# ---- design 1 ----
### src/rtl/kb_pkg.sv
// Shared keypad scanner types: controller states, code width and the
// row/column to key-code map, so benches can reuse them.
`ifndef KBCODE_WID
`define KBCODE_WID 5
`endif

package kb_pkg;

  typedef enum logic [1:0] {
    SCAN             = 2'd0,
    DEBOUNCE_PRESS   = 2'd1,
    HELD             = 2'd2,
    DEBOUNCE_RELEASE = 2'd3
  } kb_state_e;

  localparam int KB_CODE_W = 4;

  // Indexed by {row, col}; * = 0xE, # = 0xF.
  localparam logic [KB_CODE_W-1:0] KB_CODE_MAP [16] = '{
    4'h1, 4'h2, 4'h3, 4'hA,
    4'h4, 4'h5, 4'h6, 4'hB,
    4'h7, 4'h8, 4'h9, 4'hC,
    4'hE, 4'h0, 4'hF, 4'hD
  };

  // Lowest-numbered active-low column in a pattern (0 if none low).
  function automatic logic [1:0] kb_low_col(input logic [3:0] col_n);
    logic [1:0] c;
    c = 2'd0;
    for (int i = 3; i >= 0; i--) begin
      if (!col_n[i]) c = i[1:0];
    end
    return c;
  endfunction

endpackage

### src/rtl/kb_debounce.sv
// Stable-pattern counter. The cycle that asserts restart counts as the first
// stable cycle; done flags the cycle that completes CYC consecutive matches.
module kb_debounce #(
  parameter int unsigned CYC = 8
) (
  input  logic clk,
  input  logic rst,
  input  logic restart,
  input  logic match,
  output logic done
);

  localparam int unsigned CW = (CYC > 2) ? $clog2(CYC) : 1;
  localparam logic [CW-1:0] LAST = CW'(CYC - 1);

  logic [CW-1:0] cnt_q, cnt_d;

  // Saturating stable-cycle count; any mismatch drops it back to zero.
  always_comb begin
    cnt_d = cnt_q;
    if (restart)             cnt_d = CW'(1);
    else if (!match)         cnt_d = '0;
    else if (cnt_q != LAST)  cnt_d = cnt_q + 1'b1;
  end

  // Count register.
  always_ff @(posedge clk or posedge rst) begin
    if (rst) cnt_q <= '0;
    else     cnt_q <= cnt_d;
  end

  assign done = match && (cnt_q == LAST);

endmodule

### src/rtl/kb_scanner.sv
// 4x4 keypad scanner: walks active-low rows, debounces a press on the frozen
// row, reports {valid, code} while held and debounces the release.
module kb_scanner
  import kb_pkg::*;
#(
  parameter int unsigned SCAN_DIV     = 50000,
  parameter int unsigned DEBOUNCE_CYC = 500000
) (
  input  logic                   clk,
  input  logic                   rst,
  output logic [3:0]             row_out,
  input  logic [3:0]             col_in,
  output logic [`KBCODE_WID-1:0] kb_idx
);

  localparam int unsigned SW = $clog2(SCAN_DIV);
  localparam logic [SW-1:0] SCAN_LAST = SW'(SCAN_DIV - 1);

  kb_state_e               state_q, state_d;
  logic [1:0]              row_q, row_d;
  logic [SW-1:0]           scan_cnt_q, scan_cnt_d;
  logic [3:0]              col_lat_q, col_lat_d;
  logic [`KBCODE_WID-1:0]  kb_idx_q, kb_idx_d;
  logic [3:0]              row_out_q;
  logic [3:0]              col_s1_q, col_s2_q;
  logic                    db_restart, db_match, db_done;

  // Two-flop synchronizer for the asynchronous column inputs.
  always_ff @(posedge clk or posedge rst) begin
    if (rst) begin
      col_s1_q <= 4'hF;
      col_s2_q <= 4'hF;
    end else begin
      col_s1_q <= col_in;
      col_s2_q <= col_s1_q;
    end
  end

  kb_debounce #(.CYC(DEBOUNCE_CYC)) u_debounce (
    .clk     (clk),
    .rst     (rst),
    .restart (db_restart),
    .match   (db_match),
    .done    (db_done)
  );

  // Next-state, row walk and output code selection.
  always_comb begin
    state_d    = state_q;
    row_d      = row_q;
    scan_cnt_d = scan_cnt_q;
    col_lat_d  = col_lat_q;
    kb_idx_d   = kb_idx_q;
    db_restart = 1'b0;
    db_match   = 1'b0;
    case (state_q)
      SCAN: begin
        db_restart = 1'b1;
        if (col_s2_q != 4'hF) begin
          state_d   = DEBOUNCE_PRESS;
          col_lat_d = col_s2_q;
        end else if (scan_cnt_q == '0) begin
          row_d      = row_q + 2'd1;
          scan_cnt_d = SCAN_LAST;
        end else begin
          scan_cnt_d = scan_cnt_q - 1'b1;
        end
      end
      DEBOUNCE_PRESS: begin
        db_match = (col_s2_q == col_lat_q);
        if (!db_match) begin
          state_d    = SCAN;
          row_d      = row_q + 2'd1;
          scan_cnt_d = SCAN_LAST;
        end else if (db_done) begin
          state_d  = HELD;
          kb_idx_d = {1'b1, KB_CODE_MAP[{row_q, kb_low_col(col_lat_q)}]};
        end
      end
      HELD: begin
        db_restart = 1'b1;
        if (col_s2_q == 4'hF) state_d = DEBOUNCE_RELEASE;
      end
      DEBOUNCE_RELEASE: begin
        db_match = (col_s2_q == 4'hF);
        if (!db_match) begin
          state_d = HELD;
        end else if (db_done) begin
          state_d    = SCAN;
          kb_idx_d   = '0;
          row_d      = row_q + 2'd1;
          scan_cnt_d = SCAN_LAST;
        end
      end
      default: state_d = SCAN;
    endcase
  end

  // State, timer and registered outputs.
  always_ff @(posedge clk or posedge rst) begin
    if (rst) begin
      state_q    <= SCAN;
      row_q      <= 2'd0;
      scan_cnt_q <= SCAN_LAST;
      col_lat_q  <= 4'hF;
      kb_idx_q   <= '0;
      row_out_q  <= 4'b1110;
    end else begin
      state_q    <= state_d;
      row_q      <= row_d;
      scan_cnt_q <= scan_cnt_d;
      col_lat_q  <= col_lat_d;
      kb_idx_q   <= kb_idx_d;
      row_out_q  <= ~(4'b0001 << row_d);
    end
  end

  assign row_out = row_out_q;
  assign kb_idx  = kb_idx_q;

endmodule

### config.mk
export PLATFORM = sky130hd
export DESIGN_NAME = kb_scanner
export DESIGN_NICKNAME = d
export VERILOG_FILES = /design/src/rtl/kb_pkg.sv /design/src/rtl/kb_debounce.sv /design/src/rtl/kb_scanner.sv
export SDC_FILE = /design/constraint.sdc
export NUM_CORES = 1
export LEC_CHECK = 0
export CAP_MARGIN = 30
export CORE_ASPECT_RATIO = 0.5
export CORE_MARGIN = 3
export CORE_UTILIZATION = 45
export CTS_BUF_LIST = sky130_fd_sc_hd__clkbuf_2 sky130_fd_sc_hd__clkbuf_4 sky130_fd_sc_hd__clkbuf_8
export CTS_CLUSTER_DIAMETER = 40
export DETAILED_ROUTE_END_ITERATION = 10
export GPL_ROUTABILITY_DRIVEN = 0
export HOLD_SLACK_MARGIN = 0.08
export PLACE_DENSITY = 0.63
export SLEW_MARGIN = 0
export SYNTH_ARGS = -nofsm -noshare
export SYNTH_HDL_FRONTEND = slang
export SYNTH_SLANG_ARGS = --single-unit
### constraint.sdc
create_clock -name clk -period 6.3 [get_ports clk]
set_input_delay 1.575 -clock clk [delete_from_list [all_inputs] [get_ports clk]]
set_output_delay 1.575 -clock clk [all_outputs]
set_load 0.03 [all_outputs]
# ---- design 2 ----
--- config.mk ---
export PLATFORM = sky130hd
export DESIGN_NAME = cmp_seq_ctrl
export DESIGN_NICKNAME = d
export VERILOG_FILES = /design/src/rtl/cmp_pkg.sv /design/src/rtl/cmp_slice.sv /design/src/rtl/cmp_seq_ctrl.sv
export SDC_FILE = /design/constraint.sdc
export NUM_CORES = 1
export LEC_CHECK = 0
export CAP_MARGIN = 20
export CORE_MARGIN = 2
export CORE_UTILIZATION = 35
export CTS_BUF_LIST = sky130_fd_sc_hd__clkbuf_2 sky130_fd_sc_hd__clkbuf_4 sky130_fd_sc_hd__clkbuf_8
export DETAILED_ROUTE_END_ITERATION = 10
export GPL_ROUTABILITY_DRIVEN = 0
export PLACE_DENSITY_LB_ADDON = 0.25
export SLEW_MARGIN = 20
export SYNTH_ARGS = -nofsm -noshare
export SYNTH_HDL_FRONTEND = slang
export SYNTH_HIERARCHICAL = 1
export SYNTH_SLANG_ARGS = --single-unit
--- constraint.sdc ---
create_clock -name clk -period 3.16 [get_ports clk]
set_clock_uncertainty 0.15 [all_clocks]
set_input_delay 0.948 -clock clk [delete_from_list [all_inputs] [get_ports clk]]
set_output_delay 0.948 -clock clk [all_outputs]
set_load 0.03 [all_outputs]
--- src/rtl/cmp_pkg.sv ---
// Shared definitions for the sliced magnitude-compare sequencer.
//   state_t     : controller FSM states
//   nslice()    : number of comparator slices covering an operand
//   RES_*       : {eq,lt,gt} result encodings
package cmp_pkg;

    typedef enum logic {
        ST_IDLE = 1'b0,
        ST_RUN  = 1'b1
    } state_t;

    function automatic int nslice(input int width, input int slice);
        return width / slice;
    endfunction

    localparam logic [2:0] RES_NONE = 3'b000;
    localparam logic [2:0] RES_EQ   = 3'b100;
    localparam logic [2:0] RES_LT   = 3'b010;
    localparam logic [2:0] RES_GT   = 3'b001;

endpackage

--- src/rtl/cmp_slice.sv ---
// Combinational SLICE-bit unsigned comparator.
//   a, b       : slice operands
//   eq, lt, gt : one-hot relation of a to b
module cmp_slice #(
    parameter int SLICE = 4
) (
    input  logic [SLICE-1:0] a,
    input  logic [SLICE-1:0] b,
    output logic             eq,
    output logic             lt,
    output logic             gt
);

    assign eq = (a == b);
    assign lt = (a <  b);
    assign gt = (a >  b);

endmodule

--- src/rtl/cmp_seq_ctrl.sv ---
// WIDTH-bit unsigned magnitude compare sequenced over one shared SLICE-bit
// comparator, most-significant slice first, stopping at the first unequal slice.
//   clk, rst_n  : clock, asynchronous active-low reset
//   start       : request a compare (accepted only while ready)
//   abort       : cancel an in-flight compare, no done
//   a, b        : operands, captured on accepted start
//   ready, busy : idle / compare in progress
//   done        : one-cycle pulse when eq/lt/gt/slices_used are updated
//   eq, lt, gt  : registered one-hot result, held until the next done
//   slices_used : slices examined for the last result
module cmp_seq_ctrl
    import cmp_pkg::*;
#(
    parameter int WIDTH = 16,
    parameter int SLICE = 4
) (
    input  logic                                     clk,
    input  logic                                     rst_n,
    input  logic                                     start,
    input  logic                                     abort,
    input  logic [WIDTH-1:0]                         a,
    input  logic [WIDTH-1:0]                         b,
    output logic                                     ready,
    output logic                                     busy,
    output logic                                     done,
    output logic                                     eq,
    output logic                                     lt,
    output logic                                     gt,
    output logic [$clog2(nslice(WIDTH, SLICE)):0]    slices_used
);

    localparam int NSLICE = nslice(WIDTH, SLICE);
    localparam int IDXW   = (NSLICE > 1) ? $clog2(NSLICE) : 1;
    localparam int CNTW   = $clog2(NSLICE) + 1;

    if ((WIDTH % SLICE) != 0) begin : g_width_check
        $error("cmp_seq_ctrl: WIDTH must be a multiple of SLICE");
    end

    state_t            state, state_d;
    logic [WIDTH-1:0]  a_q, b_q;
    logic [IDXW-1:0]   idx;
    logic [SLICE-1:0]  sa, sb;
    logic              s_eq, s_lt, s_gt;
    logic              load, step, finish;
    logic [2:0]        res_d;
    logic [CNTW-1:0]   used_d;

    // Slice mux over the captured operands.
    always_comb begin
        sa = '0;
        sb = '0;
        for (int unsigned i = 0; i < NSLICE; i++) begin
            if (idx == IDXW'(i)) begin
                sa = a_q[i*SLICE +: SLICE];
                sb = b_q[i*SLICE +: SLICE];
            end
        end
    end

    cmp_slice #(.SLICE(SLICE)) u_slice (
        .a  (sa),
        .b  (sb),
        .eq (s_eq),
        .lt (s_lt),
        .gt (s_gt)
    );

    always_comb begin
        state_d = state;
        load    = 1'b0;
        step    = 1'b0;
        finish  = 1'b0;
        res_d   = s_eq ? RES_EQ : (s_lt ? RES_LT : (s_gt ? RES_GT : RES_NONE));
        used_d  = CNTW'(NSLICE) - CNTW'(idx);
        case (state)
            ST_IDLE: begin
                // abort together with start in IDLE suppresses the start
                if (start && !abort) begin
                    load    = 1'b1;
                    state_d = ST_RUN;
                end
            end
            ST_RUN: begin
                // abort takes priority over a result resolving this cycle
                if (abort) begin
                    state_d = ST_IDLE;
                end else if (!s_eq || idx == '0) begin
                    finish  = 1'b1;
                    state_d = ST_IDLE;
                end else begin
                    step = 1'b1;
                end
            end
            default: state_d = ST_IDLE;
        endcase
    end

    always_ff @(posedge clk or negedge rst_n) begin
        if (!rst_n) begin
            state <= ST_IDLE;
        end else begin
            state <= state_d;
        end
    end

    always_ff @(posedge clk or negedge rst_n) begin
        if (!rst_n) begin
            a_q          <= '0;
            b_q          <= '0;
            idx          <= '0;
            done         <= 1'b0;
            {eq, lt, gt} <= RES_NONE;
            slices_used  <= '0;
        end else begin
            done <= finish;
            if (load) begin
                a_q <= a;
                b_q <= b;
                idx <= IDXW'(NSLICE - 1);
            end else if (step) begin
                idx <= idx - 1'b1;
            end
            if (finish) begin
                {eq, lt, gt} <= res_d;
                slices_used  <= used_d;
            end
        end
    end

    assign busy  = (state == ST_RUN);
    assign ready = !busy;

endmodule


## Gallery

Metal 3.
image #1
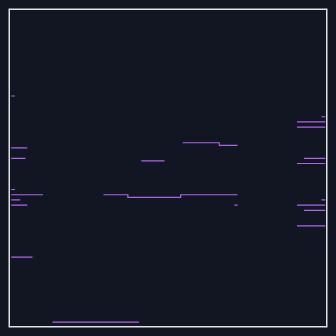
image #2
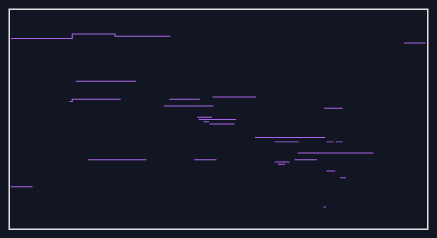
image #2: design 1
image #1: design 2

Key to image #2:
longest straight run	22.5 um
main direction	horizontal
share of all routed wire	3.9%
wire length on this layer	256 um

Design 2, register map, names as in the netlist:
Other sequential cells in the stronger gray, the rest of the logic in the fainter gray.
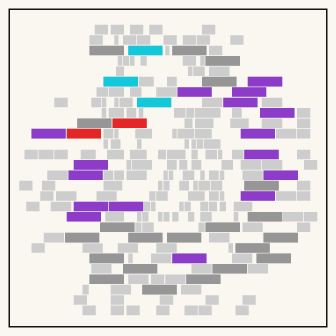
color	netlist name	sequential cells
purple	a_q	16
cyan	slices_used	3
red	idx	2
flop share of the area: 37.9%
FF+latch area: 0.00105 mm2

==> metrics.cfg, design 2 <==
[status]
outcome = complete, no violations

[timing]
tns_ns = 0
hold_violations = 0

[power]
combinationalPower_mw = 0.788
p_seq_share_pct = 40.0
pwr-share-comb_pct = 42.1

[min_path]
min_to = gt$_DFFE_PN0P_

[cells_and_area]
layout-drive-gt1-share_pct = 26.5
clkCellAreaFrac_pct = 3.02
flops = 42
combGateArea_mm2 = 0.00102

[worst_setup_path]
ff2ff_setup_slack_ns = 0.30
cp-endpoint = slices_used[0]$_DFFE_PN0P_

[synth]
syn_inst = 171
top_logic_kind = multiplexers
edf_count = 0
yosysSeqAreaShare_pct = 48.5
yosysUniqueCellTypes = 25
fa_ha_area_share_pct = 5.20

[floorplan]
core-area_mm2 = 0.00596
die-width_um = 82.7

[drt]
wl_um = 4250
top_layer_used = met4
initialDrtViolationCount = 55

[clock_network]
cts.sinks = 42
clockRootBuffer = clkbuf_8
cts_tree = yes

[grt]
grtUsageMet3_pct = 3.91
antenna_found_initial = 0

==> design 2: cells in the mapped netlist (2+ instances only) <==
| library cell | number |
|---|---|
| dfrtp_1 | 42 |
| mux2_4 | 30 |
| inv_1 | 15 |
| nand2_1 | 15 |
| a21oi_1 | 10 |
| ha_1 | 9 |
| nor2b_1 | 6 |
| a22o_1 | 5 |
| o21ai_0 | 5 |
| a221oi_1 | 4 |
| buf_6 | 4 |
| clkbuf_1 | 4 |
| mux2_2 | 4 |
| o31ai_1 | 4 |
| nor2_1 | 3 |
| and2_1 | 2 |
Design 1, wiring heat map:
25 x 13 tiles, from black (low) to pale yellow (high), scaled to the fullest tile. Values are wire area over tile area, all layers added.
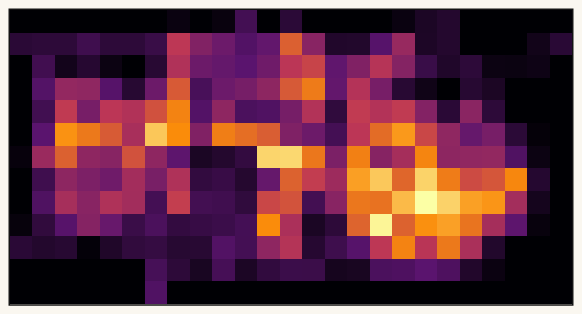
nearly empty tiles	25%
fullest tile	0.47
emptiest ninth of the die	upper right
densest ninth of the die	center
mean over tiles	0.12

==> metrics.cfg, design 1 <==
[synth]
synthTopCellsByArea = dfrtp_1, dfstp_2, nor2_1, xor2_1, mux2i_1
common_cells = nor2_1, dfrtp_1, dfstp_2, inv_1, nand2_1
syn_inst = 316
yosysUniqueCellTypes = 59
yosysWarnings = 0
yosysSeqAreaShare_pct = 47.1
ys_area_mm2 = 0.00325
fa_ha_area_share_pct = 2.70
syn-num-nets = 329

[timing]
tns_ns = 0
setup_viol = 0
period_used_pct = 49.2
fmax_mhz = 323

[clock_network]
cts.repair.resized = 0
path_clk_slew_ns = 0.07
post_cts_buffers = 0
clk_latency_ns = 0.35

[place]
placed_area_mm2 = 0.00342

[cells_and_area]
combGateArea_mm2 = 0.00157
seqCellArea_mm2 = 0.00153
stdcell_area_mm2 = 0.00367
largest_cell_class = multi-input combinational cells
fill_cells = 608
final_nets = 342
n_clock_buffer = 9
buffers = 15
finalNonFillerCells = 426

[worst_setup_path]
cp-end-kind = primary output
cp.depth = 1
r2r.worst_path.cells = 4
cp.required_ns = 4.72
cp-endpoint = row_out[2]

[drt]
wl_per_cell_um = 15.3
postRouteAntennaNets = 0

[grt]
grt_usage_pct = 18.0
use_met1_pct = 23.3
grt_max_degree = 61

[min_path]
min_path_type = reg2reg

[status]
outcome = complete, no violations

[floorplan]
die_h_um = 66.1
nWellTaps = 92

[power]
vdd_drop_max_v = 0.000151

-- design 1: state kept, by name, summed over array words and instances (netlist names) --
register and flops:
col_lat_q 4, col_s1_q 4, col_s2_q 4, kb_idx 5, row_out 4, row_q 2, scan_cnt_q 16, state_q 2
u_debounce.cnt_q 19
-- design 1: where the power goes --
part	switching (mW)	leakage, nW	total [mW]	internal [mW]
Clock	0.162	0.120	0.427	0.265
Sequential	0.0831	0.743	0.539	0.456
Combinational	0.209	0.631	0.380	0.171
Total	0.454	1.49	1.35	0.892

# ---- design 3 ----
Design 3, register map, names as in the netlist:
Other sequential cells in the stronger gray, the rest of the logic in the fainter gray.
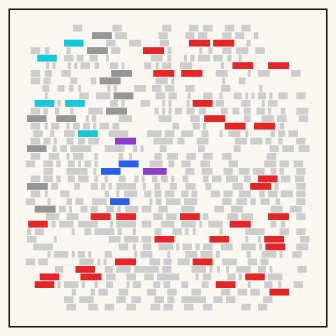

===== config.mk =====
export PLATFORM = sky130hd
export DESIGN_NAME = ysyx_23060187_wbu
export DESIGN_NICKNAME = d
export VERILOG_FILES = /design/src/rtl/ysyx_23060187_wbu.sv
export SDC_FILE = /design/constraint.sdc
export NUM_CORES = 1
export LEC_CHECK = 0
export CAP_MARGIN = 20
export CELL_PAD_IN_SITES_DETAIL_PLACEMENT = 1
export CELL_PAD_IN_SITES_GLOBAL_PLACEMENT = 1
export CORE_MARGIN = 5
export CORE_UTILIZATION = 29
export DETAILED_ROUTE_END_ITERATION = 10
export PLACE_DENSITY_LB_ADDON = 0.1
export SKIP_CTS_REPAIR_TIMING = 1
export SYNTH_ARGS = -nofsm -noshare
export SYNTH_HDL_FRONTEND = slang
export SYNTH_SLANG_ARGS = --single-unit
export TNS_END_PERCENT = 5

===== constraint.sdc =====
create_clock -name clk -period 1.48 [get_ports clk]
set_input_delay 0.296 -clock clk [delete_from_list [all_inputs] [get_ports clk]]
set_output_delay 0.296 -clock clk [all_outputs]
set_load 0.005 [all_outputs]

===== src/rtl/ysyx_23060187_wbu.sv =====
// Write-back unit: retires one instruction per handshake, waits for load data,
// aligns/extends it and drives the register file write port for one cycle.
module ysyx_23060187_wbu #(
    parameter int ADDR_WIDTH = 5,
    parameter int DATA_WIDTH = 32
) (
    input  logic                  clk,
    input  logic                  rst,
    input  logic                  in_valid,
    output logic                  in_ready,
    input  logic [ADDR_WIDTH-1:0] in_rd,
    input  logic                  in_rd_wen,
    input  logic                  in_is_load,
    input  logic [2:0]            in_load_fn,
    input  logic [1:0]            in_addr_lo,
    input  logic [DATA_WIDTH-1:0] in_result,
    input  logic                  mem_rdata_valid,
    input  logic [DATA_WIDTH-1:0] mem_rdata,
    output logic                  rf_wen,
    output logic [ADDR_WIDTH-1:0] rf_waddr,
    output logic [DATA_WIDTH-1:0] rf_wdata,
    output logic                  done,
    output logic                  err
);
    typedef enum logic [1:0] {IDLE, WAIT_MEM, WB} state_t;

    state_t                state, state_nxt;
    logic                  accept, load_bad;
    logic [ADDR_WIDTH-1:0] cap_rd, cap_rd_nxt;
    logic                  cap_rd_wen, cap_rd_wen_nxt;
    logic [2:0]            cap_fn, cap_fn_nxt;
    logic [1:0]            cap_lo, cap_lo_nxt;
    logic                  wen_nxt, done_nxt, err_nxt;
    logic [ADDR_WIDTH-1:0] waddr_nxt;
    logic [DATA_WIDTH-1:0] wdata_nxt, load_val;
    logic [7:0]            byte_sel;
    logic [15:0]           half_sel;

    assign in_ready = (state != WAIT_MEM);
    assign accept   = in_valid && in_ready;

    // Illegal funct3 or a half/word access not on its natural boundary.
    assign load_bad = in_is_load &&
                      ((in_load_fn == 3'b011) || (in_load_fn == 3'b110) || (in_load_fn == 3'b111) ||
                       ((in_load_fn[1:0] == 2'b01) && in_addr_lo[0]) ||
                       ((in_load_fn == 3'b010) && (in_addr_lo != 2'b00)));

    assign byte_sel = mem_rdata[{cap_lo, 3'b000} +: 8];
    assign half_sel = mem_rdata[{cap_lo[1], 4'b0000} +: 16];

    always_comb begin
        load_val = mem_rdata;
        case (cap_fn)
            3'b000:  load_val = {{(DATA_WIDTH-8){byte_sel[7]}}, byte_sel};
            3'b001:  load_val = {{(DATA_WIDTH-16){half_sel[15]}}, half_sel};
            3'b100:  load_val = {{(DATA_WIDTH-8){1'b0}}, byte_sel};
            3'b101:  load_val = {{(DATA_WIDTH-16){1'b0}}, half_sel};
            default: load_val = mem_rdata;
        endcase
    end

    always_ff @(posedge clk) begin
        if (rst) begin
            state      <= IDLE;
            cap_rd     <= '0;
            cap_rd_wen <= 1'b0;
            cap_fn     <= '0;
            cap_lo     <= '0;
            rf_wen     <= 1'b0;
            rf_waddr   <= '0;
            rf_wdata   <= '0;
            done       <= 1'b0;
            err        <= 1'b0;
        end else begin
            state      <= state_nxt;
            cap_rd     <= cap_rd_nxt;
            cap_rd_wen <= cap_rd_wen_nxt;
            cap_fn     <= cap_fn_nxt;
            cap_lo     <= cap_lo_nxt;
            rf_wen     <= wen_nxt;
            rf_waddr   <= waddr_nxt;
            rf_wdata   <= wdata_nxt;
            done       <= done_nxt;
            err        <= err_nxt;
        end
    end

    always_comb begin
        state_nxt = state;
        case (state)
            WAIT_MEM: if (mem_rdata_valid) state_nxt = WB;
            IDLE, WB: begin
                if (accept) state_nxt = (in_is_load && !load_bad) ? WAIT_MEM : WB;
                else        state_nxt = IDLE;
            end
            default:  state_nxt = IDLE;
        endcase
    end

    // Output registers are loaded one cycle ahead so WB shows them directly.
    always_comb begin
        cap_rd_nxt     = cap_rd;
        cap_rd_wen_nxt = cap_rd_wen;
        cap_fn_nxt     = cap_fn;
        cap_lo_nxt     = cap_lo;
        wen_nxt        = 1'b0;
        done_nxt       = 1'b0;
        err_nxt        = 1'b0;
        waddr_nxt      = rf_waddr;
        wdata_nxt      = rf_wdata;
        if (state == WAIT_MEM) begin
            if (mem_rdata_valid) begin
                done_nxt  = 1'b1;
                wen_nxt   = cap_rd_wen && (cap_rd != '0);
                waddr_nxt = cap_rd;
                wdata_nxt = load_val;
            end
        end else if (accept) begin
            cap_rd_nxt     = in_rd;
            cap_rd_wen_nxt = in_rd_wen;
            cap_fn_nxt     = in_load_fn;
            cap_lo_nxt     = in_addr_lo;
            if (!in_is_load) begin
                done_nxt  = 1'b1;
                wen_nxt   = in_rd_wen && (in_rd != '0);
                waddr_nxt = in_rd;
                wdata_nxt = in_result;
            end else if (load_bad) begin
                done_nxt  = 1'b1;
                err_nxt   = 1'b1;
                waddr_nxt = in_rd;
            end
        end
    end
endmodule

# ---- design 4 ----
===== src/rtl/rf_cmd_pkg.sv =====
// Purpose : shared command codes, FSM state encoding and default timeouts for rf_cmd_ctrl.
// Latency : n/a (declarations only).
// Backpressure: n/a.
package rf_cmd_pkg;

  localparam logic [7:0] CMD_WR = 8'hAA;
  localparam logic [7:0] CMD_RD = 8'hBB;

  localparam int DEF_FRAME_TIMEOUT = 1024;
  localparam int DEF_RD_TIMEOUT    = 4;

  typedef enum logic [2:0] {
    IDLE,
    WR_ADDR,
    WR_DATA,
    RD_ADDR,
    RD_WAIT,
    TX_PUSH
  } state_t;

endpackage


===== src/rtl/rf_cmd_timer.sv =====
// Purpose : loadable saturating down-counter; 'expired' flags TIMEOUT enabled cycles since the last load.
// Latency : expired is combinational from the count; load takes effect at the next edge.
// Backpressure: none.
// Ports   : i_clk, i_reset (async active-low), load (restart), en (count this cycle), expired (out).
module rf_cmd_timer
  import rf_cmd_pkg::*;
#(
  parameter int TIMEOUT = DEF_RD_TIMEOUT
) (
  input  logic i_clk,
  input  logic i_reset,
  input  logic load,
  input  logic en,
  output logic expired
);

  localparam int W = $clog2(TIMEOUT) + 1;
  // Loading TIMEOUT-1 makes the flag rise in the TIMEOUT-th enabled cycle after the load edge.
  localparam logic [W-1:0] RELOAD = W'(TIMEOUT - 1);

  logic [W-1:0] count;

  always_ff @(posedge i_clk or negedge i_reset) begin
    if (!i_reset) begin
      count <= '0;
    end else if (load) begin
      count <= RELOAD;
    end else if (en && (count != '0)) begin
      count <= count - W'(1);
    end
  end

  assign expired = en && (count == '0);

endmodule


===== src/rtl/rf_cmd_ctrl.sv =====
// Purpose : parses UART RX command frames (AA addr data / BB addr), drives register-file strobes and pushes read data to TX.
// Latency : every output is registered; strobes appear one cycle after the byte/valid/edge that causes them.
// Backpressure: TX push stalls indefinitely while i_TX_Full is high; RX bytes that arrive mid-read are dropped with an error pulse.
// Ports   : i_clk, i_reset (async active-low); RX byte in (i_RX_Data/i_RX_Valid); register file
//           (o_Address, o_WrEn, o_RdEn, o_WrData, i_RdData, i_RdData_valid); TX (o_TX_Data, o_TX_Valid, i_TX_Full);
//           status (o_busy, o_cmd_error).
module rf_cmd_ctrl
  import rf_cmd_pkg::*;
#(
  parameter int ADDR_WIDTH    = 4,
  parameter int DATA_WIDTH    = 8,
  parameter int FRAME_TIMEOUT = DEF_FRAME_TIMEOUT,
  parameter int RD_TIMEOUT    = DEF_RD_TIMEOUT
) (
  input  logic                  i_clk,
  input  logic                  i_reset,
  input  logic [DATA_WIDTH-1:0] i_RX_Data,
  input  logic                  i_RX_Valid,
  input  logic [DATA_WIDTH-1:0] i_RdData,
  input  logic                  i_RdData_valid,
  input  logic                  i_TX_Full,
  output logic [ADDR_WIDTH-1:0] o_Address,
  output logic                  o_WrEn,
  output logic                  o_RdEn,
  output logic [DATA_WIDTH-1:0] o_WrData,
  output logic [DATA_WIDTH-1:0] o_TX_Data,
  output logic                  o_TX_Valid,
  output logic                  o_busy,
  output logic                  o_cmd_error
);

  state_t state, state_n;

  logic [ADDR_WIDTH-1:0] pend_addr, pend_addr_n;  // write address held until the data byte lands
  logic [DATA_WIDTH-1:0] cap, cap_n;              // captured read data
  logic [ADDR_WIDTH-1:0] addr_n;
  logic [DATA_WIDTH-1:0] wdat_n, txdat_n;
  logic                  wr_n, rd_n, txv_n, err_n;

  logic frame_en, frame_exp;
  logic rd_load, rd_en, rd_exp;
  logic addr_ok;

  assign addr_ok  = (i_RX_Data[DATA_WIDTH-1:ADDR_WIDTH] == '0);
  assign frame_en = (state == WR_ADDR) || (state == WR_DATA) || (state == RD_ADDR);
  assign rd_en    = (state == RD_WAIT);

  // Any received byte restarts the inter-byte timer; it only counts inside a frame.
  rf_cmd_timer #(.TIMEOUT(FRAME_TIMEOUT)) u_frame_timer (
    .i_clk   (i_clk),
    .i_reset (i_reset),
    .load    (i_RX_Valid),
    .en      (frame_en),
    .expired (frame_exp)
  );

  rf_cmd_timer #(.TIMEOUT(RD_TIMEOUT)) u_rd_timer (
    .i_clk   (i_clk),
    .i_reset (i_reset),
    .load    (rd_load),
    .en      (rd_en),
    .expired (rd_exp)
  );

  always_comb begin
    state_n     = state;
    pend_addr_n = pend_addr;
    cap_n       = cap;
    addr_n      = o_Address;
    wdat_n      = o_WrData;
    txdat_n     = o_TX_Data;
    wr_n        = 1'b0;
    rd_n        = 1'b0;
    txv_n       = 1'b0;
    err_n       = 1'b0;
    rd_load     = 1'b0;

    unique case (state)
      IDLE: begin
        if (i_RX_Valid) begin
          if (i_RX_Data == DATA_WIDTH'(CMD_WR))      state_n = WR_ADDR;
          else if (i_RX_Data == DATA_WIDTH'(CMD_RD)) state_n = RD_ADDR;
          else                                       err_n   = 1'b1;
        end
      end
      WR_ADDR: begin
        if (i_RX_Valid) begin
          if (addr_ok) begin
            pend_addr_n = i_RX_Data[ADDR_WIDTH-1:0];
            state_n     = WR_DATA;
          end else begin
            err_n   = 1'b1;
            state_n = IDLE;
          end
        end else if (frame_exp) begin
          err_n   = 1'b1;
          state_n = IDLE;
        end
      end
      WR_DATA: begin
        if (i_RX_Valid) begin
          addr_n  = pend_addr;
          wdat_n  = i_RX_Data;
          wr_n    = 1'b1;
          state_n = IDLE;
        end else if (frame_exp) begin
          err_n   = 1'b1;
          state_n = IDLE;
        end
      end
      RD_ADDR: begin
        if (i_RX_Valid) begin
          if (addr_ok) begin
            addr_n  = i_RX_Data[ADDR_WIDTH-1:0];
            rd_n    = 1'b1;
            rd_load = 1'b1;
            state_n = RD_WAIT;
          end else begin
            err_n   = 1'b1;
            state_n = IDLE;
          end
        end else if (frame_exp) begin
          err_n   = 1'b1;
          state_n = IDLE;
        end
      end
      RD_WAIT: begin
        if (i_RX_Valid) err_n = 1'b1;  // byte dropped, read continues
        // Returned data wins over a timeout that expires in the same cycle.
        if (i_RdData_valid) begin
          cap_n   = i_RdData;
          state_n = TX_PUSH;
        end else if (rd_exp) begin
          err_n   = 1'b1;
          state_n = IDLE;
        end
      end
      TX_PUSH: begin
        if (i_RX_Valid) err_n = 1'b1;
        if (!i_TX_Full) begin
          txdat_n = cap;
          txv_n   = 1'b1;
          state_n = IDLE;
        end
      end
      default: state_n = IDLE;
    endcase
  end

  always_ff @(posedge i_clk or negedge i_reset) begin
    if (!i_reset) begin
      state       <= IDLE;
      pend_addr   <= '0;
      cap         <= '0;
      o_Address   <= '0;
      o_WrData    <= '0;
      o_TX_Data   <= '0;
      o_WrEn      <= 1'b0;
      o_RdEn      <= 1'b0;
      o_TX_Valid  <= 1'b0;
      o_cmd_error <= 1'b0;
      o_busy      <= 1'b0;
    end else begin
      state       <= state_n;
      pend_addr   <= pend_addr_n;
      cap         <= cap_n;
      o_Address   <= addr_n;
      o_WrData    <= wdat_n;
      o_TX_Data   <= txdat_n;
      o_WrEn      <= wr_n;
      o_RdEn      <= rd_n;
      o_TX_Valid  <= txv_n;
      o_cmd_error <= err_n;
      o_busy      <= (state_n != IDLE);
    end
  end

endmodule


===== config.mk =====
export PLATFORM = sky130hd
export DESIGN_NAME = rf_cmd_ctrl
export DESIGN_NICKNAME = d
export VERILOG_FILES = /design/src/rtl/rf_cmd_pkg.sv /design/src/rtl/rf_cmd_timer.sv /design/src/rtl/rf_cmd_ctrl.sv
export SDC_FILE = /design/constraint.sdc
export NUM_CORES = 1
export LEC_CHECK = 0
export CAP_MARGIN = 25
export CORE_MARGIN = 2
export CORE_UTILIZATION = 47
export DETAILED_ROUTE_END_ITERATION = 10
export GPL_TIMING_DRIVEN = 0
export PLACE_DENSITY_LB_ADDON = 0.2
export SETUP_SLACK_MARGIN = 0.15
export SLEW_MARGIN = 10
export SYNTH_ARGS = -nofsm -noshare
export SYNTH_HDL_FRONTEND = slang
export SYNTH_SLANG_ARGS = --single-unit

===== constraint.sdc =====
create_clock -name i_clk -period 2 [get_ports i_clk]
set_clock_uncertainty 0.05 [all_clocks]
set_input_delay 0.2 -clock i_clk [delete_from_list [all_inputs] [get_ports i_clk]]
set_output_delay 0.2 -clock i_clk [all_outputs]
set_load 0.005 [all_outputs]

# ---- design 5 ----
## src/rtl/pipe_ctrl_pkg.sv

```systemverilog
// Shared CPU constants: opcode values, pipeline-control state encodings
// and the default width of the retired-instruction counter.
package pipe_ctrl_pkg;

    localparam logic [6:0] OP_NOP  = 7'h00;
    localparam logic [6:0] OP_ADD  = 7'h02;
    localparam logic [6:0] OP_SUB  = 7'h05;
    localparam logic [6:0] OP_LD   = 7'h21;
    localparam logic [6:0] OP_ST   = 7'h01;
    localparam logic [6:0] OP_BZ   = 7'h60;
    localparam logic [6:0] OP_JMP  = 7'h44;

    localparam int RETIRE_W_DEF = 16;

    typedef enum logic [2:0] {
        ST_RUN   = 3'd0,
        ST_DRAIN = 3'd1,
        ST_HALT  = 3'd2,
        ST_STEP  = 3'd3
    } pipe_state_e;

endpackage

```

## src/rtl/pipe_ctrl_if.sv

```systemverilog
// Control/status bundle between the pipeline controller and the datapath.
interface pipe_ctrl_if
    import pipe_ctrl_pkg::*;
#(
    parameter int RETIRE_W = RETIRE_W_DEF
);
    logic                hazard;
    logic                branch_taken;
    logic                halt_req;
    logic                step;
    logic                pc_en;
    logic                if_en;
    logic                bubble;
    logic                wb_en;
    logic                halted;
    logic [2:0]          state;
    logic [RETIRE_W-1:0] retired;

    modport master (
        output hazard, branch_taken, halt_req, step,
        input  pc_en, if_en, bubble, wb_en, halted, state, retired
    );

    modport slave (
        input  hazard, branch_taken, halt_req, step,
        output pc_en, if_en, bubble, wb_en, halted, state, retired
    );
endinterface

```

## src/rtl/pipe_ctrl_valid.sv

```systemverilog
// Per-stage valid bits (IF -> DOF -> EX). EX always accepts what DOF holds;
// a non-advancing cycle freezes IF and pushes a bubble into DOF.
module pipe_valid (
    input  logic clk,
    input  logic rst,
    input  logic advance,
    input  logic squash_dof,
    input  logic fetch_valid,
    output logic v_if,
    output logic v_dof,
    output logic v_ex
);

    // Shift the valid chain; reset discards everything in flight.
    always_ff @(posedge clk or negedge rst) begin
        if (!rst) begin
            v_if  <= 1'b0;
            v_dof <= 1'b0;
            v_ex  <= 1'b0;
        end else begin
            if (advance) begin
                v_if <= fetch_valid;
            end
            v_dof <= advance & ~squash_dof & v_if;
            v_ex  <= v_dof;
        end
    end

endmodule

```

## src/rtl/pipe_ctrl.sv

```systemverilog
// Pipeline controller: stall/flush/halt/single-step sequencing plus a
// retired-instruction counter.
//
//   state | meaning
//   RUN   | normal issue; hazard stalls IF/DOF, branch flushes DOF
//   DRAIN | no new fetch; let in-flight instructions reach WB
//   HALT  | pipeline empty, waiting for resume or a step pulse
//   STEP  | issue exactly one instruction, then drain again
module pipe_ctrl
    import pipe_ctrl_pkg::*;
#(
    parameter int RETIRE_W  = RETIRE_W_DEF,
    parameter int DRAIN_MAX = 3
) (
    input  logic        clk,
    input  logic        rst,
    pipe_ctrl_if.slave  bus
);

    localparam int DCW = (DRAIN_MAX > 1) ? $clog2(DRAIN_MAX) : 1;

    pipe_state_e         state_q, state_d;
    logic                halted_q;
    logic [RETIRE_W-1:0] retired_q;
    logic [DCW-1:0]      drain_cnt;
    logic                drain_tc;
    logic                drained;
    logic                advance, squash_dof, fetch_valid;
    logic                pc_en, if_en, bubble;
    logic                v_if, v_dof, v_ex;

    pipe_valid u_valid (
        .clk         (clk),
        .rst         (rst),
        .advance     (advance),
        .squash_dof  (squash_dof),
        .fetch_valid (fetch_valid),
        .v_if        (v_if),
        .v_dof       (v_dof),
        .v_ex        (v_ex)
    );

    // EX empties on the same edge that IF and DOF are seen empty, so this is
    // the last DRAIN cycle.
    assign drained  = ~v_if & ~v_dof;
    assign drain_tc = (drain_cnt == '0);

    // Next-state and combinational enables from state and inputs.
    always_comb begin
        state_d     = state_q;
        pc_en       = 1'b0;
        if_en       = 1'b0;
        bubble      = 1'b1;
        advance     = 1'b1;
        fetch_valid = 1'b0;
        squash_dof  = 1'b0;
        unique case (state_q)
            ST_RUN: begin
                if (bus.branch_taken) begin
                    pc_en       = 1'b1;
                    if_en       = 1'b1;
                    fetch_valid = 1'b1;
                    squash_dof  = 1'b1;
                end else if (bus.hazard) begin
                    advance = 1'b0;
                end else begin
                    pc_en       = 1'b1;
                    if_en       = 1'b1;
                    bubble      = 1'b0;
                    fetch_valid = 1'b1;
                end
                if (bus.halt_req) begin
                    state_d = ST_DRAIN;
                end
            end
            ST_DRAIN: begin
                // PC still follows a late branch so resume starts at the target.
                pc_en      = bus.branch_taken;
                squash_dof = bus.branch_taken;
                if (drained || drain_tc) begin
                    state_d = ST_HALT;
                end
            end
            ST_HALT: begin
                if (!bus.halt_req) begin
                    state_d = ST_RUN;
                end else if (bus.step) begin
                    state_d = ST_STEP;
                end
            end
            ST_STEP: begin
                pc_en       = 1'b1;
                if_en       = 1'b1;
                bubble      = 1'b0;
                fetch_valid = 1'b1;
                state_d     = ST_DRAIN;
            end
            default: begin
                state_d = ST_RUN;
            end
        endcase
    end

    // State register and registered status outputs.
    always_ff @(posedge clk or negedge rst) begin
        if (!rst) begin
            state_q  <= ST_RUN;
            halted_q <= 1'b0;
        end else begin
            state_q  <= state_d;
            halted_q <= (state_d == ST_HALT);
        end
    end

    // Drain timeout: loaded on DRAIN entry, terminal count bounds the stay.
    always_ff @(posedge clk or negedge rst) begin
        if (!rst) begin
            drain_cnt <= '0;
        end else if (state_q != ST_DRAIN && state_d == ST_DRAIN) begin
            drain_cnt <= DCW'(DRAIN_MAX - 1);
        end else if (state_q == ST_DRAIN && !drain_tc) begin
            drain_cnt <= drain_cnt - 1'b1;
        end
    end

    // Count an instruction on the edge it enters WB, so the count already
    // includes the instruction currently asserting wb_en.
    always_ff @(posedge clk or negedge rst) begin
        if (!rst) begin
            retired_q <= '0;
        end else if (v_dof) begin
            retired_q <= retired_q + 1'b1;
        end
    end

    assign bus.pc_en   = pc_en;
    assign bus.if_en   = if_en;
    assign bus.bubble  = bubble;
    assign bus.wb_en   = v_ex;
    assign bus.halted  = halted_q;
    assign bus.state   = state_q;
    assign bus.retired = retired_q;

endmodule
```

## src/flat_wrapper.sv

```systemverilog
// flat-port wrapper written by rule: the top's interface ports become plain ports
module pipe_ctrl_flat import pipe_ctrl_pkg::*;
#(
    parameter int RETIRE_W  = RETIRE_W_DEF,
    parameter int DRAIN_MAX = 3
)
  (clk, rst, bus_hazard, bus_branch_taken, bus_halt_req, bus_step, bus_pc_en, bus_if_en, bus_bubble, bus_wb_en, bus_halted, bus_state, bus_retired);
  pipe_ctrl_if #(.RETIRE_W(RETIRE_W)) bus_i ();
  input  logic clk;
  input  logic rst;
  input wire logic [$bits(bus_i.hazard)-1:0] bus_hazard;
  input wire logic [$bits(bus_i.branch_taken)-1:0] bus_branch_taken;
  input wire logic [$bits(bus_i.halt_req)-1:0] bus_halt_req;
  input wire logic [$bits(bus_i.step)-1:0] bus_step;
  output wire logic [$bits(bus_i.pc_en)-1:0] bus_pc_en;
  output wire logic [$bits(bus_i.if_en)-1:0] bus_if_en;
  output wire logic [$bits(bus_i.bubble)-1:0] bus_bubble;
  output wire logic [$bits(bus_i.wb_en)-1:0] bus_wb_en;
  output wire logic [$bits(bus_i.halted)-1:0] bus_halted;
  output wire logic [$bits(bus_i.state)-1:0] bus_state;
  output wire logic [$bits(bus_i.retired)-1:0] bus_retired;
  assign bus_i.hazard = bus_hazard;
  assign bus_i.branch_taken = bus_branch_taken;
  assign bus_i.halt_req = bus_halt_req;
  assign bus_i.step = bus_step;
  assign bus_pc_en = bus_i.pc_en;
  assign bus_if_en = bus_i.if_en;
  assign bus_bubble = bus_i.bubble;
  assign bus_wb_en = bus_i.wb_en;
  assign bus_halted = bus_i.halted;
  assign bus_state = bus_i.state;
  assign bus_retired = bus_i.retired;
  pipe_ctrl #(.RETIRE_W(RETIRE_W), .DRAIN_MAX(DRAIN_MAX)) u_core (.clk(clk), .rst(rst), .bus(bus_i));
endmodule
```

## config.mk

```make
export PLATFORM = sky130hd
export DESIGN_NAME = pipe_ctrl_flat
export DESIGN_NICKNAME = d
export VERILOG_FILES = /design/src/rtl/pipe_ctrl_pkg.sv /design/src/rtl/pipe_ctrl_if.sv /design/src/rtl/pipe_ctrl_valid.sv /design/src/rtl/pipe_ctrl.sv /design/src/flat_wrapper.sv
export SDC_FILE = /design/constraint.sdc
export NUM_CORES = 1
export LEC_CHECK = 0
export CAP_MARGIN = 20
export CORE_MARGIN = 10
export CORE_UTILIZATION = 49
export CTS_BUF_LIST = sky130_fd_sc_hd__clkbuf_8 sky130_fd_sc_hd__clkbuf_16
export DETAILED_ROUTE_END_ITERATION = 16
export PLACE_DENSITY = 0.79
export SLEW_MARGIN = 0
export SYNTH_ARGS = -nofsm -noshare
export SYNTH_HDL_FRONTEND = slang
export SYNTH_SLANG_ARGS = --single-unit
```

## constraint.sdc

```tcl
create_clock -name clk -period 3 [get_ports clk]
set_input_delay 0.6 -clock clk [delete_from_list [all_inputs] [get_ports clk]]
set_output_delay 0.6 -clock clk [all_outputs]
set_load 0.02 [all_outputs]
```

Design 5, nets reached from selected ports:
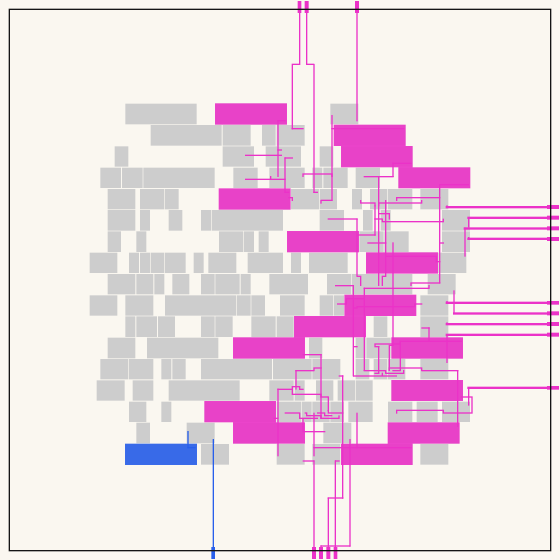
color	port	bits	direction	edge	end cells	buffers	wire
magenta	bus_retired	16	output	9 right, 4 bottom, 3 top	16	16	604 um
blue	bus_halted	1	output	bottom	1	1	16.7 um

Design 5, metal 3:
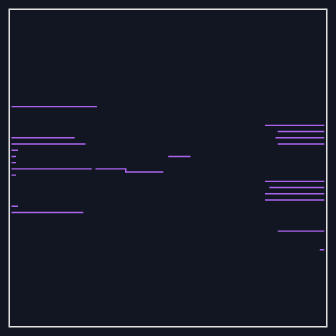
nets with wire on the layer	21
wire length on this layer	208 um
longest straight run	18.4 um
main direction	horizontal
share of all routed wire	8.7%
via count: 896
drt total wl: 2370 um
met3 Use GR: 4.56%

==> metrics.cfg, design 5 <==
[status]
outcome = complete, no violations

[cells_and_area]
final_nets = 151
flops = 25
fin_util_pct = 68.4
clkCellAreaFrac_pct = 3.00
combGateArea_um2 = 519

[worst_setup_path]
crit_path_start = bus_branch_taken
cp-endpoint = bus_if_en
crit_slowest_cell = clkdlybuf4s50_1

[synth]
simple_gate_share_pct = 20.5
synthTopCellsByArea = dfrtp_1, xor2_1, xnor2_1, a21oi_1, nand2_1

[clock_network]
cts.sinks = 25

[floorplan]
ioPinCount = 30

[timing]
hold_violations = 0
period_minus_slack_ns = 2.70
drv_slew = 0

[drt]
drc_errors = 0

[flow_run]
cap_violations = 0

[min_path]
min_from = u_core.bus.retired[15]$_DFFE_PN0P_

## design 5: flip-flops by register name, indices dropped and copies added (netlist names)
signal / cells
u_core.bus.halted: 1
u_core.bus.retired: 16
u_core.u_valid.v_if: 1
u_core.u_valid.v_ex: 1
u_core.u_valid.v_dof: 1
u_core.drain_cnt: 2
u_core.bus.state: 3
## design 5: power by group
group | switching, mW | internal, mW | total (mW)
clock network | 0.0999 | 0.0926 | 0.192
registers | 0.0796 | 0.396 | 0.476
logic | 0.152 | 0.155 | 0.306
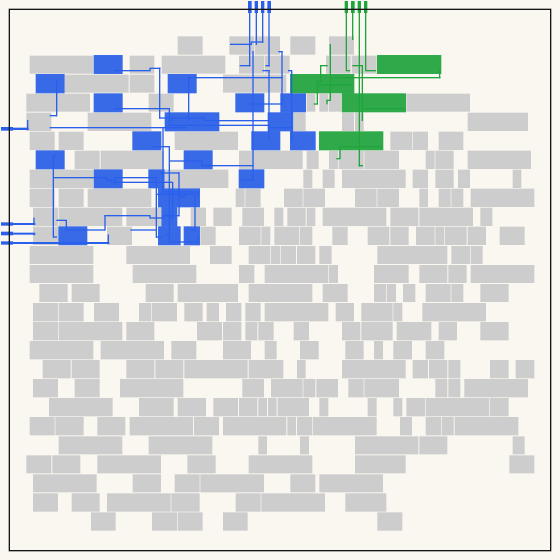
Design 4: nets reached from selected ports
color	port	bits	direction	edge	end cells	buffers	wire
green	o_Address	4	output	top	4	4	106 um
blue	i_RX_Data	8	input	4 top, 4 left	22	8	360 um
Ports: 46
port buffer count: 45

Design 4, sequential cells colored by instance or generate block:
The bar under the picture is 20 um long. Other sequential cells in the stronger gray, the rest of the logic in the fainter gray.
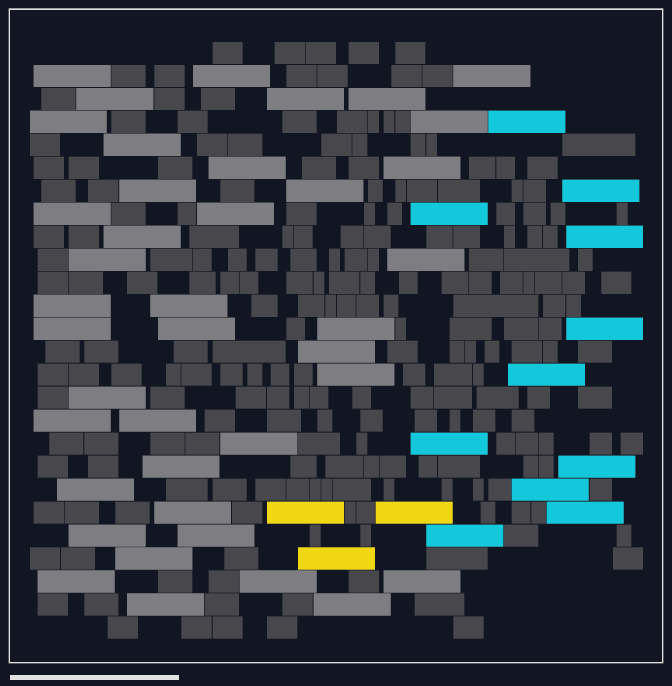
color	scope	sequential cells
yellow	u_rd_timer	3
cyan	u_frame_timer	11
not colored	40

==> metrics.cfg, design 4 <==
[status]
violations = negative setup slack
outcome = finished, violations left

[worst_setup_path]
cp.buffers_inverters = 1
worstReg2RegEnd = u_frame_timer.count[10]$_DFFE_PN0P_
cp_top_family = simple AND/OR/NAND/NOR gates
cp-endpoint = u_frame_timer.count[10]$_DFFE_PN0P_
worstPathArrival_ns = 2.43
cp.depth = 5
crit_slowest_cell = or4_4

[power]
combinationalPower_mw = 1.63
powerClk_mw = 0.612
p_seq_share_pct = 43.1

[clock_network]
cts_buffers = 5
path_clk_slew_ns = 0.10
clockRootBuffer = clkbuf_8

[synth]
yosysSeqAreaShare_pct = 53.7
ys_cells = 208
async_reset_ff_share_pct = 100
edf_count = 0
yosysWarnings = 0
top_cell = dfrtp_1
synth_top_area_share_pct = 53.7
top_area_cell = dfrtp_1
simple_gate_share_pct = 17.7
mux_area_share_pct = 15.0
ys.flop_type = dfrtp_1

[grt]
busiest_layer = met2
use_met1_pct = 24.5
grtUsageMet3_pct = 4.47

[drt]
initialDrtViolationCount = 88
top_layer_used = met4
vias = 1843

[timing]
period_used_pct = 112
worst_slack_ns = -0.238
setup_viol = 10
tightestPinTransition_ns = 0.597

[cells_and_area]
inverters = 7
flops = 54
n_clock_buffer = 5
comb_share_pct = 35.4
final_nets = 296

[floorplan]
die_h_um = 77.2

[place]
routabilityCongestion = 0.790
dp_hpwl_um = 3400
dpl.cell_count = 324

design 4: state kept, by name, summed over array words and instances, names as in the netlist:
| register | count |
|---|---|
| cap | 8 |
| o_Address | 4 |
| o_RdEn | 1 |
| o_TX_Data | 8 |
| o_TX_Valid | 1 |
| o_WrData | 8 |
| o_WrEn | 1 |
| o_busy | 1 |
| o_cmd_error | 1 |
| pend_addr | 4 |
| state | 3 |
| u_frame_timer.count | 11 |
| u_rd_timer.count | 3 |
Design 3, metal 3:
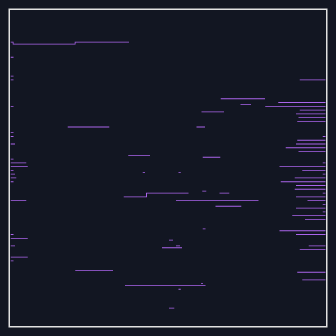
share of all routed wire	4.8%
nets with wire on the layer	69
longest straight run	29.4 um
main direction	horizontal
wire length on this layer	575 um
drt total wl: 12000 um
via count: 3340
met3 Use GR: 3.02%

Notes on 'register map, names as in the netlist' of design 3 above:
color	netlist name	sequential cells
cyan	cap_rd	5
blue	cap_fn	3
red	rf_wdata	32
purple	cap_lo	2

==> metrics.cfg, design 3 <==
[place]
dp_slack_ns = -0.575

[synth]
ys_cells = 359
ys.flop_type = dfxtp_1
top_logic_kind = AND-OR/OR-AND gates
common_cells = nand2_1, dfxtp_1, nor2_1, a21oi_1, mux2i_1
ys_sh_aoi_pct = 33.6
yosysWarnings = 0
syn-num-nets = 439

[timing]
rsz0062_at_grt = true
setup_viol = 38
tns_ns = -5.72
period_used_pct = 113
worst_slack_ns = -0.197
drv_slew = 0

[worst_setup_path]
cp-end-kind = register
cp.required_ns = 1.67
worstReg2RegEnd = rf_wdata[13]$_SDFFE_PP0P_
path_cells = clkdlybuf4s50_1, mux4_2, a221o_1, o211ai_2, a211oi_2
r2r-start = state[0]$_SDFFE_PP0P_
ff2ff_setup_slack_ns = -0.19
path_class = in2reg
r2r.worst_path.cells = 9
cp.depth = 5

[cells_and_area]
largest_reg_flops = 32
nonClkBufAreaFrac_pct = 34.9
flops = 53
n_clock_buffer = 7

[power]
power.switching_mw = 1.09
top_power_group = registers
power.density_mw_per_mm2 = 715

[clock_network]
htree_levels = 2

[status]
outcome = finished, violations left
violations = negative setup slack

[grt]
grt_usage_pct = 17.4
grt_max_degree = 54

[flow_run]
cap_violations = 0

-- design 3: metrics by stage --
stage	instances	total power [mW]	hold slack (ns)
after floorplan	359	2.10	0.424
after global placement	636	2.72	0.444
after detailed placement	636	2.74	0.460
after CTS	644	3.68	0.465
after global routing	649	3.93	0.493
final	649	3.73	0.466
-- design 3: layer usage --
layer  wire [um]  GRT usage, %  share of wire (%)  up-vias
met4         207          4.43                1.7        0
li1            -             -                  -     1610
met5           0             0                  0        -
met3         574          3.02                4.8       15
met1        5270          22.4                 44     1626
met2        5990          30.0                 50       89

# ---- design 6 ----
File: config.mk
export PLATFORM = sky130hd
export DESIGN_NAME = ibex_mem_arbiter
export DESIGN_NICKNAME = d
export VERILOG_FILES = /design/src/rtl/ibex_axi_pkg.sv /design/src/rtl/ibex_arb_id_fifo.sv /design/src/rtl/ibex_mem_arbiter.sv
export SDC_FILE = /design/constraint.sdc
export NUM_CORES = 1
export LEC_CHECK = 0
export CELL_PAD_IN_SITES_DETAIL_PLACEMENT = 0
export CELL_PAD_IN_SITES_GLOBAL_PLACEMENT = 1
export CORE_ASPECT_RATIO = 0.7
export CORE_MARGIN = 2
export CORE_UTILIZATION = 14
export CTS_BUF_LIST = sky130_fd_sc_hd__clkbuf_4
export DETAILED_ROUTE_END_ITERATION = 8
export PLACE_DENSITY = 0.92
export SYNTH_ARGS = -nofsm -noshare
export SYNTH_HDL_FRONTEND = slang
export SYNTH_HIERARCHICAL = 1
export SYNTH_SLANG_ARGS = --single-unit
File: constraint.sdc
create_clock -name clk_i -period 3.2 [get_ports clk_i]
set_input_delay 0.48 -clock clk_i [delete_from_list [all_inputs] [get_ports clk_i]]
set_output_delay 0.48 -clock clk_i [all_outputs]
set_load 0.02 [all_outputs]
File: src/rtl/ibex_axi_pkg.sv
// Shared types for the Ibex memory-side arbiter: request source identifiers
// and the default depth of the outstanding-transaction tracker.
package ibex_axi_pkg;

  typedef enum logic {
    SRC_INSTR = 1'b0,
    SRC_DATA  = 1'b1
  } src_e;

  localparam int unsigned MaxOutstandingDefault = 2;

endpackage

File: src/rtl/ibex_arb_id_fifo.sv
// One-bit-wide synchronous FIFO holding the source of every granted transfer
// so in-order responses can be steered back to the requester that issued them.
module ibex_arb_id_fifo
  import ibex_axi_pkg::*;
#(
  parameter int unsigned Depth = MaxOutstandingDefault
) (
  input  logic clk_i,
  input  logic rst_i,
  input  logic push_i,
  input  src_e din_i,
  input  logic pop_i,
  output logic full_o,
  output logic empty_o,
  output src_e head_o
);

  // A depth of one still needs a one-bit pointer that never leaves zero.
  localparam int unsigned PtrW = (Depth > 1) ? $clog2(Depth) : 1;
  localparam int unsigned CntW = $clog2(Depth) + 1;

  logic [PtrW-1:0] wr_ptr_q, wr_ptr_d;
  logic [PtrW-1:0] rd_ptr_q, rd_ptr_d;
  logic [CntW-1:0] cnt_q, cnt_d;
  src_e            mem_q [Depth];
  src_e            mem_d [Depth];
  logic            do_push;
  logic            do_pop;

  function automatic logic [PtrW-1:0] ptr_inc(input logic [PtrW-1:0] p);
    ptr_inc = (p == PtrW'(Depth - 1)) ? '0 : p + PtrW'(1);
  endfunction

  assign full_o  = (cnt_q == CntW'(Depth));
  assign empty_o = (cnt_q == '0);
  assign head_o  = mem_q[rd_ptr_q];
  assign do_push = push_i & ~full_o;
  assign do_pop  = pop_i & ~empty_o;

  always_comb begin
    wr_ptr_d = wr_ptr_q;
    rd_ptr_d = rd_ptr_q;
    cnt_d    = cnt_q;
    mem_d    = mem_q;
    if (do_push) begin
      mem_d[wr_ptr_q] = din_i;
      wr_ptr_d        = ptr_inc(wr_ptr_q);
    end
    if (do_pop) begin
      rd_ptr_d = ptr_inc(rd_ptr_q);
    end
    case ({do_push, do_pop})
      2'b10:   cnt_d = cnt_q + CntW'(1);
      2'b01:   cnt_d = cnt_q - CntW'(1);
      default: cnt_d = cnt_q;
    endcase
  end

  always_ff @(posedge clk_i or posedge rst_i) begin
    if (rst_i) begin
      wr_ptr_q <= '0;
      rd_ptr_q <= '0;
      cnt_q    <= '0;
    end else begin
      wr_ptr_q <= wr_ptr_d;
      rd_ptr_q <= rd_ptr_d;
      cnt_q    <= cnt_d;
    end
  end

  // Storage carries no reset: entries are only read once the count says valid.
  always_ff @(posedge clk_i) begin
    mem_q <= mem_d;
  end

endmodule

File: src/rtl/ibex_mem_arbiter.sv
// Round-robin two-into-one arbiter merging Ibex fetch and data ports onto a
// single memory port, with request locking and in-order response routing.
module ibex_mem_arbiter
  import ibex_axi_pkg::*;
#(
  parameter int unsigned MaxOutstanding = MaxOutstandingDefault,
  parameter int unsigned AddrWidth      = 32,
  parameter int unsigned DataWidth      = 32
) (
  input  logic                   clk_i,
  input  logic                   rst_i,
  input  logic                   instr_req_i,
  output logic                   instr_gnt_o,
  input  logic [AddrWidth-1:0]   instr_addr_i,
  output logic                   instr_rvalid_o,
  output logic [DataWidth-1:0]   instr_rdata_o,
  output logic                   instr_err_o,
  input  logic                   data_req_i,
  output logic                   data_gnt_o,
  input  logic                   data_we_i,
  input  logic [DataWidth/8-1:0] data_be_i,
  input  logic [AddrWidth-1:0]   data_addr_i,
  input  logic [DataWidth-1:0]   data_wdata_i,
  output logic                   data_rvalid_o,
  output logic [DataWidth-1:0]   data_rdata_o,
  output logic                   data_err_o,
  output logic                   mem_req_o,
  input  logic                   mem_gnt_i,
  output logic                   mem_we_o,
  output logic [DataWidth/8-1:0] mem_be_o,
  output logic [AddrWidth-1:0]   mem_addr_o,
  output logic [DataWidth-1:0]   mem_wdata_o,
  input  logic                   mem_rsp_valid_i,
  input  logic [DataWidth-1:0]   mem_rsp_rdata_i,
  input  logic                   mem_rsp_error_i,
  output logic                   unexp_rsp_o
);

  src_e last_src_q, last_src_d;
  src_e locked_src_q, locked_src_d;
  logic locked_q, locked_d;
  logic unexp_q, unexp_d;
  src_e sel;
  logic req;
  logic instr_elig, data_elig;
  logic push, pop;
  logic fifo_full, fifo_empty;
  src_e fifo_head;

  // Selection depends only on requests and registered state, never on mem_gnt_i.
  always_comb begin
    instr_elig = instr_req_i & ~fifo_full;
    data_elig  = data_req_i & ~fifo_full;
    sel        = SRC_INSTR;
    req        = 1'b0;
    if (locked_q) begin
      sel = locked_src_q;
      req = (locked_src_q == SRC_DATA) ? data_elig : instr_elig;
    end else if (instr_elig && data_elig) begin
      sel = (last_src_q == SRC_INSTR) ? SRC_DATA : SRC_INSTR;
      req = 1'b1;
    end else if (data_elig) begin
      sel = SRC_DATA;
      req = 1'b1;
    end else if (instr_elig) begin
      sel = SRC_INSTR;
      req = 1'b1;
    end
  end

  assign mem_req_o   = req & ~rst_i;
  assign mem_addr_o  = (sel == SRC_DATA) ? data_addr_i : instr_addr_i;
  assign mem_we_o    = (sel == SRC_DATA) ? data_we_i : 1'b0;
  assign mem_be_o    = (sel == SRC_DATA) ? data_be_i : '1;
  assign mem_wdata_o = (sel == SRC_DATA) ? data_wdata_i : '0;

  assign push        = mem_req_o & mem_gnt_i;
  assign instr_gnt_o = push & (sel == SRC_INSTR);
  assign data_gnt_o  = push & (sel == SRC_DATA);

  assign pop            = mem_rsp_valid_i & ~fifo_empty & ~rst_i;
  assign instr_rvalid_o = pop & (fifo_head == SRC_INSTR);
  assign data_rvalid_o  = pop & (fifo_head == SRC_DATA);
  assign instr_rdata_o  = mem_rsp_rdata_i;
  assign data_rdata_o   = mem_rsp_rdata_i;
  assign instr_err_o    = mem_rsp_error_i;
  assign data_err_o     = mem_rsp_error_i;
  assign unexp_rsp_o    = unexp_q;

  always_comb begin
    locked_d     = mem_req_o & ~mem_gnt_i;
    locked_src_d = locked_d ? sel : locked_src_q;
    last_src_d   = push ? sel : last_src_q;
    unexp_d      = unexp_q | (mem_rsp_valid_i & fifo_empty);
  end

  always_ff @(posedge clk_i or posedge rst_i) begin
    if (rst_i) begin
      last_src_q   <= SRC_INSTR;
      locked_src_q <= SRC_INSTR;
      locked_q     <= 1'b0;
      unexp_q      <= 1'b0;
    end else begin
      last_src_q   <= last_src_d;
      locked_src_q <= locked_src_d;
      locked_q     <= locked_d;
      unexp_q      <= unexp_d;
    end
  end

  ibex_arb_id_fifo #(
    .Depth(MaxOutstanding)
  ) u_id_fifo (
    .clk_i  (clk_i),
    .rst_i  (rst_i),
    .push_i (push),
    .din_i  (sel),
    .pop_i  (pop),
    .full_o (fifo_full),
    .empty_o(fifo_empty),
    .head_o (fifo_head)
  );

endmodule
# ---- design 7 ----
[src/rtl/tdm_mux_4_1_pkg.sv]
// Shared constants for the TDM gathering multiplexer and its matching demultiplexer.
package tdm_mux_4_1_pkg;
  localparam int DEFAULT_CHANNELS    = 4;
  localparam int CHANNEL_IDX_WIDTH   = $clog2(DEFAULT_CHANNELS);
  localparam int DEFAULT_DATA_WIDTH  = 8;
  localparam int DEFAULT_COUNT_WIDTH = 16;
endpackage

[src/rtl/tdm_mux_4_1_rr_arbiter.sv]
// Combinational round-robin arbiter: first requester at or above ptr_i, wrapping.
module rr_arbiter
  import tdm_mux_4_1_pkg::*;
#(
  parameter int CHANNELS = DEFAULT_CHANNELS,
  parameter int IDX_W    = $clog2(CHANNELS)
) (
  input  logic [CHANNELS-1:0] req_i,
  input  logic [IDX_W-1:0]    ptr_i,
  output logic [CHANNELS-1:0] grant_o,
  output logic [IDX_W-1:0]    grant_idx_o,
  output logic                any_grant_o
);

  logic [IDX_W-1:0] idx_s;
  logic             found_s;

  // Search from the pointer upward; IDX_W-bit addition wraps because CHANNELS is a power of 2.
  always_comb begin
    grant_o     = '0;
    grant_idx_o = '0;
    found_s     = 1'b0;
    idx_s       = '0;
    for (int off = 0; off < CHANNELS; off++) begin
      idx_s = ptr_i + IDX_W'(off);
      if (!found_s && req_i[idx_s]) begin
        grant_o[idx_s] = 1'b1;
        grant_idx_o    = idx_s;
        found_s        = 1'b1;
      end else begin
        found_s = found_s;
      end
    end
    any_grant_o = |req_i;
  end

endmodule

[src/rtl/tdm_mux_4_1.sv]
// N:1 gathering multiplexer: round-robin merge of valid/ready streams into one
// registered output tagged with its source channel.
module tdm_mux_4_1
  import tdm_mux_4_1_pkg::*;
#(
  parameter int CHANNELS    = DEFAULT_CHANNELS,
  parameter int DATA_WIDTH  = DEFAULT_DATA_WIDTH,
  parameter int COUNT_WIDTH = DEFAULT_COUNT_WIDTH,
  parameter int IDX_W       = $clog2(CHANNELS)
) (
  input  logic                         Clock_In,
  input  logic                         Reset_In,
  input  logic                         Enable_In,
  input  logic [CHANNELS*DATA_WIDTH-1:0] Data_In,
  input  logic [CHANNELS-1:0]          Valid_In,
  output logic [CHANNELS-1:0]          Ready_Out,
  output logic [DATA_WIDTH-1:0]        Mux_Data_Out,
  output logic [IDX_W-1:0]             Mux_Channel_Out,
  output logic                         Mux_Valid_Out,
  input  logic                         Mux_Ready_In,
  output logic [COUNT_WIDTH-1:0]       Word_Count_Out
);

  logic                  valid_q, valid_d;
  logic [DATA_WIDTH-1:0] data_q, data_d;
  logic [IDX_W-1:0]      chan_q, chan_d;
  logic [IDX_W-1:0]      ptr_q, ptr_d;
  logic [COUNT_WIDTH-1:0] count_q, count_d;

  logic [CHANNELS-1:0]   grant_s;
  logic [IDX_W-1:0]      grant_idx_s;
  logic                  any_grant_s;
  logic                  slot_free_s;
  logic                  drain_s;
  logic                  load_s;

  rr_arbiter #(
    .CHANNELS (CHANNELS),
    .IDX_W    (IDX_W)
  ) u_arb (
    .req_i       (Valid_In),
    .ptr_i       (ptr_q),
    .grant_o     (grant_s),
    .grant_idx_o (grant_idx_s),
    .any_grant_o (any_grant_s)
  );

  // Reset is folded into load so no accept strobe escapes during reset.
  assign drain_s     = valid_q && Mux_Ready_In;
  assign slot_free_s = !valid_q || Mux_Ready_In;
  assign load_s      = Enable_In && slot_free_s && any_grant_s && !Reset_In;
  assign Ready_Out   = load_s ? grant_s : '0;

  // Next-state for the output slot, round-robin pointer and delivered-word counter.
  always_comb begin
    valid_d = valid_q;
    data_d  = data_q;
    chan_d  = chan_q;
    ptr_d   = ptr_q;
    count_d = count_q;
    if (load_s) begin
      valid_d = 1'b1;
      data_d  = Data_In[grant_idx_s*DATA_WIDTH +: DATA_WIDTH];
      chan_d  = grant_idx_s;
      ptr_d   = grant_idx_s + IDX_W'(1);
    end else if (drain_s) begin
      valid_d = 1'b0;
    end else begin
      valid_d = valid_q;
    end
    if (drain_s) begin
      count_d = count_q + COUNT_WIDTH'(1);
    end else begin
      count_d = count_q;
    end
  end

  // State registers with synchronous reset.
  always_ff @(posedge Clock_In) begin
    if (Reset_In) begin
      valid_q <= 1'b0;
      data_q  <= '0;
      chan_q  <= '0;
      ptr_q   <= '0;
      count_q <= '0;
    end else begin
      valid_q <= valid_d;
      data_q  <= data_d;
      chan_q  <= chan_d;
      ptr_q   <= ptr_d;
      count_q <= count_d;
    end
  end

  assign Mux_Valid_Out   = valid_q;
  assign Mux_Data_Out    = data_q;
  assign Mux_Channel_Out = chan_q;
  assign Word_Count_Out  = count_q;

endmodule
[config.mk]
export PLATFORM = sky130hd
export DESIGN_NAME = tdm_mux_4_1
export DESIGN_NICKNAME = d
export VERILOG_FILES = /design/src/rtl/tdm_mux_4_1_pkg.sv /design/src/rtl/tdm_mux_4_1_rr_arbiter.sv /design/src/rtl/tdm_mux_4_1.sv
export SDC_FILE = /design/constraint.sdc
export NUM_CORES = 1
export LEC_CHECK = 0
export CAP_MARGIN = 10
export CORE_ASPECT_RATIO = 0.7
export CORE_MARGIN = 1
export CORE_UTILIZATION = 50
export DETAILED_ROUTE_END_ITERATION = 12
export PLACE_DENSITY = 0.95
export SETUP_SLACK_MARGIN = 0.5
export SLEW_MARGIN = 20
export SYNTH_ARGS = -nofsm -noshare
export SYNTH_HDL_FRONTEND = slang
export SYNTH_SLANG_ARGS = --single-unit
[constraint.sdc]
create_clock -name Clock_In -period 6.8 [get_ports Clock_In]
set_clock_uncertainty 0.05 [all_clocks]
set_input_delay 1.36 -clock Clock_In [delete_from_list [all_inputs] [get_ports Clock_In]]
set_output_delay 1.36 -clock Clock_In [all_outputs]
set_load 0.005 [all_outputs]
# ---- design 8 ----
==> src/rtl/fft_result_serializer.sv <==
// Captures one parallel FFT frame into a buffer and streams it out one complex
// word per cycle over valid/ready, optionally in bit-reversed element order.
module fft_result_serializer #(
  parameter int N      = 32,
  parameter int LOG2N  = 5,
  parameter int DW     = 19,
  parameter int BITREV = 0
) (
  input  logic             clk_p_i,
  input  logic             reset_n_i,
  input  logic [N*DW-1:0]  frame_r_i,
  input  logic [N*DW-1:0]  frame_i_i,
  input  logic             frame_valid_i,
  output logic             frame_ready_o,
  output logic [DW-1:0]    out_r_o,
  output logic [DW-1:0]    out_i_o,
  output logic [LOG2N-1:0] out_idx_o,
  output logic             out_valid_o,
  input  logic             out_ready_i,
  output logic             out_last_o,
  output logic             frame_done_o,
  output logic             overflow_o,
  input  logic             ovf_clr_i,
  output logic             dbg_state_o
);

  // Output handshake: a word moves on a rising edge where out_valid_o and
  // out_ready_i are both high; a frame is taken when frame_valid_i and
  // frame_ready_o are both high, otherwise the strobe is dropped and flagged.

  typedef enum logic {S_IDLE = 1'b0, S_STREAM = 1'b1} state_t;

  state_t            r_state;
  state_t            w_state_nxt;
  logic [LOG2N-1:0]  r_idx;
  logic [2*DW-1:0]   r_buf [N];
  logic [DW-1:0]     r_out_r;
  logic [DW-1:0]     r_out_i;
  logic              r_done;
  logic              r_ovf;

  logic              w_xfer;
  logic              w_at_last;
  logic              w_ready;
  logic              w_capture;
  logic              w_drop;
  logic [LOG2N-1:0]  w_next_addr;

  function automatic logic [LOG2N-1:0] rd_addr(input logic [LOG2N-1:0] k);
    logic [LOG2N-1:0] r;
    r = k;
    if (BITREV != 0) begin
      for (int b = 0; b < LOG2N; b++) r[b] = k[LOG2N-1-b];
    end
    return r;
  endfunction

  assign w_xfer      = (r_state == S_STREAM) & out_ready_i;
  assign w_at_last   = (r_idx == LOG2N'(N-1));
  assign w_ready     = (r_state == S_IDLE) | (w_xfer & w_at_last);
  assign w_capture   = frame_valid_i & w_ready;
  assign w_drop      = frame_valid_i & ~w_ready;
  assign w_next_addr = rd_addr(r_idx + 1'b1);

  always_ff @(posedge clk_p_i or negedge reset_n_i) begin
    if (!reset_n_i) r_state <= S_IDLE;
    else            r_state <= w_state_nxt;
  end

  always_comb begin
    w_state_nxt = r_state;
    case (r_state)
      S_IDLE:   if (w_capture) w_state_nxt = S_STREAM;
      S_STREAM: if (w_xfer && w_at_last && !w_capture) w_state_nxt = S_IDLE;
      default:  w_state_nxt = S_IDLE;
    endcase
  end

  // Buffer has no reset: its contents only matter after a capture.
  always_ff @(posedge clk_p_i) begin
    if (w_capture) begin
      for (int j = 0; j < N; j++) begin
        r_buf[j] <= {frame_r_i[j*DW +: DW], frame_i_i[j*DW +: DW]};
      end
    end
  end

  // Output word is registered: loaded straight from the frame on capture
  // (element 0 in either read order), then from the buffer on each transfer.
  always_ff @(posedge clk_p_i or negedge reset_n_i) begin
    if (!reset_n_i) begin
      r_idx   <= '0;
      r_out_r <= '0;
      r_out_i <= '0;
      r_done  <= 1'b0;
    end else begin
      r_done <= w_xfer & w_at_last;
      if (w_capture) begin
        r_idx   <= '0;
        r_out_r <= frame_r_i[0 +: DW];
        r_out_i <= frame_i_i[0 +: DW];
      end else if (w_xfer) begin
        if (w_at_last) begin
          r_idx <= '0;
        end else begin
          r_idx   <= r_idx + 1'b1;
          r_out_r <= r_buf[w_next_addr][2*DW-1:DW];
          r_out_i <= r_buf[w_next_addr][DW-1:0];
        end
      end
    end
  end

  always_ff @(posedge clk_p_i or negedge reset_n_i) begin
    if (!reset_n_i)     r_ovf <= 1'b0;
    else if (w_drop)    r_ovf <= 1'b1;
    else if (ovf_clr_i) r_ovf <= 1'b0;
  end

  assign frame_ready_o = w_ready;
  assign out_valid_o   = (r_state == S_STREAM);
  assign out_last_o    = (r_state == S_STREAM) & w_at_last;
  assign out_idx_o     = r_idx;
  assign out_r_o       = r_out_r;
  assign out_i_o       = r_out_i;
  assign frame_done_o  = r_done;
  assign overflow_o    = r_ovf;
  assign dbg_state_o   = r_state;

endmodule

==> config.mk <==
export PLATFORM = sky130hd
export DESIGN_NAME = fft_result_serializer
export DESIGN_NICKNAME = d
export VERILOG_FILES = /design/src/rtl/fft_result_serializer.sv
export SDC_FILE = /design/constraint.sdc
export NUM_CORES = 1
export LEC_CHECK = 0
export CORE_AREA = 2 2 498 500
export DETAILED_ROUTE_END_ITERATION = 10
export DIE_AREA = 0 0 500 502
export PLACE_DENSITY_LB_ADDON = 0.15
export SETUP_SLACK_MARGIN = 0.4
export SLEW_MARGIN = 20
export SYNTH_ARGS = -nofsm -noshare
export SYNTH_HDL_FRONTEND = slang
export SYNTH_SLANG_ARGS = --single-unit
==> constraint.sdc <==
create_clock -name clk_p_i -period 21.9 [get_ports clk_p_i]
set_input_delay 5.475 -clock clk_p_i [delete_from_list [all_inputs] [get_ports clk_p_i]]
set_output_delay 5.475 -clock clk_p_i [all_outputs]
set_load 0.02 [all_outputs]
Design 6, cell placement:
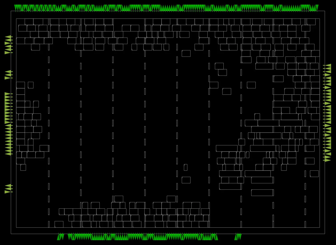
flop share of the area: 8.13%
Finished Layout Cells: 461

==> metrics.cfg, design 6 <==
[synth]
ys_cells = 191
syn-num-nets = 332

[clock_network]
clockRootBuffer = clkbuf_4

[drt]
wirelength_met1_um = 2780

[cells_and_area]
reg_top3 = u_id_fifo/cnt_q (2), u_id_fifo/mem_q (2)
antennaDiodeCount = 0

[timing]
rsz0062_at_grt = false

[power]
total_power_mw = 1.66

[min_path]
hold_path_depth = 1
min_to = unexp_rsp_o$_DFF_PP0_

[place]
dpl.cell_count = 458
dp_hpwl_um = 5470

[floorplan]
fp_util_pct = 14.4
die_h_um = 95.8

[status]
outcome = complete, no violations

==> design 6: cell type report <==
class	count	area, um2
clock buffer	3	22.5
sequential	10	260
timing repair buffer	183	1850
fill	1246	8520
tap	157	196
multi-input combinational	101	843
inverter	7	28.8
==> design 6: power by group <==
part / switching [mW] / leakage (nW) / total [mW] / internal [mW]
logic: 0.623 / 1.09 / 1.36 / 0.739
registers: 0.0401 / 0.113 / 0.217 / 0.177
clock network: 0.0343 / 0.0138 / 0.0772 / 0.0429
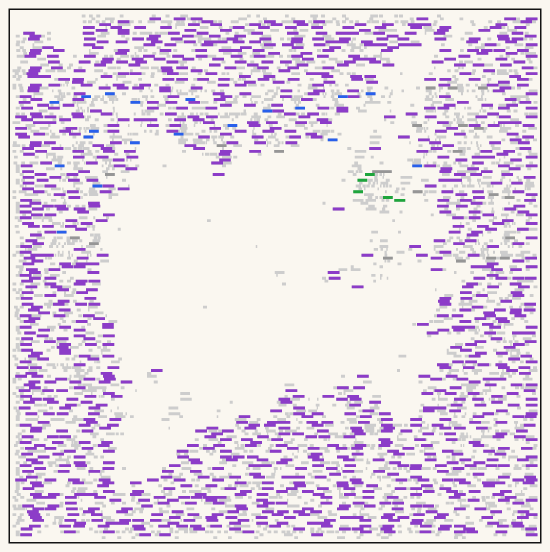
Design 8: register map, names as in the netlist
Other sequential cells in the stronger gray, the rest of the logic in the fainter gray.
color	netlist name	sequential cells
purple	r_buf	1216
blue	out_i_o	19
green	out_idx_o	5
not colored	22
post-layout util: 28.9%
sequential power: 2.80 mW
FF+latch area: 0.0377 mm2
flop share of the area: 53.2%

Design 8, wiring heat map:
25 x 25 tiles, from black (low) to pale yellow (high), scaled to the fullest tile. Values are wire area over tile area, all layers added.
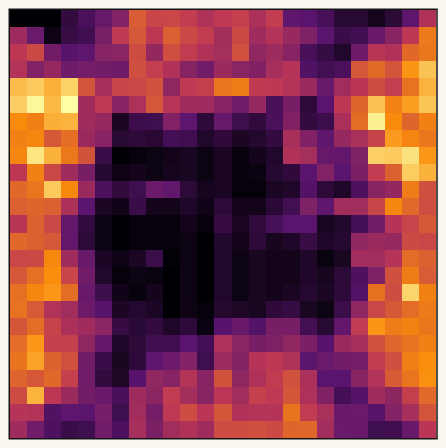
nearly empty tiles	4.5%
tiles over half the peak	31%
mean over tiles	0.15
emptiest ninth of the die	center
fullest tile	0.40
via count: 29.4k
drt total wl: 214000 um
GRT Total Usage: 16.6%
wire length per cell: 30.2 um

==> metrics.cfg, design 8 <==
[status]
outcome = complete, no violations

[cells_and_area]
nonClkBufAreaFrac_pct = 18.5
final_common_cell = clkdlybuf4s50_1
final_nets = 4920
layout_top_cells = clkdlybuf4s50_1, edfxtp_1, mux4_2
layout-drive-gt1-share_pct = 16.2
largest_reg_flops = 1216
buffers = 1312
largest_cell_class = registers
flops = 1262

[floorplan]
fp_util_pct = 20.1
core-area_mm2 = 0.245
die-width_um = 500

[timing]
worst_slack_ns = 9.29
setup_viol = 0
drv_slew = 0
whs_ns = 0.514
tightestPinTransition_ns = 1.20
slew_headroom_pct = 20.1

[synth]
top_logic_kind = multiplexers
yosysWarnings = 0
fa_ha_area_share_pct = 0.0508
async_reset_ff_share_pct = 3.65

[place]
dp_hpwl_um = 160000

[worst_setup_path]
cp-endpoint = frame_ready_o
worstReg2RegEnd = out_i_o[2]$_DFFE_PN0P_
cp-end-kind = primary output

[drt]
postRouteAntennaNets = 0
wirelength_met1_um = 73400
via_per_inst = 4.15
wl_met2_um = 112000

[flow_run]
warning_count = 43
cap_violations = 0

[clock_network]
clk_latency_ns = 0.80

[power]
vdd_drop_max_v = 0.000107
power.density_mw_per_mm2 = 107

[grt]
grtUsageMet3_pct = 8.17
use_met2_pct = 30.0
antenna_found_initial = 165
use_met1_pct = 16.9

[min_path]
min_from = out_r_o[12]$_DFFE_PN0P_

## design 8: power by group
group          total (mW)  internal, mW  switching (mW)
clock                2.55          1.44            1.11
sequential           2.80          2.74          0.0634
combinational        2.23         0.888            1.34
total                7.58          5.07            2.52
## design 8: metrics by stage
step                      instances  utilization [%]
after floorplan                2367                -
after global placement         6756             26.8
after detailed placement       6756             26.8
after CTS                      7045             28.8
after global routing           7056             28.8
final                          7098             28.9
## design 8: worst max-delay path, delay by kind of cell
kind,cells,cell delay [ns]
AOI/OAI and AO/OA,1,0.23
buffers and inverters,2,1.42
Design 7, cell placement:
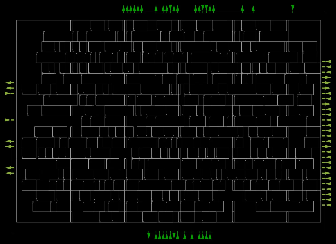
flop share of the area: 19.8%
core area: 0.00402 mm2

==> metrics.cfg, design 7 <==
[timing]
whs_ns = 0.425
tightestPinTransition_ns = 0.811
period_minus_slack_ns = 5.34
rsz0062_at_grt = false
drv_slew = 0

[drt]
wirelength_met1_um = 2640
wl_met2_um = 2710
drc_errors = 0
wl_um = 5950
via_per_inst = 5.93
top_layer_used = met4

[floorplan]
dieArea_mm2 = 0.00455
die-width_um = 80.2
ioPinCount = 71

[synth]
fa_ha_area_share_pct = 5.26
ys_cells = 266
top_logic_kind = simple AND/OR/NAND/NOR gates
synthTopCellsByArea = dfxtp_1, ha_1, nand2_1, xor2_1, nor2_1
yosysWarnings = 0
ys_sh_aoi_pct = 21.0
simple_gate_share_pct = 25.1
yosysSeqAreaShare_pct = 27.1

[cells_and_area]
fin_util_pct = 72.8
largest_reg_flops = 16
combGateArea_mm2 = 0.00144
layout-drive-gt1-share_pct = 8.51
stdcell_area_mm2 = 0.00293

[grt]
grt_max_degree = 31
grtUsageMet3_pct = 6.67
grt_usage_pct = 27.2

[place]
io_buffers = 70

[worst_setup_path]
crit_top_cell = clkdlybuf4s50_1
ff2ff_setup_slack_ns = 3.34

[power]
total_power_mw = 0.572
swShare_pct = 35.5

[clock_network]
ctsLongestPathBuffers = 2
clk_latency_ns = 0.28

[status]
outcome = complete, no violations

==> design 7: final timing paths <==
check / from / endpoint / cells after the start
max: Valid_In[3] / Ready_Out[0] / 8
min reg2reg: Mux_Channel_Out[1]$_SDFFE_PP0P_ / Mux_Channel_Out[1]$_SDFFE_PP0P_ / 2
min: Mux_Channel_Out[1]$_SDFFE_PP0P_ / Mux_Channel_Out[1]$_SDFFE_PP0P_ / 2
max reg2reg: ptr_q[1]$_SDFFE_PP0P_ / Mux_Data_Out[4]$_SDFFE_PP0P_ / 9

==> gallery <==
Nets reached from selected ports.
(a)
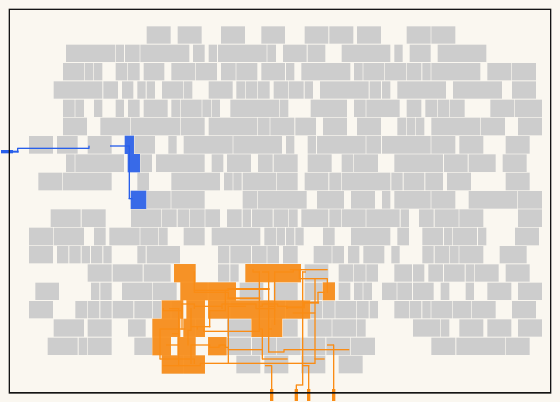
(b)
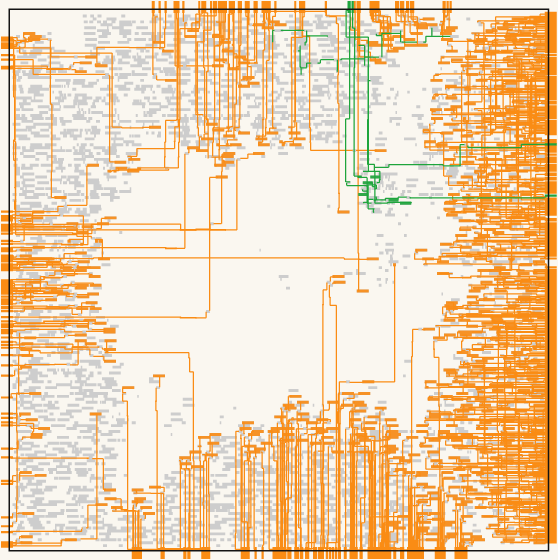
(c)
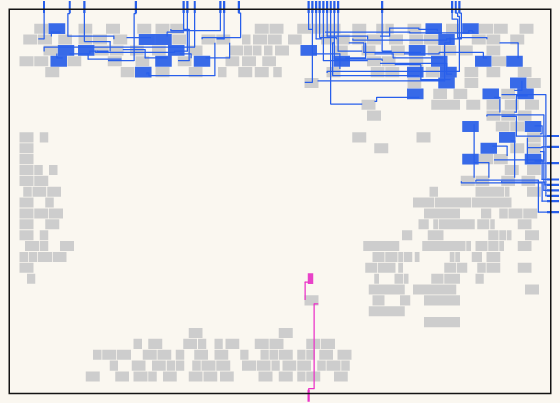
- fewest cells: (a)
- most cells: (b)
For design 7, see (a).
For design 6, see (c).
For design 8, see (b).

Key to (a):
color	port	bits	direction	edge	end cells	buffers	wire
blue	Mux_Ready_In	1	input	left	3	1	23.2 um
orange	Valid_In	4	input	bottom	21	4	285 um


# ---- design 9 ----
Design 9, cell placement:
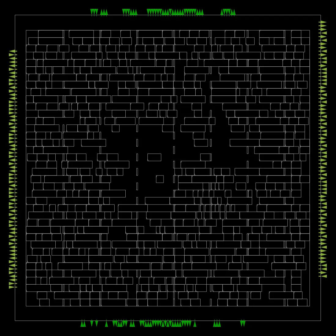

**src/rtl/mem_access_ctrl.sv**
```systemverilog
// MEM-stage load/store sequencer in front of the data RAM wrapper.
// Optional alignment check: define MEM_ACCESS_MISALIGN_CHECK_EN.
module mem_access_ctrl #(
    parameter int RD_LAT = 1
) (
    input  logic        clk,
    input  logic        rst,
    input  logic        req_valid,
    output logic        req_ready,
    input  logic        req_we,
    input  logic [31:0] req_addr,
    input  logic [2:0]  req_type,
    input  logic [31:0] req_wdata,
    input  logic [4:0]  req_rd,
    output logic        ram_wr_en,
    output logic [31:0] ram_addr,
    output logic [2:0]  ram_rw_type,
    output logic [31:0] ram_dat_i,
    input  logic [31:0] ram_dat_o,
    output logic        resp_valid,
    input  logic        resp_ready,
    output logic [31:0] resp_data,
    output logic [4:0]  resp_rd,
    output logic        resp_is_load,
    output logic        resp_err
);

    localparam int CW = $clog2(RD_LAT + 1);

    typedef enum logic [2:0] {
        IDLE, RD_WAIT, LOAD, WRITE, RESP, ERR_RESP
    } state_t;

    state_t        state;
    logic [31:0]   addr_q;
    logic [31:0]   wdata_q;
    logic [2:0]    type_q;
    logic [4:0]    rd_q;
    logic          we_q;
    logic [CW-1:0] cnt;
    logic          type_bad;
    logic          misalign;

    always_comb begin
        type_bad = (req_type == 3'b011) || (req_type == 3'b110) ||
                   (req_type == 3'b111);
`ifdef MEM_ACCESS_MISALIGN_CHECK_EN
        misalign = ((req_type[1:0] == 2'b01) && req_addr[0]) ||
                   ((req_type == 3'b010) && (req_addr[1:0] != 2'b00));
`else
        misalign = 1'b0;
`endif
    end

    assign req_ready   = (state == IDLE);
    assign ram_wr_en   = (state == WRITE);
    assign ram_addr    = (state == IDLE) ? 32'd0 : addr_q;
    assign ram_rw_type = (state == IDLE) ? 3'd0 : type_q;
    assign ram_dat_i   = (state == IDLE) ? 32'd0 : wdata_q;

    always_ff @(posedge clk or posedge rst) begin
        if (rst) begin
            state        <= IDLE;
            addr_q       <= '0;
            wdata_q      <= '0;
            type_q       <= '0;
            rd_q         <= '0;
            we_q         <= 1'b0;
            cnt          <= '0;
            resp_valid   <= 1'b0;
            resp_data    <= '0;
            resp_rd      <= '0;
            resp_is_load <= 1'b0;
            resp_err     <= 1'b0;
        end else begin
            unique case (state)
                IDLE: begin
                    if (req_valid) begin
                        addr_q  <= req_addr;
                        wdata_q <= req_wdata;
                        type_q  <= req_type;
                        rd_q    <= req_rd;
                        we_q    <= req_we;
                        cnt     <= CW'(RD_LAT);
                        if (type_bad || misalign) begin
                            state        <= ERR_RESP;
                            resp_valid   <= 1'b1;
                            resp_err     <= 1'b1;
                            resp_data    <= '0;
                            resp_rd      <= req_rd;
                            resp_is_load <= !req_we;
                        end else if (req_we && req_type == 3'b010) begin
                            state <= WRITE;
                        end else begin
                            state <= RD_WAIT;
                        end
                    end
                end
                RD_WAIT: begin
                    cnt <= cnt - CW'(1);
                    if (cnt == CW'(1))
                        state <= we_q ? WRITE : LOAD;
                end
                LOAD: begin
                    state        <= RESP;
                    resp_valid   <= 1'b1;
                    resp_data    <= ram_dat_o;
                    resp_rd      <= rd_q;
                    resp_is_load <= 1'b1;
                end
                WRITE: begin
                    state        <= RESP;
                    resp_valid   <= 1'b1;
                    resp_data    <= '0;
                    resp_rd      <= rd_q;
                    resp_is_load <= 1'b0;
                end
                RESP, ERR_RESP: begin
                    // Response regs hold until WB takes them.
                    if (resp_ready) begin
                        state        <= IDLE;
                        resp_valid   <= 1'b0;
                        resp_err     <= 1'b0;
                        resp_data    <= '0;
                        resp_rd      <= '0;
                        resp_is_load <= 1'b0;
                    end
                end
                default: state <= IDLE;
            endcase
        end
    end

endmodule
```
**config.mk**
```make
export PLATFORM = sky130hd
export DESIGN_NAME = mem_access_ctrl
export DESIGN_NICKNAME = d
export VERILOG_FILES = /design/src/rtl/mem_access_ctrl.sv
export SDC_FILE = /design/constraint.sdc
export NUM_CORES = 1
export LEC_CHECK = 0
export CAP_MARGIN = 10
export CORE_MARGIN = 4
export CORE_UTILIZATION = 44
export CTS_BUF_LIST = sky130_fd_sc_hd__clkbuf_8
export CTS_CLUSTER_SIZE = 8
export DETAILED_ROUTE_END_ITERATION = 10
export PLACE_DENSITY = 0.83
export SETUP_SLACK_MARGIN = 0.2
export SYNTH_ARGS = -nofsm -noshare
export SYNTH_HDL_FRONTEND = slang
export SYNTH_SLANG_ARGS = --single-unit
```
**constraint.sdc**
```tcl
create_clock -name clk -period 4.6 [get_ports clk]
set_input_delay 0.69 -clock clk [delete_from_list [all_inputs] [get_ports clk]]
set_output_delay 0.69 -clock clk [all_outputs]
set_load 0.01 [all_outputs]
```
# ---- design 10 ----
--- src/rtl/fetch_stage_pkg.sv ---
// Shared CPU constants and fetch FSM encoding.
package fetch_stage_pkg;

    localparam logic [15:0] RESET_PC  = 16'h0000;
    localparam logic [15:0] NOP_INSTR = 16'h0800;

    typedef enum logic [1:0] {
        FETCH = 2'd0,
        HOLD  = 2'd1,
        KILL  = 2'd2
    } fetch_state_e;

endpackage

--- src/rtl/fetch_stage_if_id_reg.sv ---
// IF/ID pipeline register: bubble beats load, otherwise hold.
module if_id_reg
    import fetch_stage_pkg::*;
#(
    parameter logic [15:0] NOP = NOP_INSTR
) (
    input  logic        clk_i,
    input  logic        rst_ni,
    input  logic        load_i,
    input  logic        bubble_i,
    input  logic [15:0] instr_i,
    input  logic [15:0] pc1_i,
    output logic [15:0] instr_o,
    output logic [15:0] pc1_o,
    output logic        valid_o
);

    logic [15:0] instr_q;
    logic [15:0] pc1_q;
    logic        valid_q;

    always_ff @(posedge clk_i) begin
        if (!rst_ni || bubble_i) begin
            instr_q <= NOP;
            pc1_q   <= 16'h0000;
            valid_q <= 1'b0;
        end else if (load_i) begin
            instr_q <= instr_i;
            pc1_q   <= pc1_i;
            valid_q <= 1'b1;
        end
    end

    assign instr_o = instr_q;
    assign pc1_o   = pc1_q;
    assign valid_o = valid_q;

endmodule

--- src/rtl/fetch_stage.sv ---
// Instruction fetch: PC, imem handshake, skid buffer and redirect squash.
module fetch_stage
    import fetch_stage_pkg::*;
#(
    parameter logic [15:0] RESET_PC_P  = RESET_PC,
    parameter logic [15:0] NOP_INSTR_P = NOP_INSTR
) (
    input  logic        IF_clk,
    input  logic        IF_rst_n,
    input  logic        IF_stall,
    input  logic        IF_redirect,
    input  logic [15:0] IF_redirect_pc,
    output logic        IF_imem_req,
    output logic [15:0] IF_imem_addr,
    input  logic        IF_imem_ready,
    input  logic [15:0] IF_imem_rdata,
    output logic [15:0] IF_instruction,
    output logic [15:0] IF_pc_plus1,
    output logic        IF_valid
);

    fetch_state_e state_q, state_d;
    logic [15:0]  fetch_pc_q, fetch_pc_d;
    logic [15:0]  pending_q, pending_d;
    logic [15:0]  skid_instr_q, skid_instr_d;
    logic [15:0]  skid_pc1_q, skid_pc1_d;
    logic         ld, bub;
    logic [15:0]  ld_instr, ld_pc1;
    logic [15:0]  pc_inc;

    assign pc_inc = fetch_pc_q + 16'h0001;

    always_ff @(posedge IF_clk) begin
        if (!IF_rst_n) begin
            state_q      <= FETCH;
            fetch_pc_q   <= RESET_PC_P;
            pending_q    <= 16'h0000;
            skid_instr_q <= 16'h0000;
            skid_pc1_q   <= 16'h0000;
        end else begin
            state_q      <= state_d;
            fetch_pc_q   <= fetch_pc_d;
            pending_q    <= pending_d;
            skid_instr_q <= skid_instr_d;
            skid_pc1_q   <= skid_pc1_d;
        end
    end

    always_comb begin
        state_d      = state_q;
        fetch_pc_d   = fetch_pc_q;
        pending_d    = pending_q;
        skid_instr_d = skid_instr_q;
        skid_pc1_d   = skid_pc1_q;
        ld           = 1'b0;
        bub          = 1'b0;
        ld_instr     = IF_imem_rdata;
        ld_pc1       = pc_inc;
        if (IF_redirect) begin
            bub          = 1'b1;
            skid_instr_d = 16'h0000;
            skid_pc1_d   = 16'h0000;
            // An unanswered request must stay on the bus until it drains.
            if (state_q != HOLD && !IF_imem_ready) begin
                pending_d = IF_redirect_pc;
                state_d   = KILL;
            end else begin
                fetch_pc_d = IF_redirect_pc;
                state_d    = FETCH;
            end
        end else begin
            unique case (state_q)
                FETCH: begin
                    if (IF_imem_ready) begin
                        fetch_pc_d = pc_inc;
                        if (IF_stall) begin
                            skid_instr_d = IF_imem_rdata;
                            skid_pc1_d   = pc_inc;
                            state_d      = HOLD;
                        end else begin
                            ld = 1'b1;
                        end
                    end else if (!IF_stall) begin
                        bub = 1'b1;
                    end
                end
                HOLD: begin
                    if (!IF_stall) begin
                        ld       = 1'b1;
                        ld_instr = skid_instr_q;
                        ld_pc1   = skid_pc1_q;
                        state_d  = FETCH;
                    end
                end
                KILL: begin
                    bub = 1'b1;
                    if (IF_imem_ready) begin
                        fetch_pc_d = pending_q;
                        state_d    = FETCH;
                    end
                end
                default: state_d = FETCH;
            endcase
        end
    end

    assign IF_imem_req  = (state_q != HOLD);
    assign IF_imem_addr = fetch_pc_q;

    if_id_reg #(
        .NOP(NOP_INSTR_P)
    ) u_if_id (
        .clk_i   (IF_clk),
        .rst_ni  (IF_rst_n),
        .load_i  (ld),
        .bubble_i(bub),
        .instr_i (ld_instr),
        .pc1_i   (ld_pc1),
        .instr_o (IF_instruction),
        .pc1_o   (IF_pc_plus1),
        .valid_o (IF_valid)
    );

endmodule

--- config.mk ---
export PLATFORM = sky130hd
export DESIGN_NAME = fetch_stage
export DESIGN_NICKNAME = d
export VERILOG_FILES = /design/src/rtl/fetch_stage_pkg.sv /design/src/rtl/fetch_stage_if_id_reg.sv /design/src/rtl/fetch_stage.sv
export SDC_FILE = /design/constraint.sdc
export NUM_CORES = 1
export LEC_CHECK = 0
export CAP_MARGIN = 20
export CORE_ASPECT_RATIO = 1.4
export CORE_UTILIZATION = 45
export DETAILED_ROUTE_END_ITERATION = 16
export PLACE_DENSITY_LB_ADDON = 0.08
export SETUP_SLACK_MARGIN = 0.05
export SLEW_MARGIN = 15
export SYNTH_ARGS = -nofsm -noshare
export SYNTH_HDL_FRONTEND = slang
export SYNTH_HIERARCHICAL = 1
export SYNTH_SLANG_ARGS = --single-unit
export TNS_END_PERCENT = 30
--- constraint.sdc ---
create_clock -name IF_clk -period 6.3 [get_ports IF_clk]
set_clock_uncertainty 0.1 [all_clocks]
set_input_delay 1.89 -clock IF_clk [delete_from_list [all_inputs] [get_ports IF_clk]]
set_output_delay 1.89 -clock IF_clk [all_outputs]
set_load 0.01 [all_outputs]
# ---- design 11 ----
### config.mk
export PLATFORM = sky130hd
export DESIGN_NAME = firc_sample_fifo
export DESIGN_NICKNAME = d
export VERILOG_FILES = /design/src/rtl/firc_sample_fifo.sv
export SDC_FILE = /design/constraint.sdc
export NUM_CORES = 1
export LEC_CHECK = 0
export CAP_MARGIN = 15
export CELL_PAD_IN_SITES_DETAIL_PLACEMENT = 0
export CELL_PAD_IN_SITES_GLOBAL_PLACEMENT = 1
export CORE_MARGIN = 2
export CORE_UTILIZATION = 50
export DETAILED_ROUTE_END_ITERATION = 10
export HOLD_SLACK_MARGIN = 0.15
export PLACE_DENSITY_LB_ADDON = 0.1
export REMOVE_ABC_BUFFERS = 1
export SYNTH_ARGS = -nofsm -noshare
export SYNTH_HDL_FRONTEND = slang
export SYNTH_SLANG_ARGS = --single-unit
export TNS_END_PERCENT = 30
### constraint.sdc
create_clock -name Clk -period 9 [get_ports Clk]
set_clock_uncertainty 0.15 [all_clocks]
set_input_delay 2.7 -clock Clk [delete_from_list [all_inputs] [get_ports Clk]]
set_output_delay 2.7 -clock Clk [all_outputs]
set_load 0.02 [all_outputs]
### src/rtl/firc_sample_fifo.sv
// Input sample FIFO feeding the complex FIR core: DEPTH x {I,Q} 24-bit samples, in-order delivery.
// Latency: a pushed word can be pulled from the next cycle; pulled data appears on the outputs one cycle after PullOut.
// Backpressure: StopIn rises once SKID or fewer entries are free; pushes at Full without a pull are dropped.
//
// Ports:
//   Clk, Reset            - clock, synchronous active-low reset
//   PushIn, SampI, SampQ  - source write strobe and I/Q sample
//   StopIn                - back-pressure to the source (decoded from registered Count)
//   PullOut               - read strobe from filter control
//   SampIOut, SampQOut    - registered read data; OutValid pulses when they update
//   Full, Empty, Count    - occupancy status
//   Overflow, Underflow   - sticky error flags, only live when FIRC_SAMPLE_FIFO_FLAGS_EN is defined
//
// Build option: define FIRC_SAMPLE_FIFO_FLAGS_EN to enable the sticky Overflow/Underflow flags;
// otherwise both are tied to 0.

module firc_sample_fifo #(
   parameter int  DEPTH = 8,
   parameter int  SKID  = 2,
   localparam int AW    = $clog2(DEPTH)
) (
   input  logic          Clk,
   input  logic          Reset,
   input  logic          PushIn,
   input  logic [23:0]   SampI,
   input  logic [23:0]   SampQ,
   output logic          StopIn,
   input  logic          PullOut,
   output logic [23:0]   SampIOut,
   output logic [23:0]   SampQOut,
   output logic          OutValid,
   output logic          Full,
   output logic          Empty,
   output logic [AW:0]   Count,
   output logic          Overflow,
   output logic          Underflow
);

   localparam logic [AW:0] FULL_LVL = (AW+1)'(DEPTH);
   localparam logic [AW:0] STOP_LVL = (AW+1)'(DEPTH - SKID);

   // Storage word is packed {I,Q}
   logic [47:0]   mem [DEPTH];
   logic [AW-1:0] wr_ptr;
   logic [AW-1:0] rd_ptr;
   logic          pull_ok;
   logic          push_ok;

   // Status decodes come only from the registered Count, so no strobe reaches them combinationally
   assign Full   = (Count == FULL_LVL);
   assign Empty  = (Count == '0);
   assign StopIn = (Count >= STOP_LVL);

   // At Full a push is still taken if a pull frees a slot in the same cycle.
   // At Empty the pull is ignored even with a push: there is no fall-through.
   assign pull_ok = PullOut & ~Empty;
   assign push_ok = PushIn & (~Full | pull_ok);

   // Data array carries no reset; stale contents are never visible because the pointers are reset.
   always_ff @(posedge Clk) begin
      if (Reset && push_ok) begin
         mem[wr_ptr] <= {SampI, SampQ};
      end
   end

   always_ff @(posedge Clk) begin
      if (!Reset) begin
         wr_ptr   <= '0;
         rd_ptr   <= '0;
         Count    <= '0;
         SampIOut <= '0;
         SampQOut <= '0;
         OutValid <= 1'b0;
      end else begin
         if (push_ok) begin
            wr_ptr <= wr_ptr + AW'(1);
         end
         if (pull_ok) begin
            {SampIOut, SampQOut} <= mem[rd_ptr];
            rd_ptr               <= rd_ptr + AW'(1);
         end
         OutValid <= pull_ok;
         Count    <= Count + (AW+1)'(push_ok) - (AW+1)'(pull_ok);
      end
   end

`ifdef FIRC_SAMPLE_FIFO_FLAGS_EN
   // Sticky until reset. A pull that coincides with a push at Empty is not an underflow:
   // the pushed word is simply delivered on a later pull.
   always_ff @(posedge Clk) begin
      if (!Reset) begin
         Overflow  <= 1'b0;
         Underflow <= 1'b0;
      end else begin
         if (PushIn & Full & ~pull_ok) begin
            Overflow <= 1'b1;
         end
         if (PullOut & Empty & ~PushIn) begin
            Underflow <= 1'b1;
         end
      end
   end
`else
   assign Overflow  = 1'b0;
   assign Underflow = 1'b0;
`endif

endmodule
Design 11, metal 3:
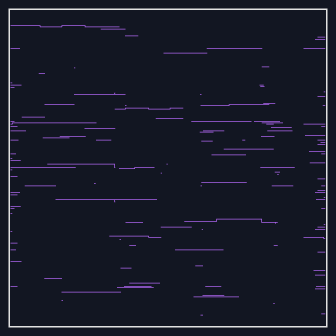
longest straight run	60.0 um
main direction	horizontal
share of all routed wire	4.3%
nets with wire on the layer	88
wire length on this layer	1430 um
via count: 8848
drt total wl: 33300 um
met3 Use GR: 3.14%

==> metrics.cfg, design 11 <==
[status]
outcome = complete, no violations

[grt]
busiest_layer = met2

[synth]
synth-seq-cells = 443
synth_top_area_share_pct = 68.3
yosysUniqueCellTypes = 36
synthTopCellsByArea = edfxtp_1, mux2i_1, dfxtp_1, a22oi_1, a21oi_1
syn_inst = 1005
avgSynthCellArea_um2 = 16.8
async_reset_ff_share_pct = 0

[timing]
slew_headroom_pct = 30.6
period_used_pct = 56.5
tightestPinTransition_ns = 1.04

[floorplan]
rows = 67
dieArea_mm2 = 0.0353
nWellTaps = 448

[power]
p_leak_nw = 6.46
swShare_pct = 27.8
internal_power_mw = 4.01
pwr-share-comb_pct = 22.7
powerClk_mw = 1.79

[drt]
wl_met2_um = 16200
initialDrtViolationCount = 513
wirelength_met1_um = 15200

[cells_and_area]
fill_cells = 2586
largest_cell_class = registers
combGateArea_mm2 = 0.00384
logic_gates = 495

[clock_network]
cts.sinks = 443
post_cts_buffers = 0

[flow_run]
cap_violations = 0
warning_count = 27

[worst_setup_path]
r2r-start = Count[2]$_SDFF_PN0_
cp_top_family = buffers and inverters
r2r.worst_path.cells = 12
cp.required_ns = 9.01
path_cells = clkdlybuf4s50_1, nor2b_1, o211ai_1, nor2_4, buf_4

==> design 11: cell families (layout without fill, tap and decap cells) <==
group / after synthesis / after routing / share of synthesized area [%]
AND-OR/OR-AND: 198 / 198 / 7.42
XOR/XNOR: 6 / 6 / 0.311
adder cells (fa/ha/maj): 9 / 9 / 0.711
buffers and inverters: 68 / 221 / 2.42
flip-flops: 443 / 443 / 75.3
multiplexers: 193 / 193 / 11.4
other: 1 / 2 / 0.0222
AND/OR/NAND/NOR: 87 / 87 / 2.42
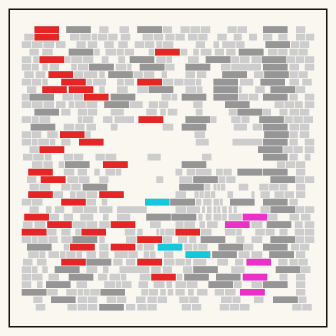
Design 9: register map, names as in the netlist
Other sequential cells in the stronger gray, the rest of the logic in the fainter gray.
color	netlist name	sequential cells
red	addr_q	32
cyan	type_q	3
magenta	resp_rd	5
flop share of the area: 38.3%
sequential power: 1.76 mW
FF+latch area: 0.00293 mm2
post-layout util: 69.6%

Design 9, nets reached from selected ports:
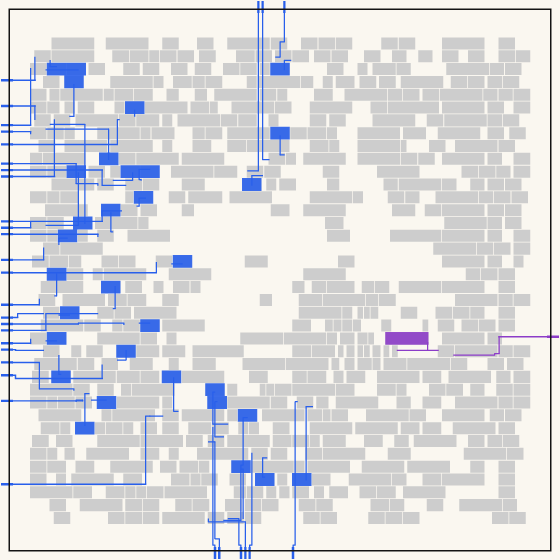
color	port	bits	direction	edge	end cells	buffers	wire
purple	resp_valid	1	output	right	1	1	34.4 um
blue	req_addr	32	input	23 left, 6 bottom, 3 top	32	32	861 um
port buffer count: 217
Ports: 218

Notes on 'cell placement' of design 9 above:
core area: 0.0110 mm2
Well Taps: 140
tally of filler cells in the layout: 772
Finished Layout Cells: 731
flop count: 117

==> metrics.cfg, design 9 <==
[clock_network]
clk_latency_ns = 0.42
ctsLongestPathBuffers = 2

[timing]
tightestPinTransition_ns = 1.14

[drt]
wirelength_met1_um = 4830
wl_met2_um = 6260
top_layer_used = met4

[power]
combinationalPower_mw = 2.80
p_leak_nw = 3.26

[grt]
grtUsageMet3_pct = 10.8

[worst_setup_path]
worstPathArrival_ns = 2.72
cp-end-kind = primary output
cp-start-kind = register

[synth]
yosysSeqAreaShare_pct = 58.6
avgSynthCellArea_um2 = 13.7

[cells_and_area]
syn2layout_area_growth_pct = 53.1
stdcell_area_mm2 = 0.00765

[status]
outcome = complete, no violations

[min_path]
min_to = resp_rd[4]$_DFFE_PP0P_
min_from = resp_rd[4]$_DFFE_PP0P_

[floorplan]
die_h_um = 115

[place]
routabilityCongestion = 0.811

[flow_run]
warning_count = 26

design 9: worst max-delay path: cells and delay by family (launching register included):
kind / cells / cell delay (ns)
and+or+nand+nor: 2 / 0.91
DFF: 1 / 0.57
buffers and inverters: 2 / 0.79
design 9: flip-flops by register name, summed over array words and instances (netlist names), 3 cells and up:
| register | count |
|---|---|
| rd_q | 5 |
| resp_data | 32 |
| type_q | 3 |
| state | 3 |
| addr_q | 32 |
| wdata_q | 32 |
| resp_rd | 5 |
Design 10, metal 3:
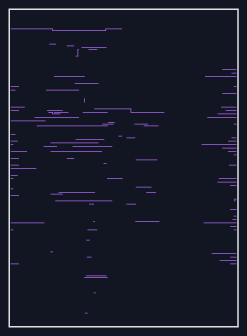
longest straight run	28.1 um
share of all routed wire	5.1%
nets with wire on the layer	80
main direction	horizontal

==> metrics.cfg, design 10 <==
[worst_setup_path]
worstPathArrival_ns = 2.26
path_cells = nor2b_1, inv_2, clkdlybuf4s50_1
path_class = reg2out
r2r.worst_path.cells = 5
cp.required_ns = 4.31
cp_slowest_stage_delay_ns = 0.66
r2r-start = state_q[0]$_SDFFE_PN0P_

[floorplan]
ioPinCount = 87

[drt]
wl_per_cell_um = 15.3
wl_um = 12200

[power]
powerClk_mw = 0.634
total_power_mw = 1.50
p_seq_share_pct = 44.9
power.density_mw_per_mm2 = 245

[synth]
yosysUniqueCellTypes = 59
top_cell = dfxtp_1
synth_top_area_share_pct = 40.0
synthTopCellsByArea = dfxtp_1, a21oi_1, nand2_1, mux2i_1, mux2_4
syn-num-nets = 630
ys_sh_aoi_pct = 16.5
syn_inst = 592
common_cells = dfxtp_1, nand2_1, a21oi_1, nor2_1, mux2i_1
ys.flop_type = dfxtp_1

[min_path]
hold_path_depth = 2
min_from = pending_q[5]$_SDFFE_PN0P_

[timing]
tightestPinTransition_ns = 1.05
period_minus_slack_ns = 4.25
slew_headroom_pct = 30.1

[clock_network]
path_clk_slew_ns = 0.07
clockRootBuffer = clkbuf_16
hold_buffers = 0

[cells_and_area]
finalNonFillerCells = 795
fin_util_pct = 56.6
seqCellArea_mm2 = 0.00198
fill_cells = 1036

[flow_run]
cap_violations = 0

[grt]
grt_usage_pct = 21.7
antenna_found_initial = 0
grt_pass1_wl_um = 20200

[status]
outcome = complete, no violations

[design 10: layout by cell type, fill, tap and decap left out, types with 10 or more instances in the layout]
cell type,n
nor2b_1,11
nand2b_1,11
buf_4,10
xnor2_1,11
mux2i_1,32
dfxtp_1,99
nor2_1,62
mux2_4,17
o211ai_1,10
nand2_1,89
a21oi_1,67
nand3_1,16
o21ai_0,23
clkdlybuf4s50_1,86
[design 10: layer usage]
| layer | track usage [%] | wire length [um] |
|---|---|---|
| met3 | 3.50 | 625 |
| met2 | 38.3 | 6140 |
| met5 | 0 | 0 |
| met4 | 7.50 | 138 |
| met1 | 26.5 | 5270 |

# ---- design 12 ----
<file path="config.mk">
export PLATFORM = sky130hd
export DESIGN_NAME = wb_arbiter
export DESIGN_NICKNAME = d
export VERILOG_FILES = /design/src/rtl/wb_arbiter_pkg.sv /design/src/rtl/wb_arbiter_rr_arbiter.sv /design/src/rtl/wb_arbiter.sv
export SDC_FILE = /design/constraint.sdc
export NUM_CORES = 1
export LEC_CHECK = 0
export ABC_AREA = 1
export CORE_MARGIN = 4
export CORE_UTILIZATION = 45
export DETAILED_ROUTE_END_ITERATION = 8
export PLACE_DENSITY = 0.74
export SYNTH_ARGS = -nofsm -noshare
export SYNTH_HDL_FRONTEND = slang
export SYNTH_SLANG_ARGS = --single-unit
</file>
<file path="constraint.sdc">
create_clock -name clk -period 4.2 [get_ports clk]
set_clock_uncertainty 0.05 [all_clocks]
set_input_delay 0.42 -clock clk [delete_from_list [all_inputs] [get_ports clk]]
set_output_delay 0.42 -clock clk [all_outputs]
set_load 0.02 [all_outputs]
</file>
<file path="src/rtl/wb_arbiter_pkg.sv">
// Shared field widths, source numbering and helpers for the writeback arbiter.
package wb_arbiter_pkg;

  localparam int ROBID_W  = 8;
  localparam int PREG_W   = 6;
  localparam int ECAUSE_W = 5;

  localparam int SRC_CSR = 0;
  localparam int SRC_ALU = 1;
  localparam int SRC_BR  = 2;
  localparam int SRC_LSQ = 3;

  // Next round-robin position after idx in a ring of n slots.
  function automatic int wrap_inc(input int idx, input int n);
    return (idx + 1 >= n) ? 0 : idx + 1;
  endfunction

endpackage

</file>
<file path="src/rtl/wb_arbiter_rr_arbiter.sv">
// N-wide round-robin arbiter: one-hot grant scanning upward from a rotating
// pointer that moves just past the winner whenever a grant is taken.
module rr_arbiter
  import wb_arbiter_pkg::*;
#(
  parameter int N = 4,
  localparam int IW = (N > 1) ? $clog2(N) : 1
) (
  input  logic          clk,
  input  logic          rst,
  input  logic [N-1:0]  req,
  input  logic          advance,
  output logic [N-1:0]  grant,
  output logic [IW-1:0] grant_idx,
  output logic          grant_any
);

  logic [IW-1:0] rr_ptr;

  always_comb begin
    int idx;
    logic [IW-1:0] sel;
    grant     = '0;
    grant_idx = '0;
    grant_any = 1'b0;
    idx       = 0;
    sel       = '0;
    for (int k = 0; k < N; k++) begin
      idx = (int'(rr_ptr) + k) % N;
      sel = IW'(idx);
      if (!grant_any && req[sel]) begin
        grant_any  = 1'b1;
        grant_idx  = sel;
        grant[sel] = 1'b1;
      end
    end
  end

  // The pointer only moves when the grant is actually consumed (held on flush).
  always_ff @(posedge clk) begin
    if (rst) begin
      rr_ptr <= '0;
    end else if (advance && grant_any) begin
      rr_ptr <= IW'(wrap_inc(int'(grant_idx), N));
    end
  end

endmodule

</file>
<file path="src/rtl/wb_arbiter.sv">
// Writeback arbiter: one skid entry per functional unit, round-robin drained
// onto a single registered writeback bus; ROB flush discards everything in flight.
module wb_arbiter
  import wb_arbiter_pkg::*;
#(
  parameter int NSRC = 4,
  parameter int RW   = 32
) (
  input  logic                     clk,
  input  logic                     rst,
  input  logic [NSRC-1:0]          src_valid,
  output logic [NSRC-1:0]          src_ready,
  input  logic [NSRC-1:0]          src_error,
  input  logic [ECAUSE_W*NSRC-1:0] src_ecause,
  input  logic [ROBID_W*NSRC-1:0]  src_robid,
  input  logic [PREG_W*NSRC-1:0]   src_rd,
  input  logic [RW*NSRC-1:0]       src_result,
  input  logic                     rob_flush,
  output logic                     wb_valid,
  output logic                     wb_error,
  output logic [ECAUSE_W-1:0]      wb_ecause,
  output logic [ROBID_W-1:0]       wb_robid,
  output logic [PREG_W-1:0]        wb_rd,
  output logic [RW-1:0]            wb_result
);

  localparam int IW = (NSRC > 1) ? $clog2(NSRC) : 1;

  logic [NSRC-1:0]     buf_v;
  logic [NSRC-1:0]     buf_error;
  logic [ECAUSE_W-1:0] buf_ecause [NSRC];
  logic [ROBID_W-1:0]  buf_robid  [NSRC];
  logic [PREG_W-1:0]   buf_rd     [NSRC];
  logic [RW-1:0]       buf_result [NSRC];

  logic [NSRC-1:0] grant;
  logic [IW-1:0]   grant_idx;
  logic            grant_any;
  logic [NSRC-1:0] take;

  rr_arbiter #(.N(NSRC)) u_rr (
    .clk       (clk),
    .rst       (rst),
    .req       (buf_v),
    .advance   (~rob_flush),
    .grant     (grant),
    .grant_idx (grant_idx),
    .grant_any (grant_any)
  );

  // Ready depends only on buffer occupancy and this cycle's grant, never on src_valid.
  assign src_ready = ~buf_v | grant;
  assign take      = src_valid & src_ready & {NSRC{~rob_flush}};

  always_ff @(posedge clk) begin
    if (rst || rob_flush) begin
      buf_v <= '0;
    end else begin
      buf_v <= take | (buf_v & ~grant);
    end
  end

  // Payload storage needs no reset; it is only observed behind buf_v.
  always_ff @(posedge clk) begin
    for (int i = 0; i < NSRC; i++) begin
      if (take[i]) begin
        buf_error[i]  <= src_error[i];
        buf_ecause[i] <= src_ecause[ECAUSE_W*i +: ECAUSE_W];
        buf_robid[i]  <= src_robid[ROBID_W*i +: ROBID_W];
        buf_rd[i]     <= src_rd[PREG_W*i +: PREG_W];
        buf_result[i] <= src_result[RW*i +: RW];
      end
    end
  end

  // Payload holds across idle cycles so only wb_valid toggles.
  always_ff @(posedge clk) begin
    if (rst) begin
      wb_valid  <= 1'b0;
      wb_error  <= 1'b0;
      wb_ecause <= '0;
      wb_robid  <= '0;
      wb_rd     <= '0;
      wb_result <= '0;
    end else if (rob_flush) begin
      wb_valid <= 1'b0;
    end else begin
      wb_valid <= grant_any;
      if (grant_any) begin
        wb_error  <= buf_error[grant_idx];
        wb_ecause <= buf_ecause[grant_idx];
        wb_robid  <= buf_robid[grant_idx];
        wb_rd     <= buf_rd[grant_idx];
        wb_result <= buf_result[grant_idx];
      end
    end
  end

endmodule

</file>
# ---- design 13 ----
**config.mk**
```make
export PLATFORM = sky130hd
export DESIGN_NAME = uart_rx_frame_parser
export DESIGN_NICKNAME = d
export VERILOG_FILES = /design/src/rtl/uart_rx_frame_parser.sv
export SDC_FILE = /design/constraint.sdc
export NUM_CORES = 1
export LEC_CHECK = 0
export CAP_MARGIN = 40
export CORE_MARGIN = 2
export CORE_UTILIZATION = 50
export DETAILED_ROUTE_END_ITERATION = 12
export GPL_ROUTABILITY_DRIVEN = 0
export MAX_ROUTING_LAYER = met4
export PLACE_DENSITY_LB_ADDON = 0.3
export SYNTH_ARGS = -nofsm -noshare
export SYNTH_HDL_FRONTEND = slang
export SYNTH_SLANG_ARGS = --single-unit
```
**constraint.sdc**
```tcl
create_clock -name CLK -period 2.1 [get_ports CLK]
set_input_delay 0.42 -clock CLK [delete_from_list [all_inputs] [get_ports CLK]]
set_output_delay 0.42 -clock CLK [all_outputs]
set_load 0.01 [all_outputs]
```
**src/rtl/uart_rx_frame_parser.sv**
```systemverilog
// UART RX frame parser: drains the RX FIFO one byte at a time and turns
// AA 55 LEN PAYLOAD[LEN] CHK frames into a payload stream plus frame status.

module uart_rx_frame_parser #(
   parameter int unsigned MAX_LEN     = 32,
   parameter int unsigned TIMEOUT_CYC = 50000,
   parameter logic [7:0]  HDR0        = 8'hAA,
   parameter logic [7:0]  HDR1        = 8'h55
) (
   input  logic       CLK,
   input  logic       RST,
   input  logic       En,
   input  logic       Empty_sig,
   input  logic [7:0] FIFO_RD_Dat,
   output logic       RD_Req_sig,
   output logic [7:0] Pay_Dat,
   output logic       Pay_Vld,
   output logic [7:0] Pay_Idx,
   output logic [7:0] Frame_Len,
   output logic       Frame_Done,
   output logic [1:0] Frame_Err
);

   typedef enum logic [2:0] {
      S_H0,
      S_H1,
      S_LEN,
      S_PAY,
      S_CHK
   } state_t;

   typedef enum logic [1:0] {
      ERR_NONE = 2'd0,
      ERR_CHK  = 2'd1,
      ERR_LEN  = 2'd2,
      ERR_TMO  = 2'd3
   } err_t;

   localparam int unsigned   TW        = $clog2(TIMEOUT_CYC);
   localparam logic [TW-1:0] TMO_LAST  = TW'(TIMEOUT_CYC - 1);
   localparam logic [7:0]    MAX_LEN_B = 8'(MAX_LEN);

   state_t        state_q,   state_d;
   logic          rd_pend_q, rd_pend_d;
   logic [TW-1:0] timer_q,   timer_d;
   logic [7:0]    sum_q,     sum_d;
   logic [7:0]    idx_q,     idx_d;
   logic [7:0]    len_q,     len_d;
   logic [7:0]    pay_dat_q, pay_dat_d;
   logic [7:0]    pay_idx_q, pay_idx_d;
   logic          pay_vld_q, pay_vld_d;
   logic          done_q,    done_d;
   err_t          err_q,     err_d;

   logic          byte_vld;
   logic [7:0]    rx_byte;

   // Only one read may be in flight; the FIFO answers the cycle after the request.
   assign RD_Req_sig = En & ~Empty_sig & ~rd_pend_q & ~RST;
   assign byte_vld   = rd_pend_q;
   assign rx_byte    = FIFO_RD_Dat;
   assign rd_pend_d  = RD_Req_sig;

   always_comb begin
      // NOTE: every _d gets its hold/idle value first so no path can infer a latch.
      state_d   = state_q;
      timer_d   = timer_q;
      sum_d     = sum_q;
      idx_d     = idx_q;
      len_d     = len_q;
      pay_dat_d = pay_dat_q;
      pay_idx_d = pay_idx_q;
      pay_vld_d = 1'b0;
      done_d    = 1'b0;
      err_d     = ERR_NONE;

      if (byte_vld) begin
         timer_d = '0;
         case (state_q)
            S_H0: begin
               if (rx_byte == HDR0) state_d = S_H1;
            end
            S_H1: begin
               if (rx_byte == HDR1)      state_d = S_LEN;
               else if (rx_byte != HDR0) state_d = S_H0;
            end
            S_LEN: begin
               len_d = rx_byte;
               sum_d = rx_byte;
               if (rx_byte > MAX_LEN_B) begin
                  err_d   = ERR_LEN;
                  state_d = S_H0;
               end else if (rx_byte == 8'd0) begin
                  state_d = S_CHK;
               end else begin
                  idx_d   = 8'd0;
                  state_d = S_PAY;
               end
            end
            S_PAY: begin
               pay_dat_d = rx_byte;
               pay_idx_d = idx_q;
               pay_vld_d = 1'b1;
               sum_d     = sum_q + rx_byte;
               if (idx_q == len_q - 8'd1) state_d = S_CHK;
               else                       idx_d   = idx_q + 8'd1;
            end
            S_CHK: begin
               if (rx_byte == sum_q) done_d = 1'b1;
               else                  err_d  = ERR_CHK;
               state_d = S_H0;
            end
            default: state_d = S_H0;
         endcase
      end else if (state_q == S_H0) begin
         timer_d = '0;
      end else if (timer_q == TMO_LAST) begin
         // A byte landing in the expiry cycle takes the branch above instead.
         err_d   = ERR_TMO;
         state_d = S_H0;
         timer_d = '0;
         sum_d   = '0;
         idx_d   = '0;
      end else begin
         timer_d = timer_q + 1'b1;
      end
   end

   always_ff @(posedge CLK) begin
      if (RST) begin
         // NOTE: data/index/length regs are reset too because every output must read 0 after RST.
         state_q   <= S_H0;
         rd_pend_q <= 1'b0;
         timer_q   <= '0;
         sum_q     <= '0;
         idx_q     <= '0;
         len_q     <= '0;
         pay_dat_q <= '0;
         pay_idx_q <= '0;
         pay_vld_q <= 1'b0;
         done_q    <= 1'b0;
         err_q     <= ERR_NONE;
      end else begin
         // NOTE: non-blocking only in the clocked block; all next-state logic lives in always_comb.
         state_q   <= state_d;
         rd_pend_q <= rd_pend_d;
         timer_q   <= timer_d;
         sum_q     <= sum_d;
         idx_q     <= idx_d;
         len_q     <= len_d;
         pay_dat_q <= pay_dat_d;
         pay_idx_q <= pay_idx_d;
         pay_vld_q <= pay_vld_d;
         done_q    <= done_d;
         err_q     <= err_d;
      end
   end

   assign Pay_Dat    = pay_dat_q;
   assign Pay_Vld    = pay_vld_q;
   assign Pay_Idx    = pay_idx_q;
   assign Frame_Len  = len_q;
   assign Frame_Done = done_q;
   assign Frame_Err  = err_q;

   // Done and error come from exclusive branches of the same consume path.
   assert property (@(posedge CLK) disable iff (RST) !(Frame_Done && (Frame_Err != 2'd0)));

endmodule

```
Design 12, nets reached from selected ports:
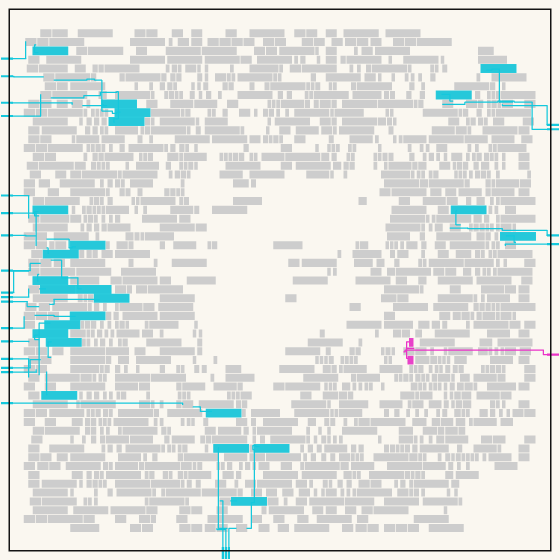
color	port	bits	direction	edge	end cells	buffers	wire
magenta	rst	1	input	right	2	1	55.5 um
cyan	src_rd	24	input	17 left, 4 right, 3 bottom	24	24	662 um
port buffer count: 271
Ports: 272

==> metrics.cfg, design 12 <==
[power]
top_power_group = combinational cells
p_seq_share_pct = 30.7
pwr-share-comb_pct = 47.1
power.density_mw_per_mm2 = 743

[status]
outcome = complete, no violations

[cells_and_area]
largest_cell_class = registers
comb_share_pct = 18.9
nonClkBufAreaFrac_pct = 19.0
fill_cells = 1999
syn2layout_area_growth_pct = 34.8
logic_gates = 603

[synth]
common_cells = nand2_1, edfxtp_1, nand3_1, inv_1, nor2_1
synth_area_mm2 = 0.0113
simple_gate_share_pct = 20.8

[worst_setup_path]
cp_max_fo = 14

[grt]
grt_remaining_overflow = 0

[drt]
wirelength_met1_um = 12000
postRouteAntennaNets = 0

==> design 12: cell usage in the layout (no fill, tap or decap), types with 5 or more instances in the layout <==
cell / count
a21oi_1: 39
buf_4: 12
clkbuf_1: 7
clkbuf_16: 28
clkbuf_8: 9
clkdlybuf4s50_1: 271
clkinv_2: 5
dfxtp_1: 59
edfxtp_1: 208
ha_1: 6
inv_1: 168
nand2_1: 229
nand2_4: 6
nand3_1: 187
nand3b_1: 22
nor2_1: 61
o21ai_0: 31
==> design 12: per-layer routing <==
layer  track usage, %  up-vias
li1                 -     4150
met1             26.8     4045
met2             36.2      398
met3             5.43       70
met4             6.33        2
met5                0        -
Design 13, metal 3:
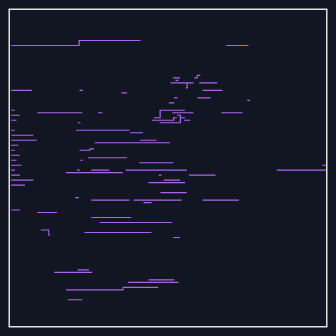
nets with wire on the layer	58
longest straight run	20.2 um
share of all routed wire	4.9%
via count: 3445
drt total wl: 9580 um
met3 Use GR: 5.33%

Design 13, nets reached from selected ports:
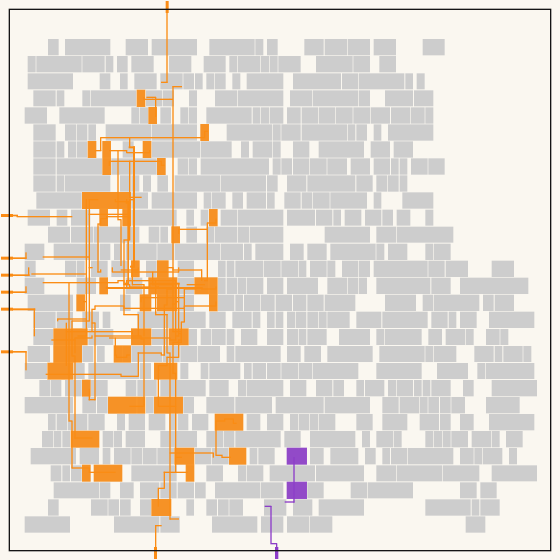
color	port	bits	direction	edge	end cells	buffers	wire
orange	FIFO_RD_Dat	8	input	6 left, 1 bottom, 1 top	44	21	782 um
purple	Empty_sig	1	input	bottom	2	1	17.0 um

==> metrics.cfg, design 13 <==
[status]
outcome = finished, violations left
violations = negative setup slack

[drt]
dr.pass1.iters = 5
wirelength_met1_um = 4170
top_layer_used = met4

[timing]
setup_viol = 11
worst_slack_ns = -0.150

[synth]
xor_area_share_pct = 8.30
yosysSeqAreaShare_pct = 37.9

[flow_run]
cap_violations = 0

[cells_and_area]
inverters = 9
n_clock_buffer = 9
comb_share_pct = 44.5

[worst_setup_path]
r2r.worst_path.cells = 10
path_class = reg2reg
cp-start-kind = register
path_cells = inv_2, ha_4, xnor2_2, a311oi_1, o211ai_1, buf_4, nor4_4, a211oi_2, buf_4, a31o_1

[floorplan]
ioPinCount = 41

[clock_network]
htree_levels = 3

[place]
io_buffers = 40

[design 13: what timing repair did]
item,in CTS,in global routing
buffers inserted,1,5
endpoints found under the setup margin,14,16
pin swaps,5,12
gates resized,14,18
gates cloned,0,0
[design 13: logic make-up (layout without fill, tap and decap cells)]
logic type	Yosys count	in the layout
xor+xnor	32	32
simple gates	194	194
buf+inv	30	137
flops	64	64
fa+ha+maj	11	11
compound gates	87	87
mux	3	3

==> notes/layouts.md <==
Pictures saved along the way, in no particular order.

Wiring heat map.
shot_01.png
17 x 17 tiles, from black (low) to pale yellow (high), scaled to the fullest tile. Values are wire area over tile area, all layers added.
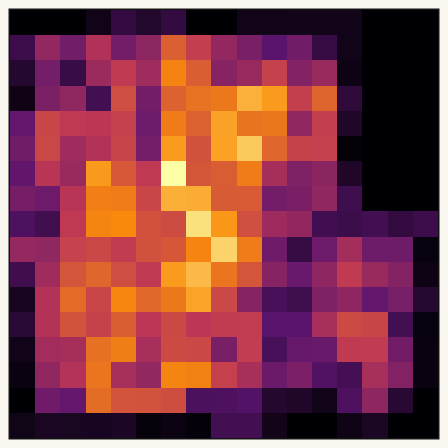
shot_02.png
33 x 33 tiles, from black (low) to pale yellow (high), scaled to the fullest tile. Values are wire area over tile area, all layers added.
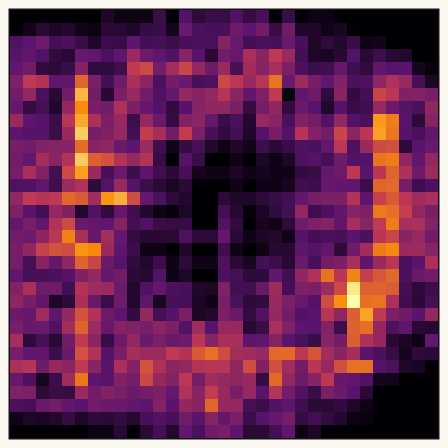
For design 13, see shot_01.png.
For design 12, see shot_02.png.



==> notes/layouts.md <==
Pictures saved along the way, in no particular order.

Metal 3.
picture 1
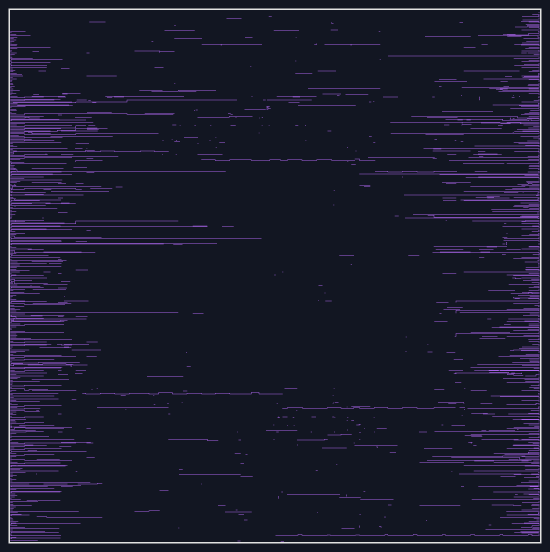
picture 2
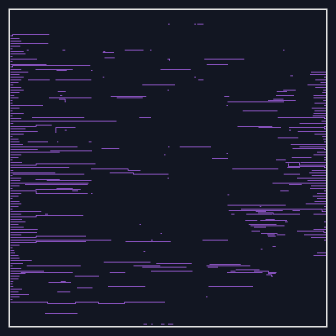
picture 3
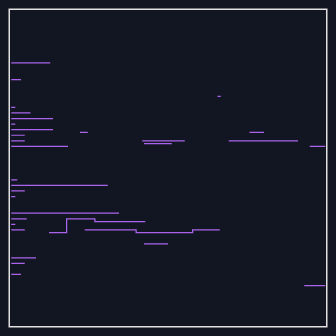
picture 4
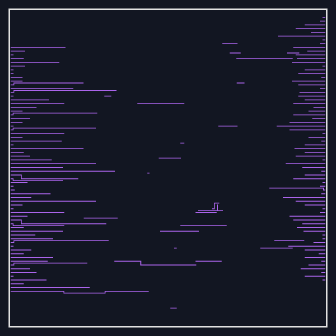
picture 5
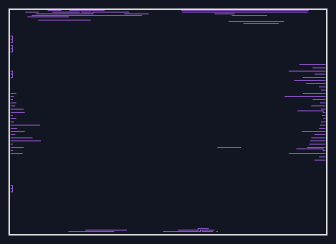
picture 6
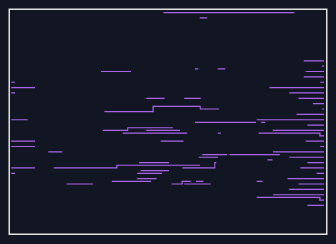
design 6 -> picture 5
design 4 -> picture 3
design 8 -> picture 1
design 7 -> picture 6
design 12 -> picture 2
design 9 -> picture 4

Key to picture 2:
wire length on this layer	2950 um
longest straight run	55.4 um


==> screenshots <==
Cell placement.
Plate I
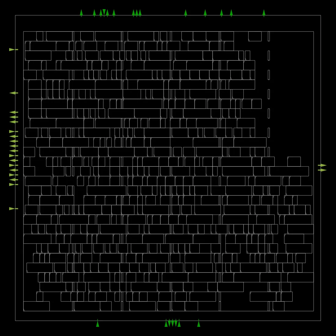
Plate II
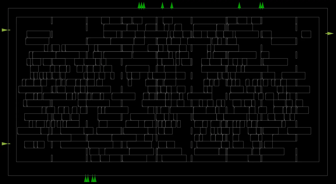
Plate III
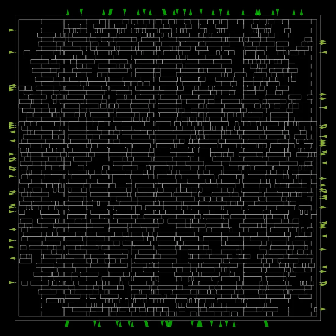
Plate IV
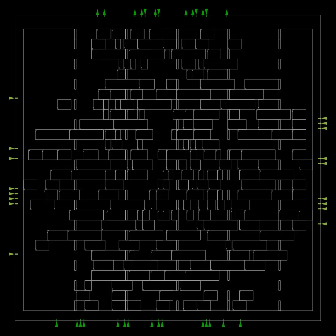
Plate V
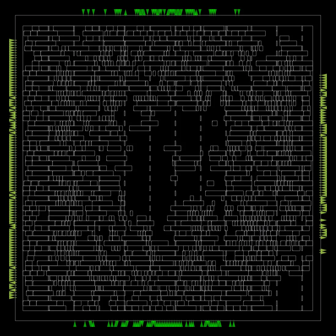
Plate VI
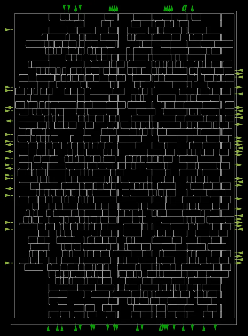
The one with the lowest utilization is Plate IV.
The one with the highest utilization is Plate I.
| picture | from |
|---|---|
| Plate VI | design 10 |
| Plate V | design 12 |
| Plate II | design 1 |
| Plate III | design 11 |
| Plate IV | design 2 |
| Plate I | design 13 |

Power figures rest on the tool's default switching activity, not on a simulated workload.
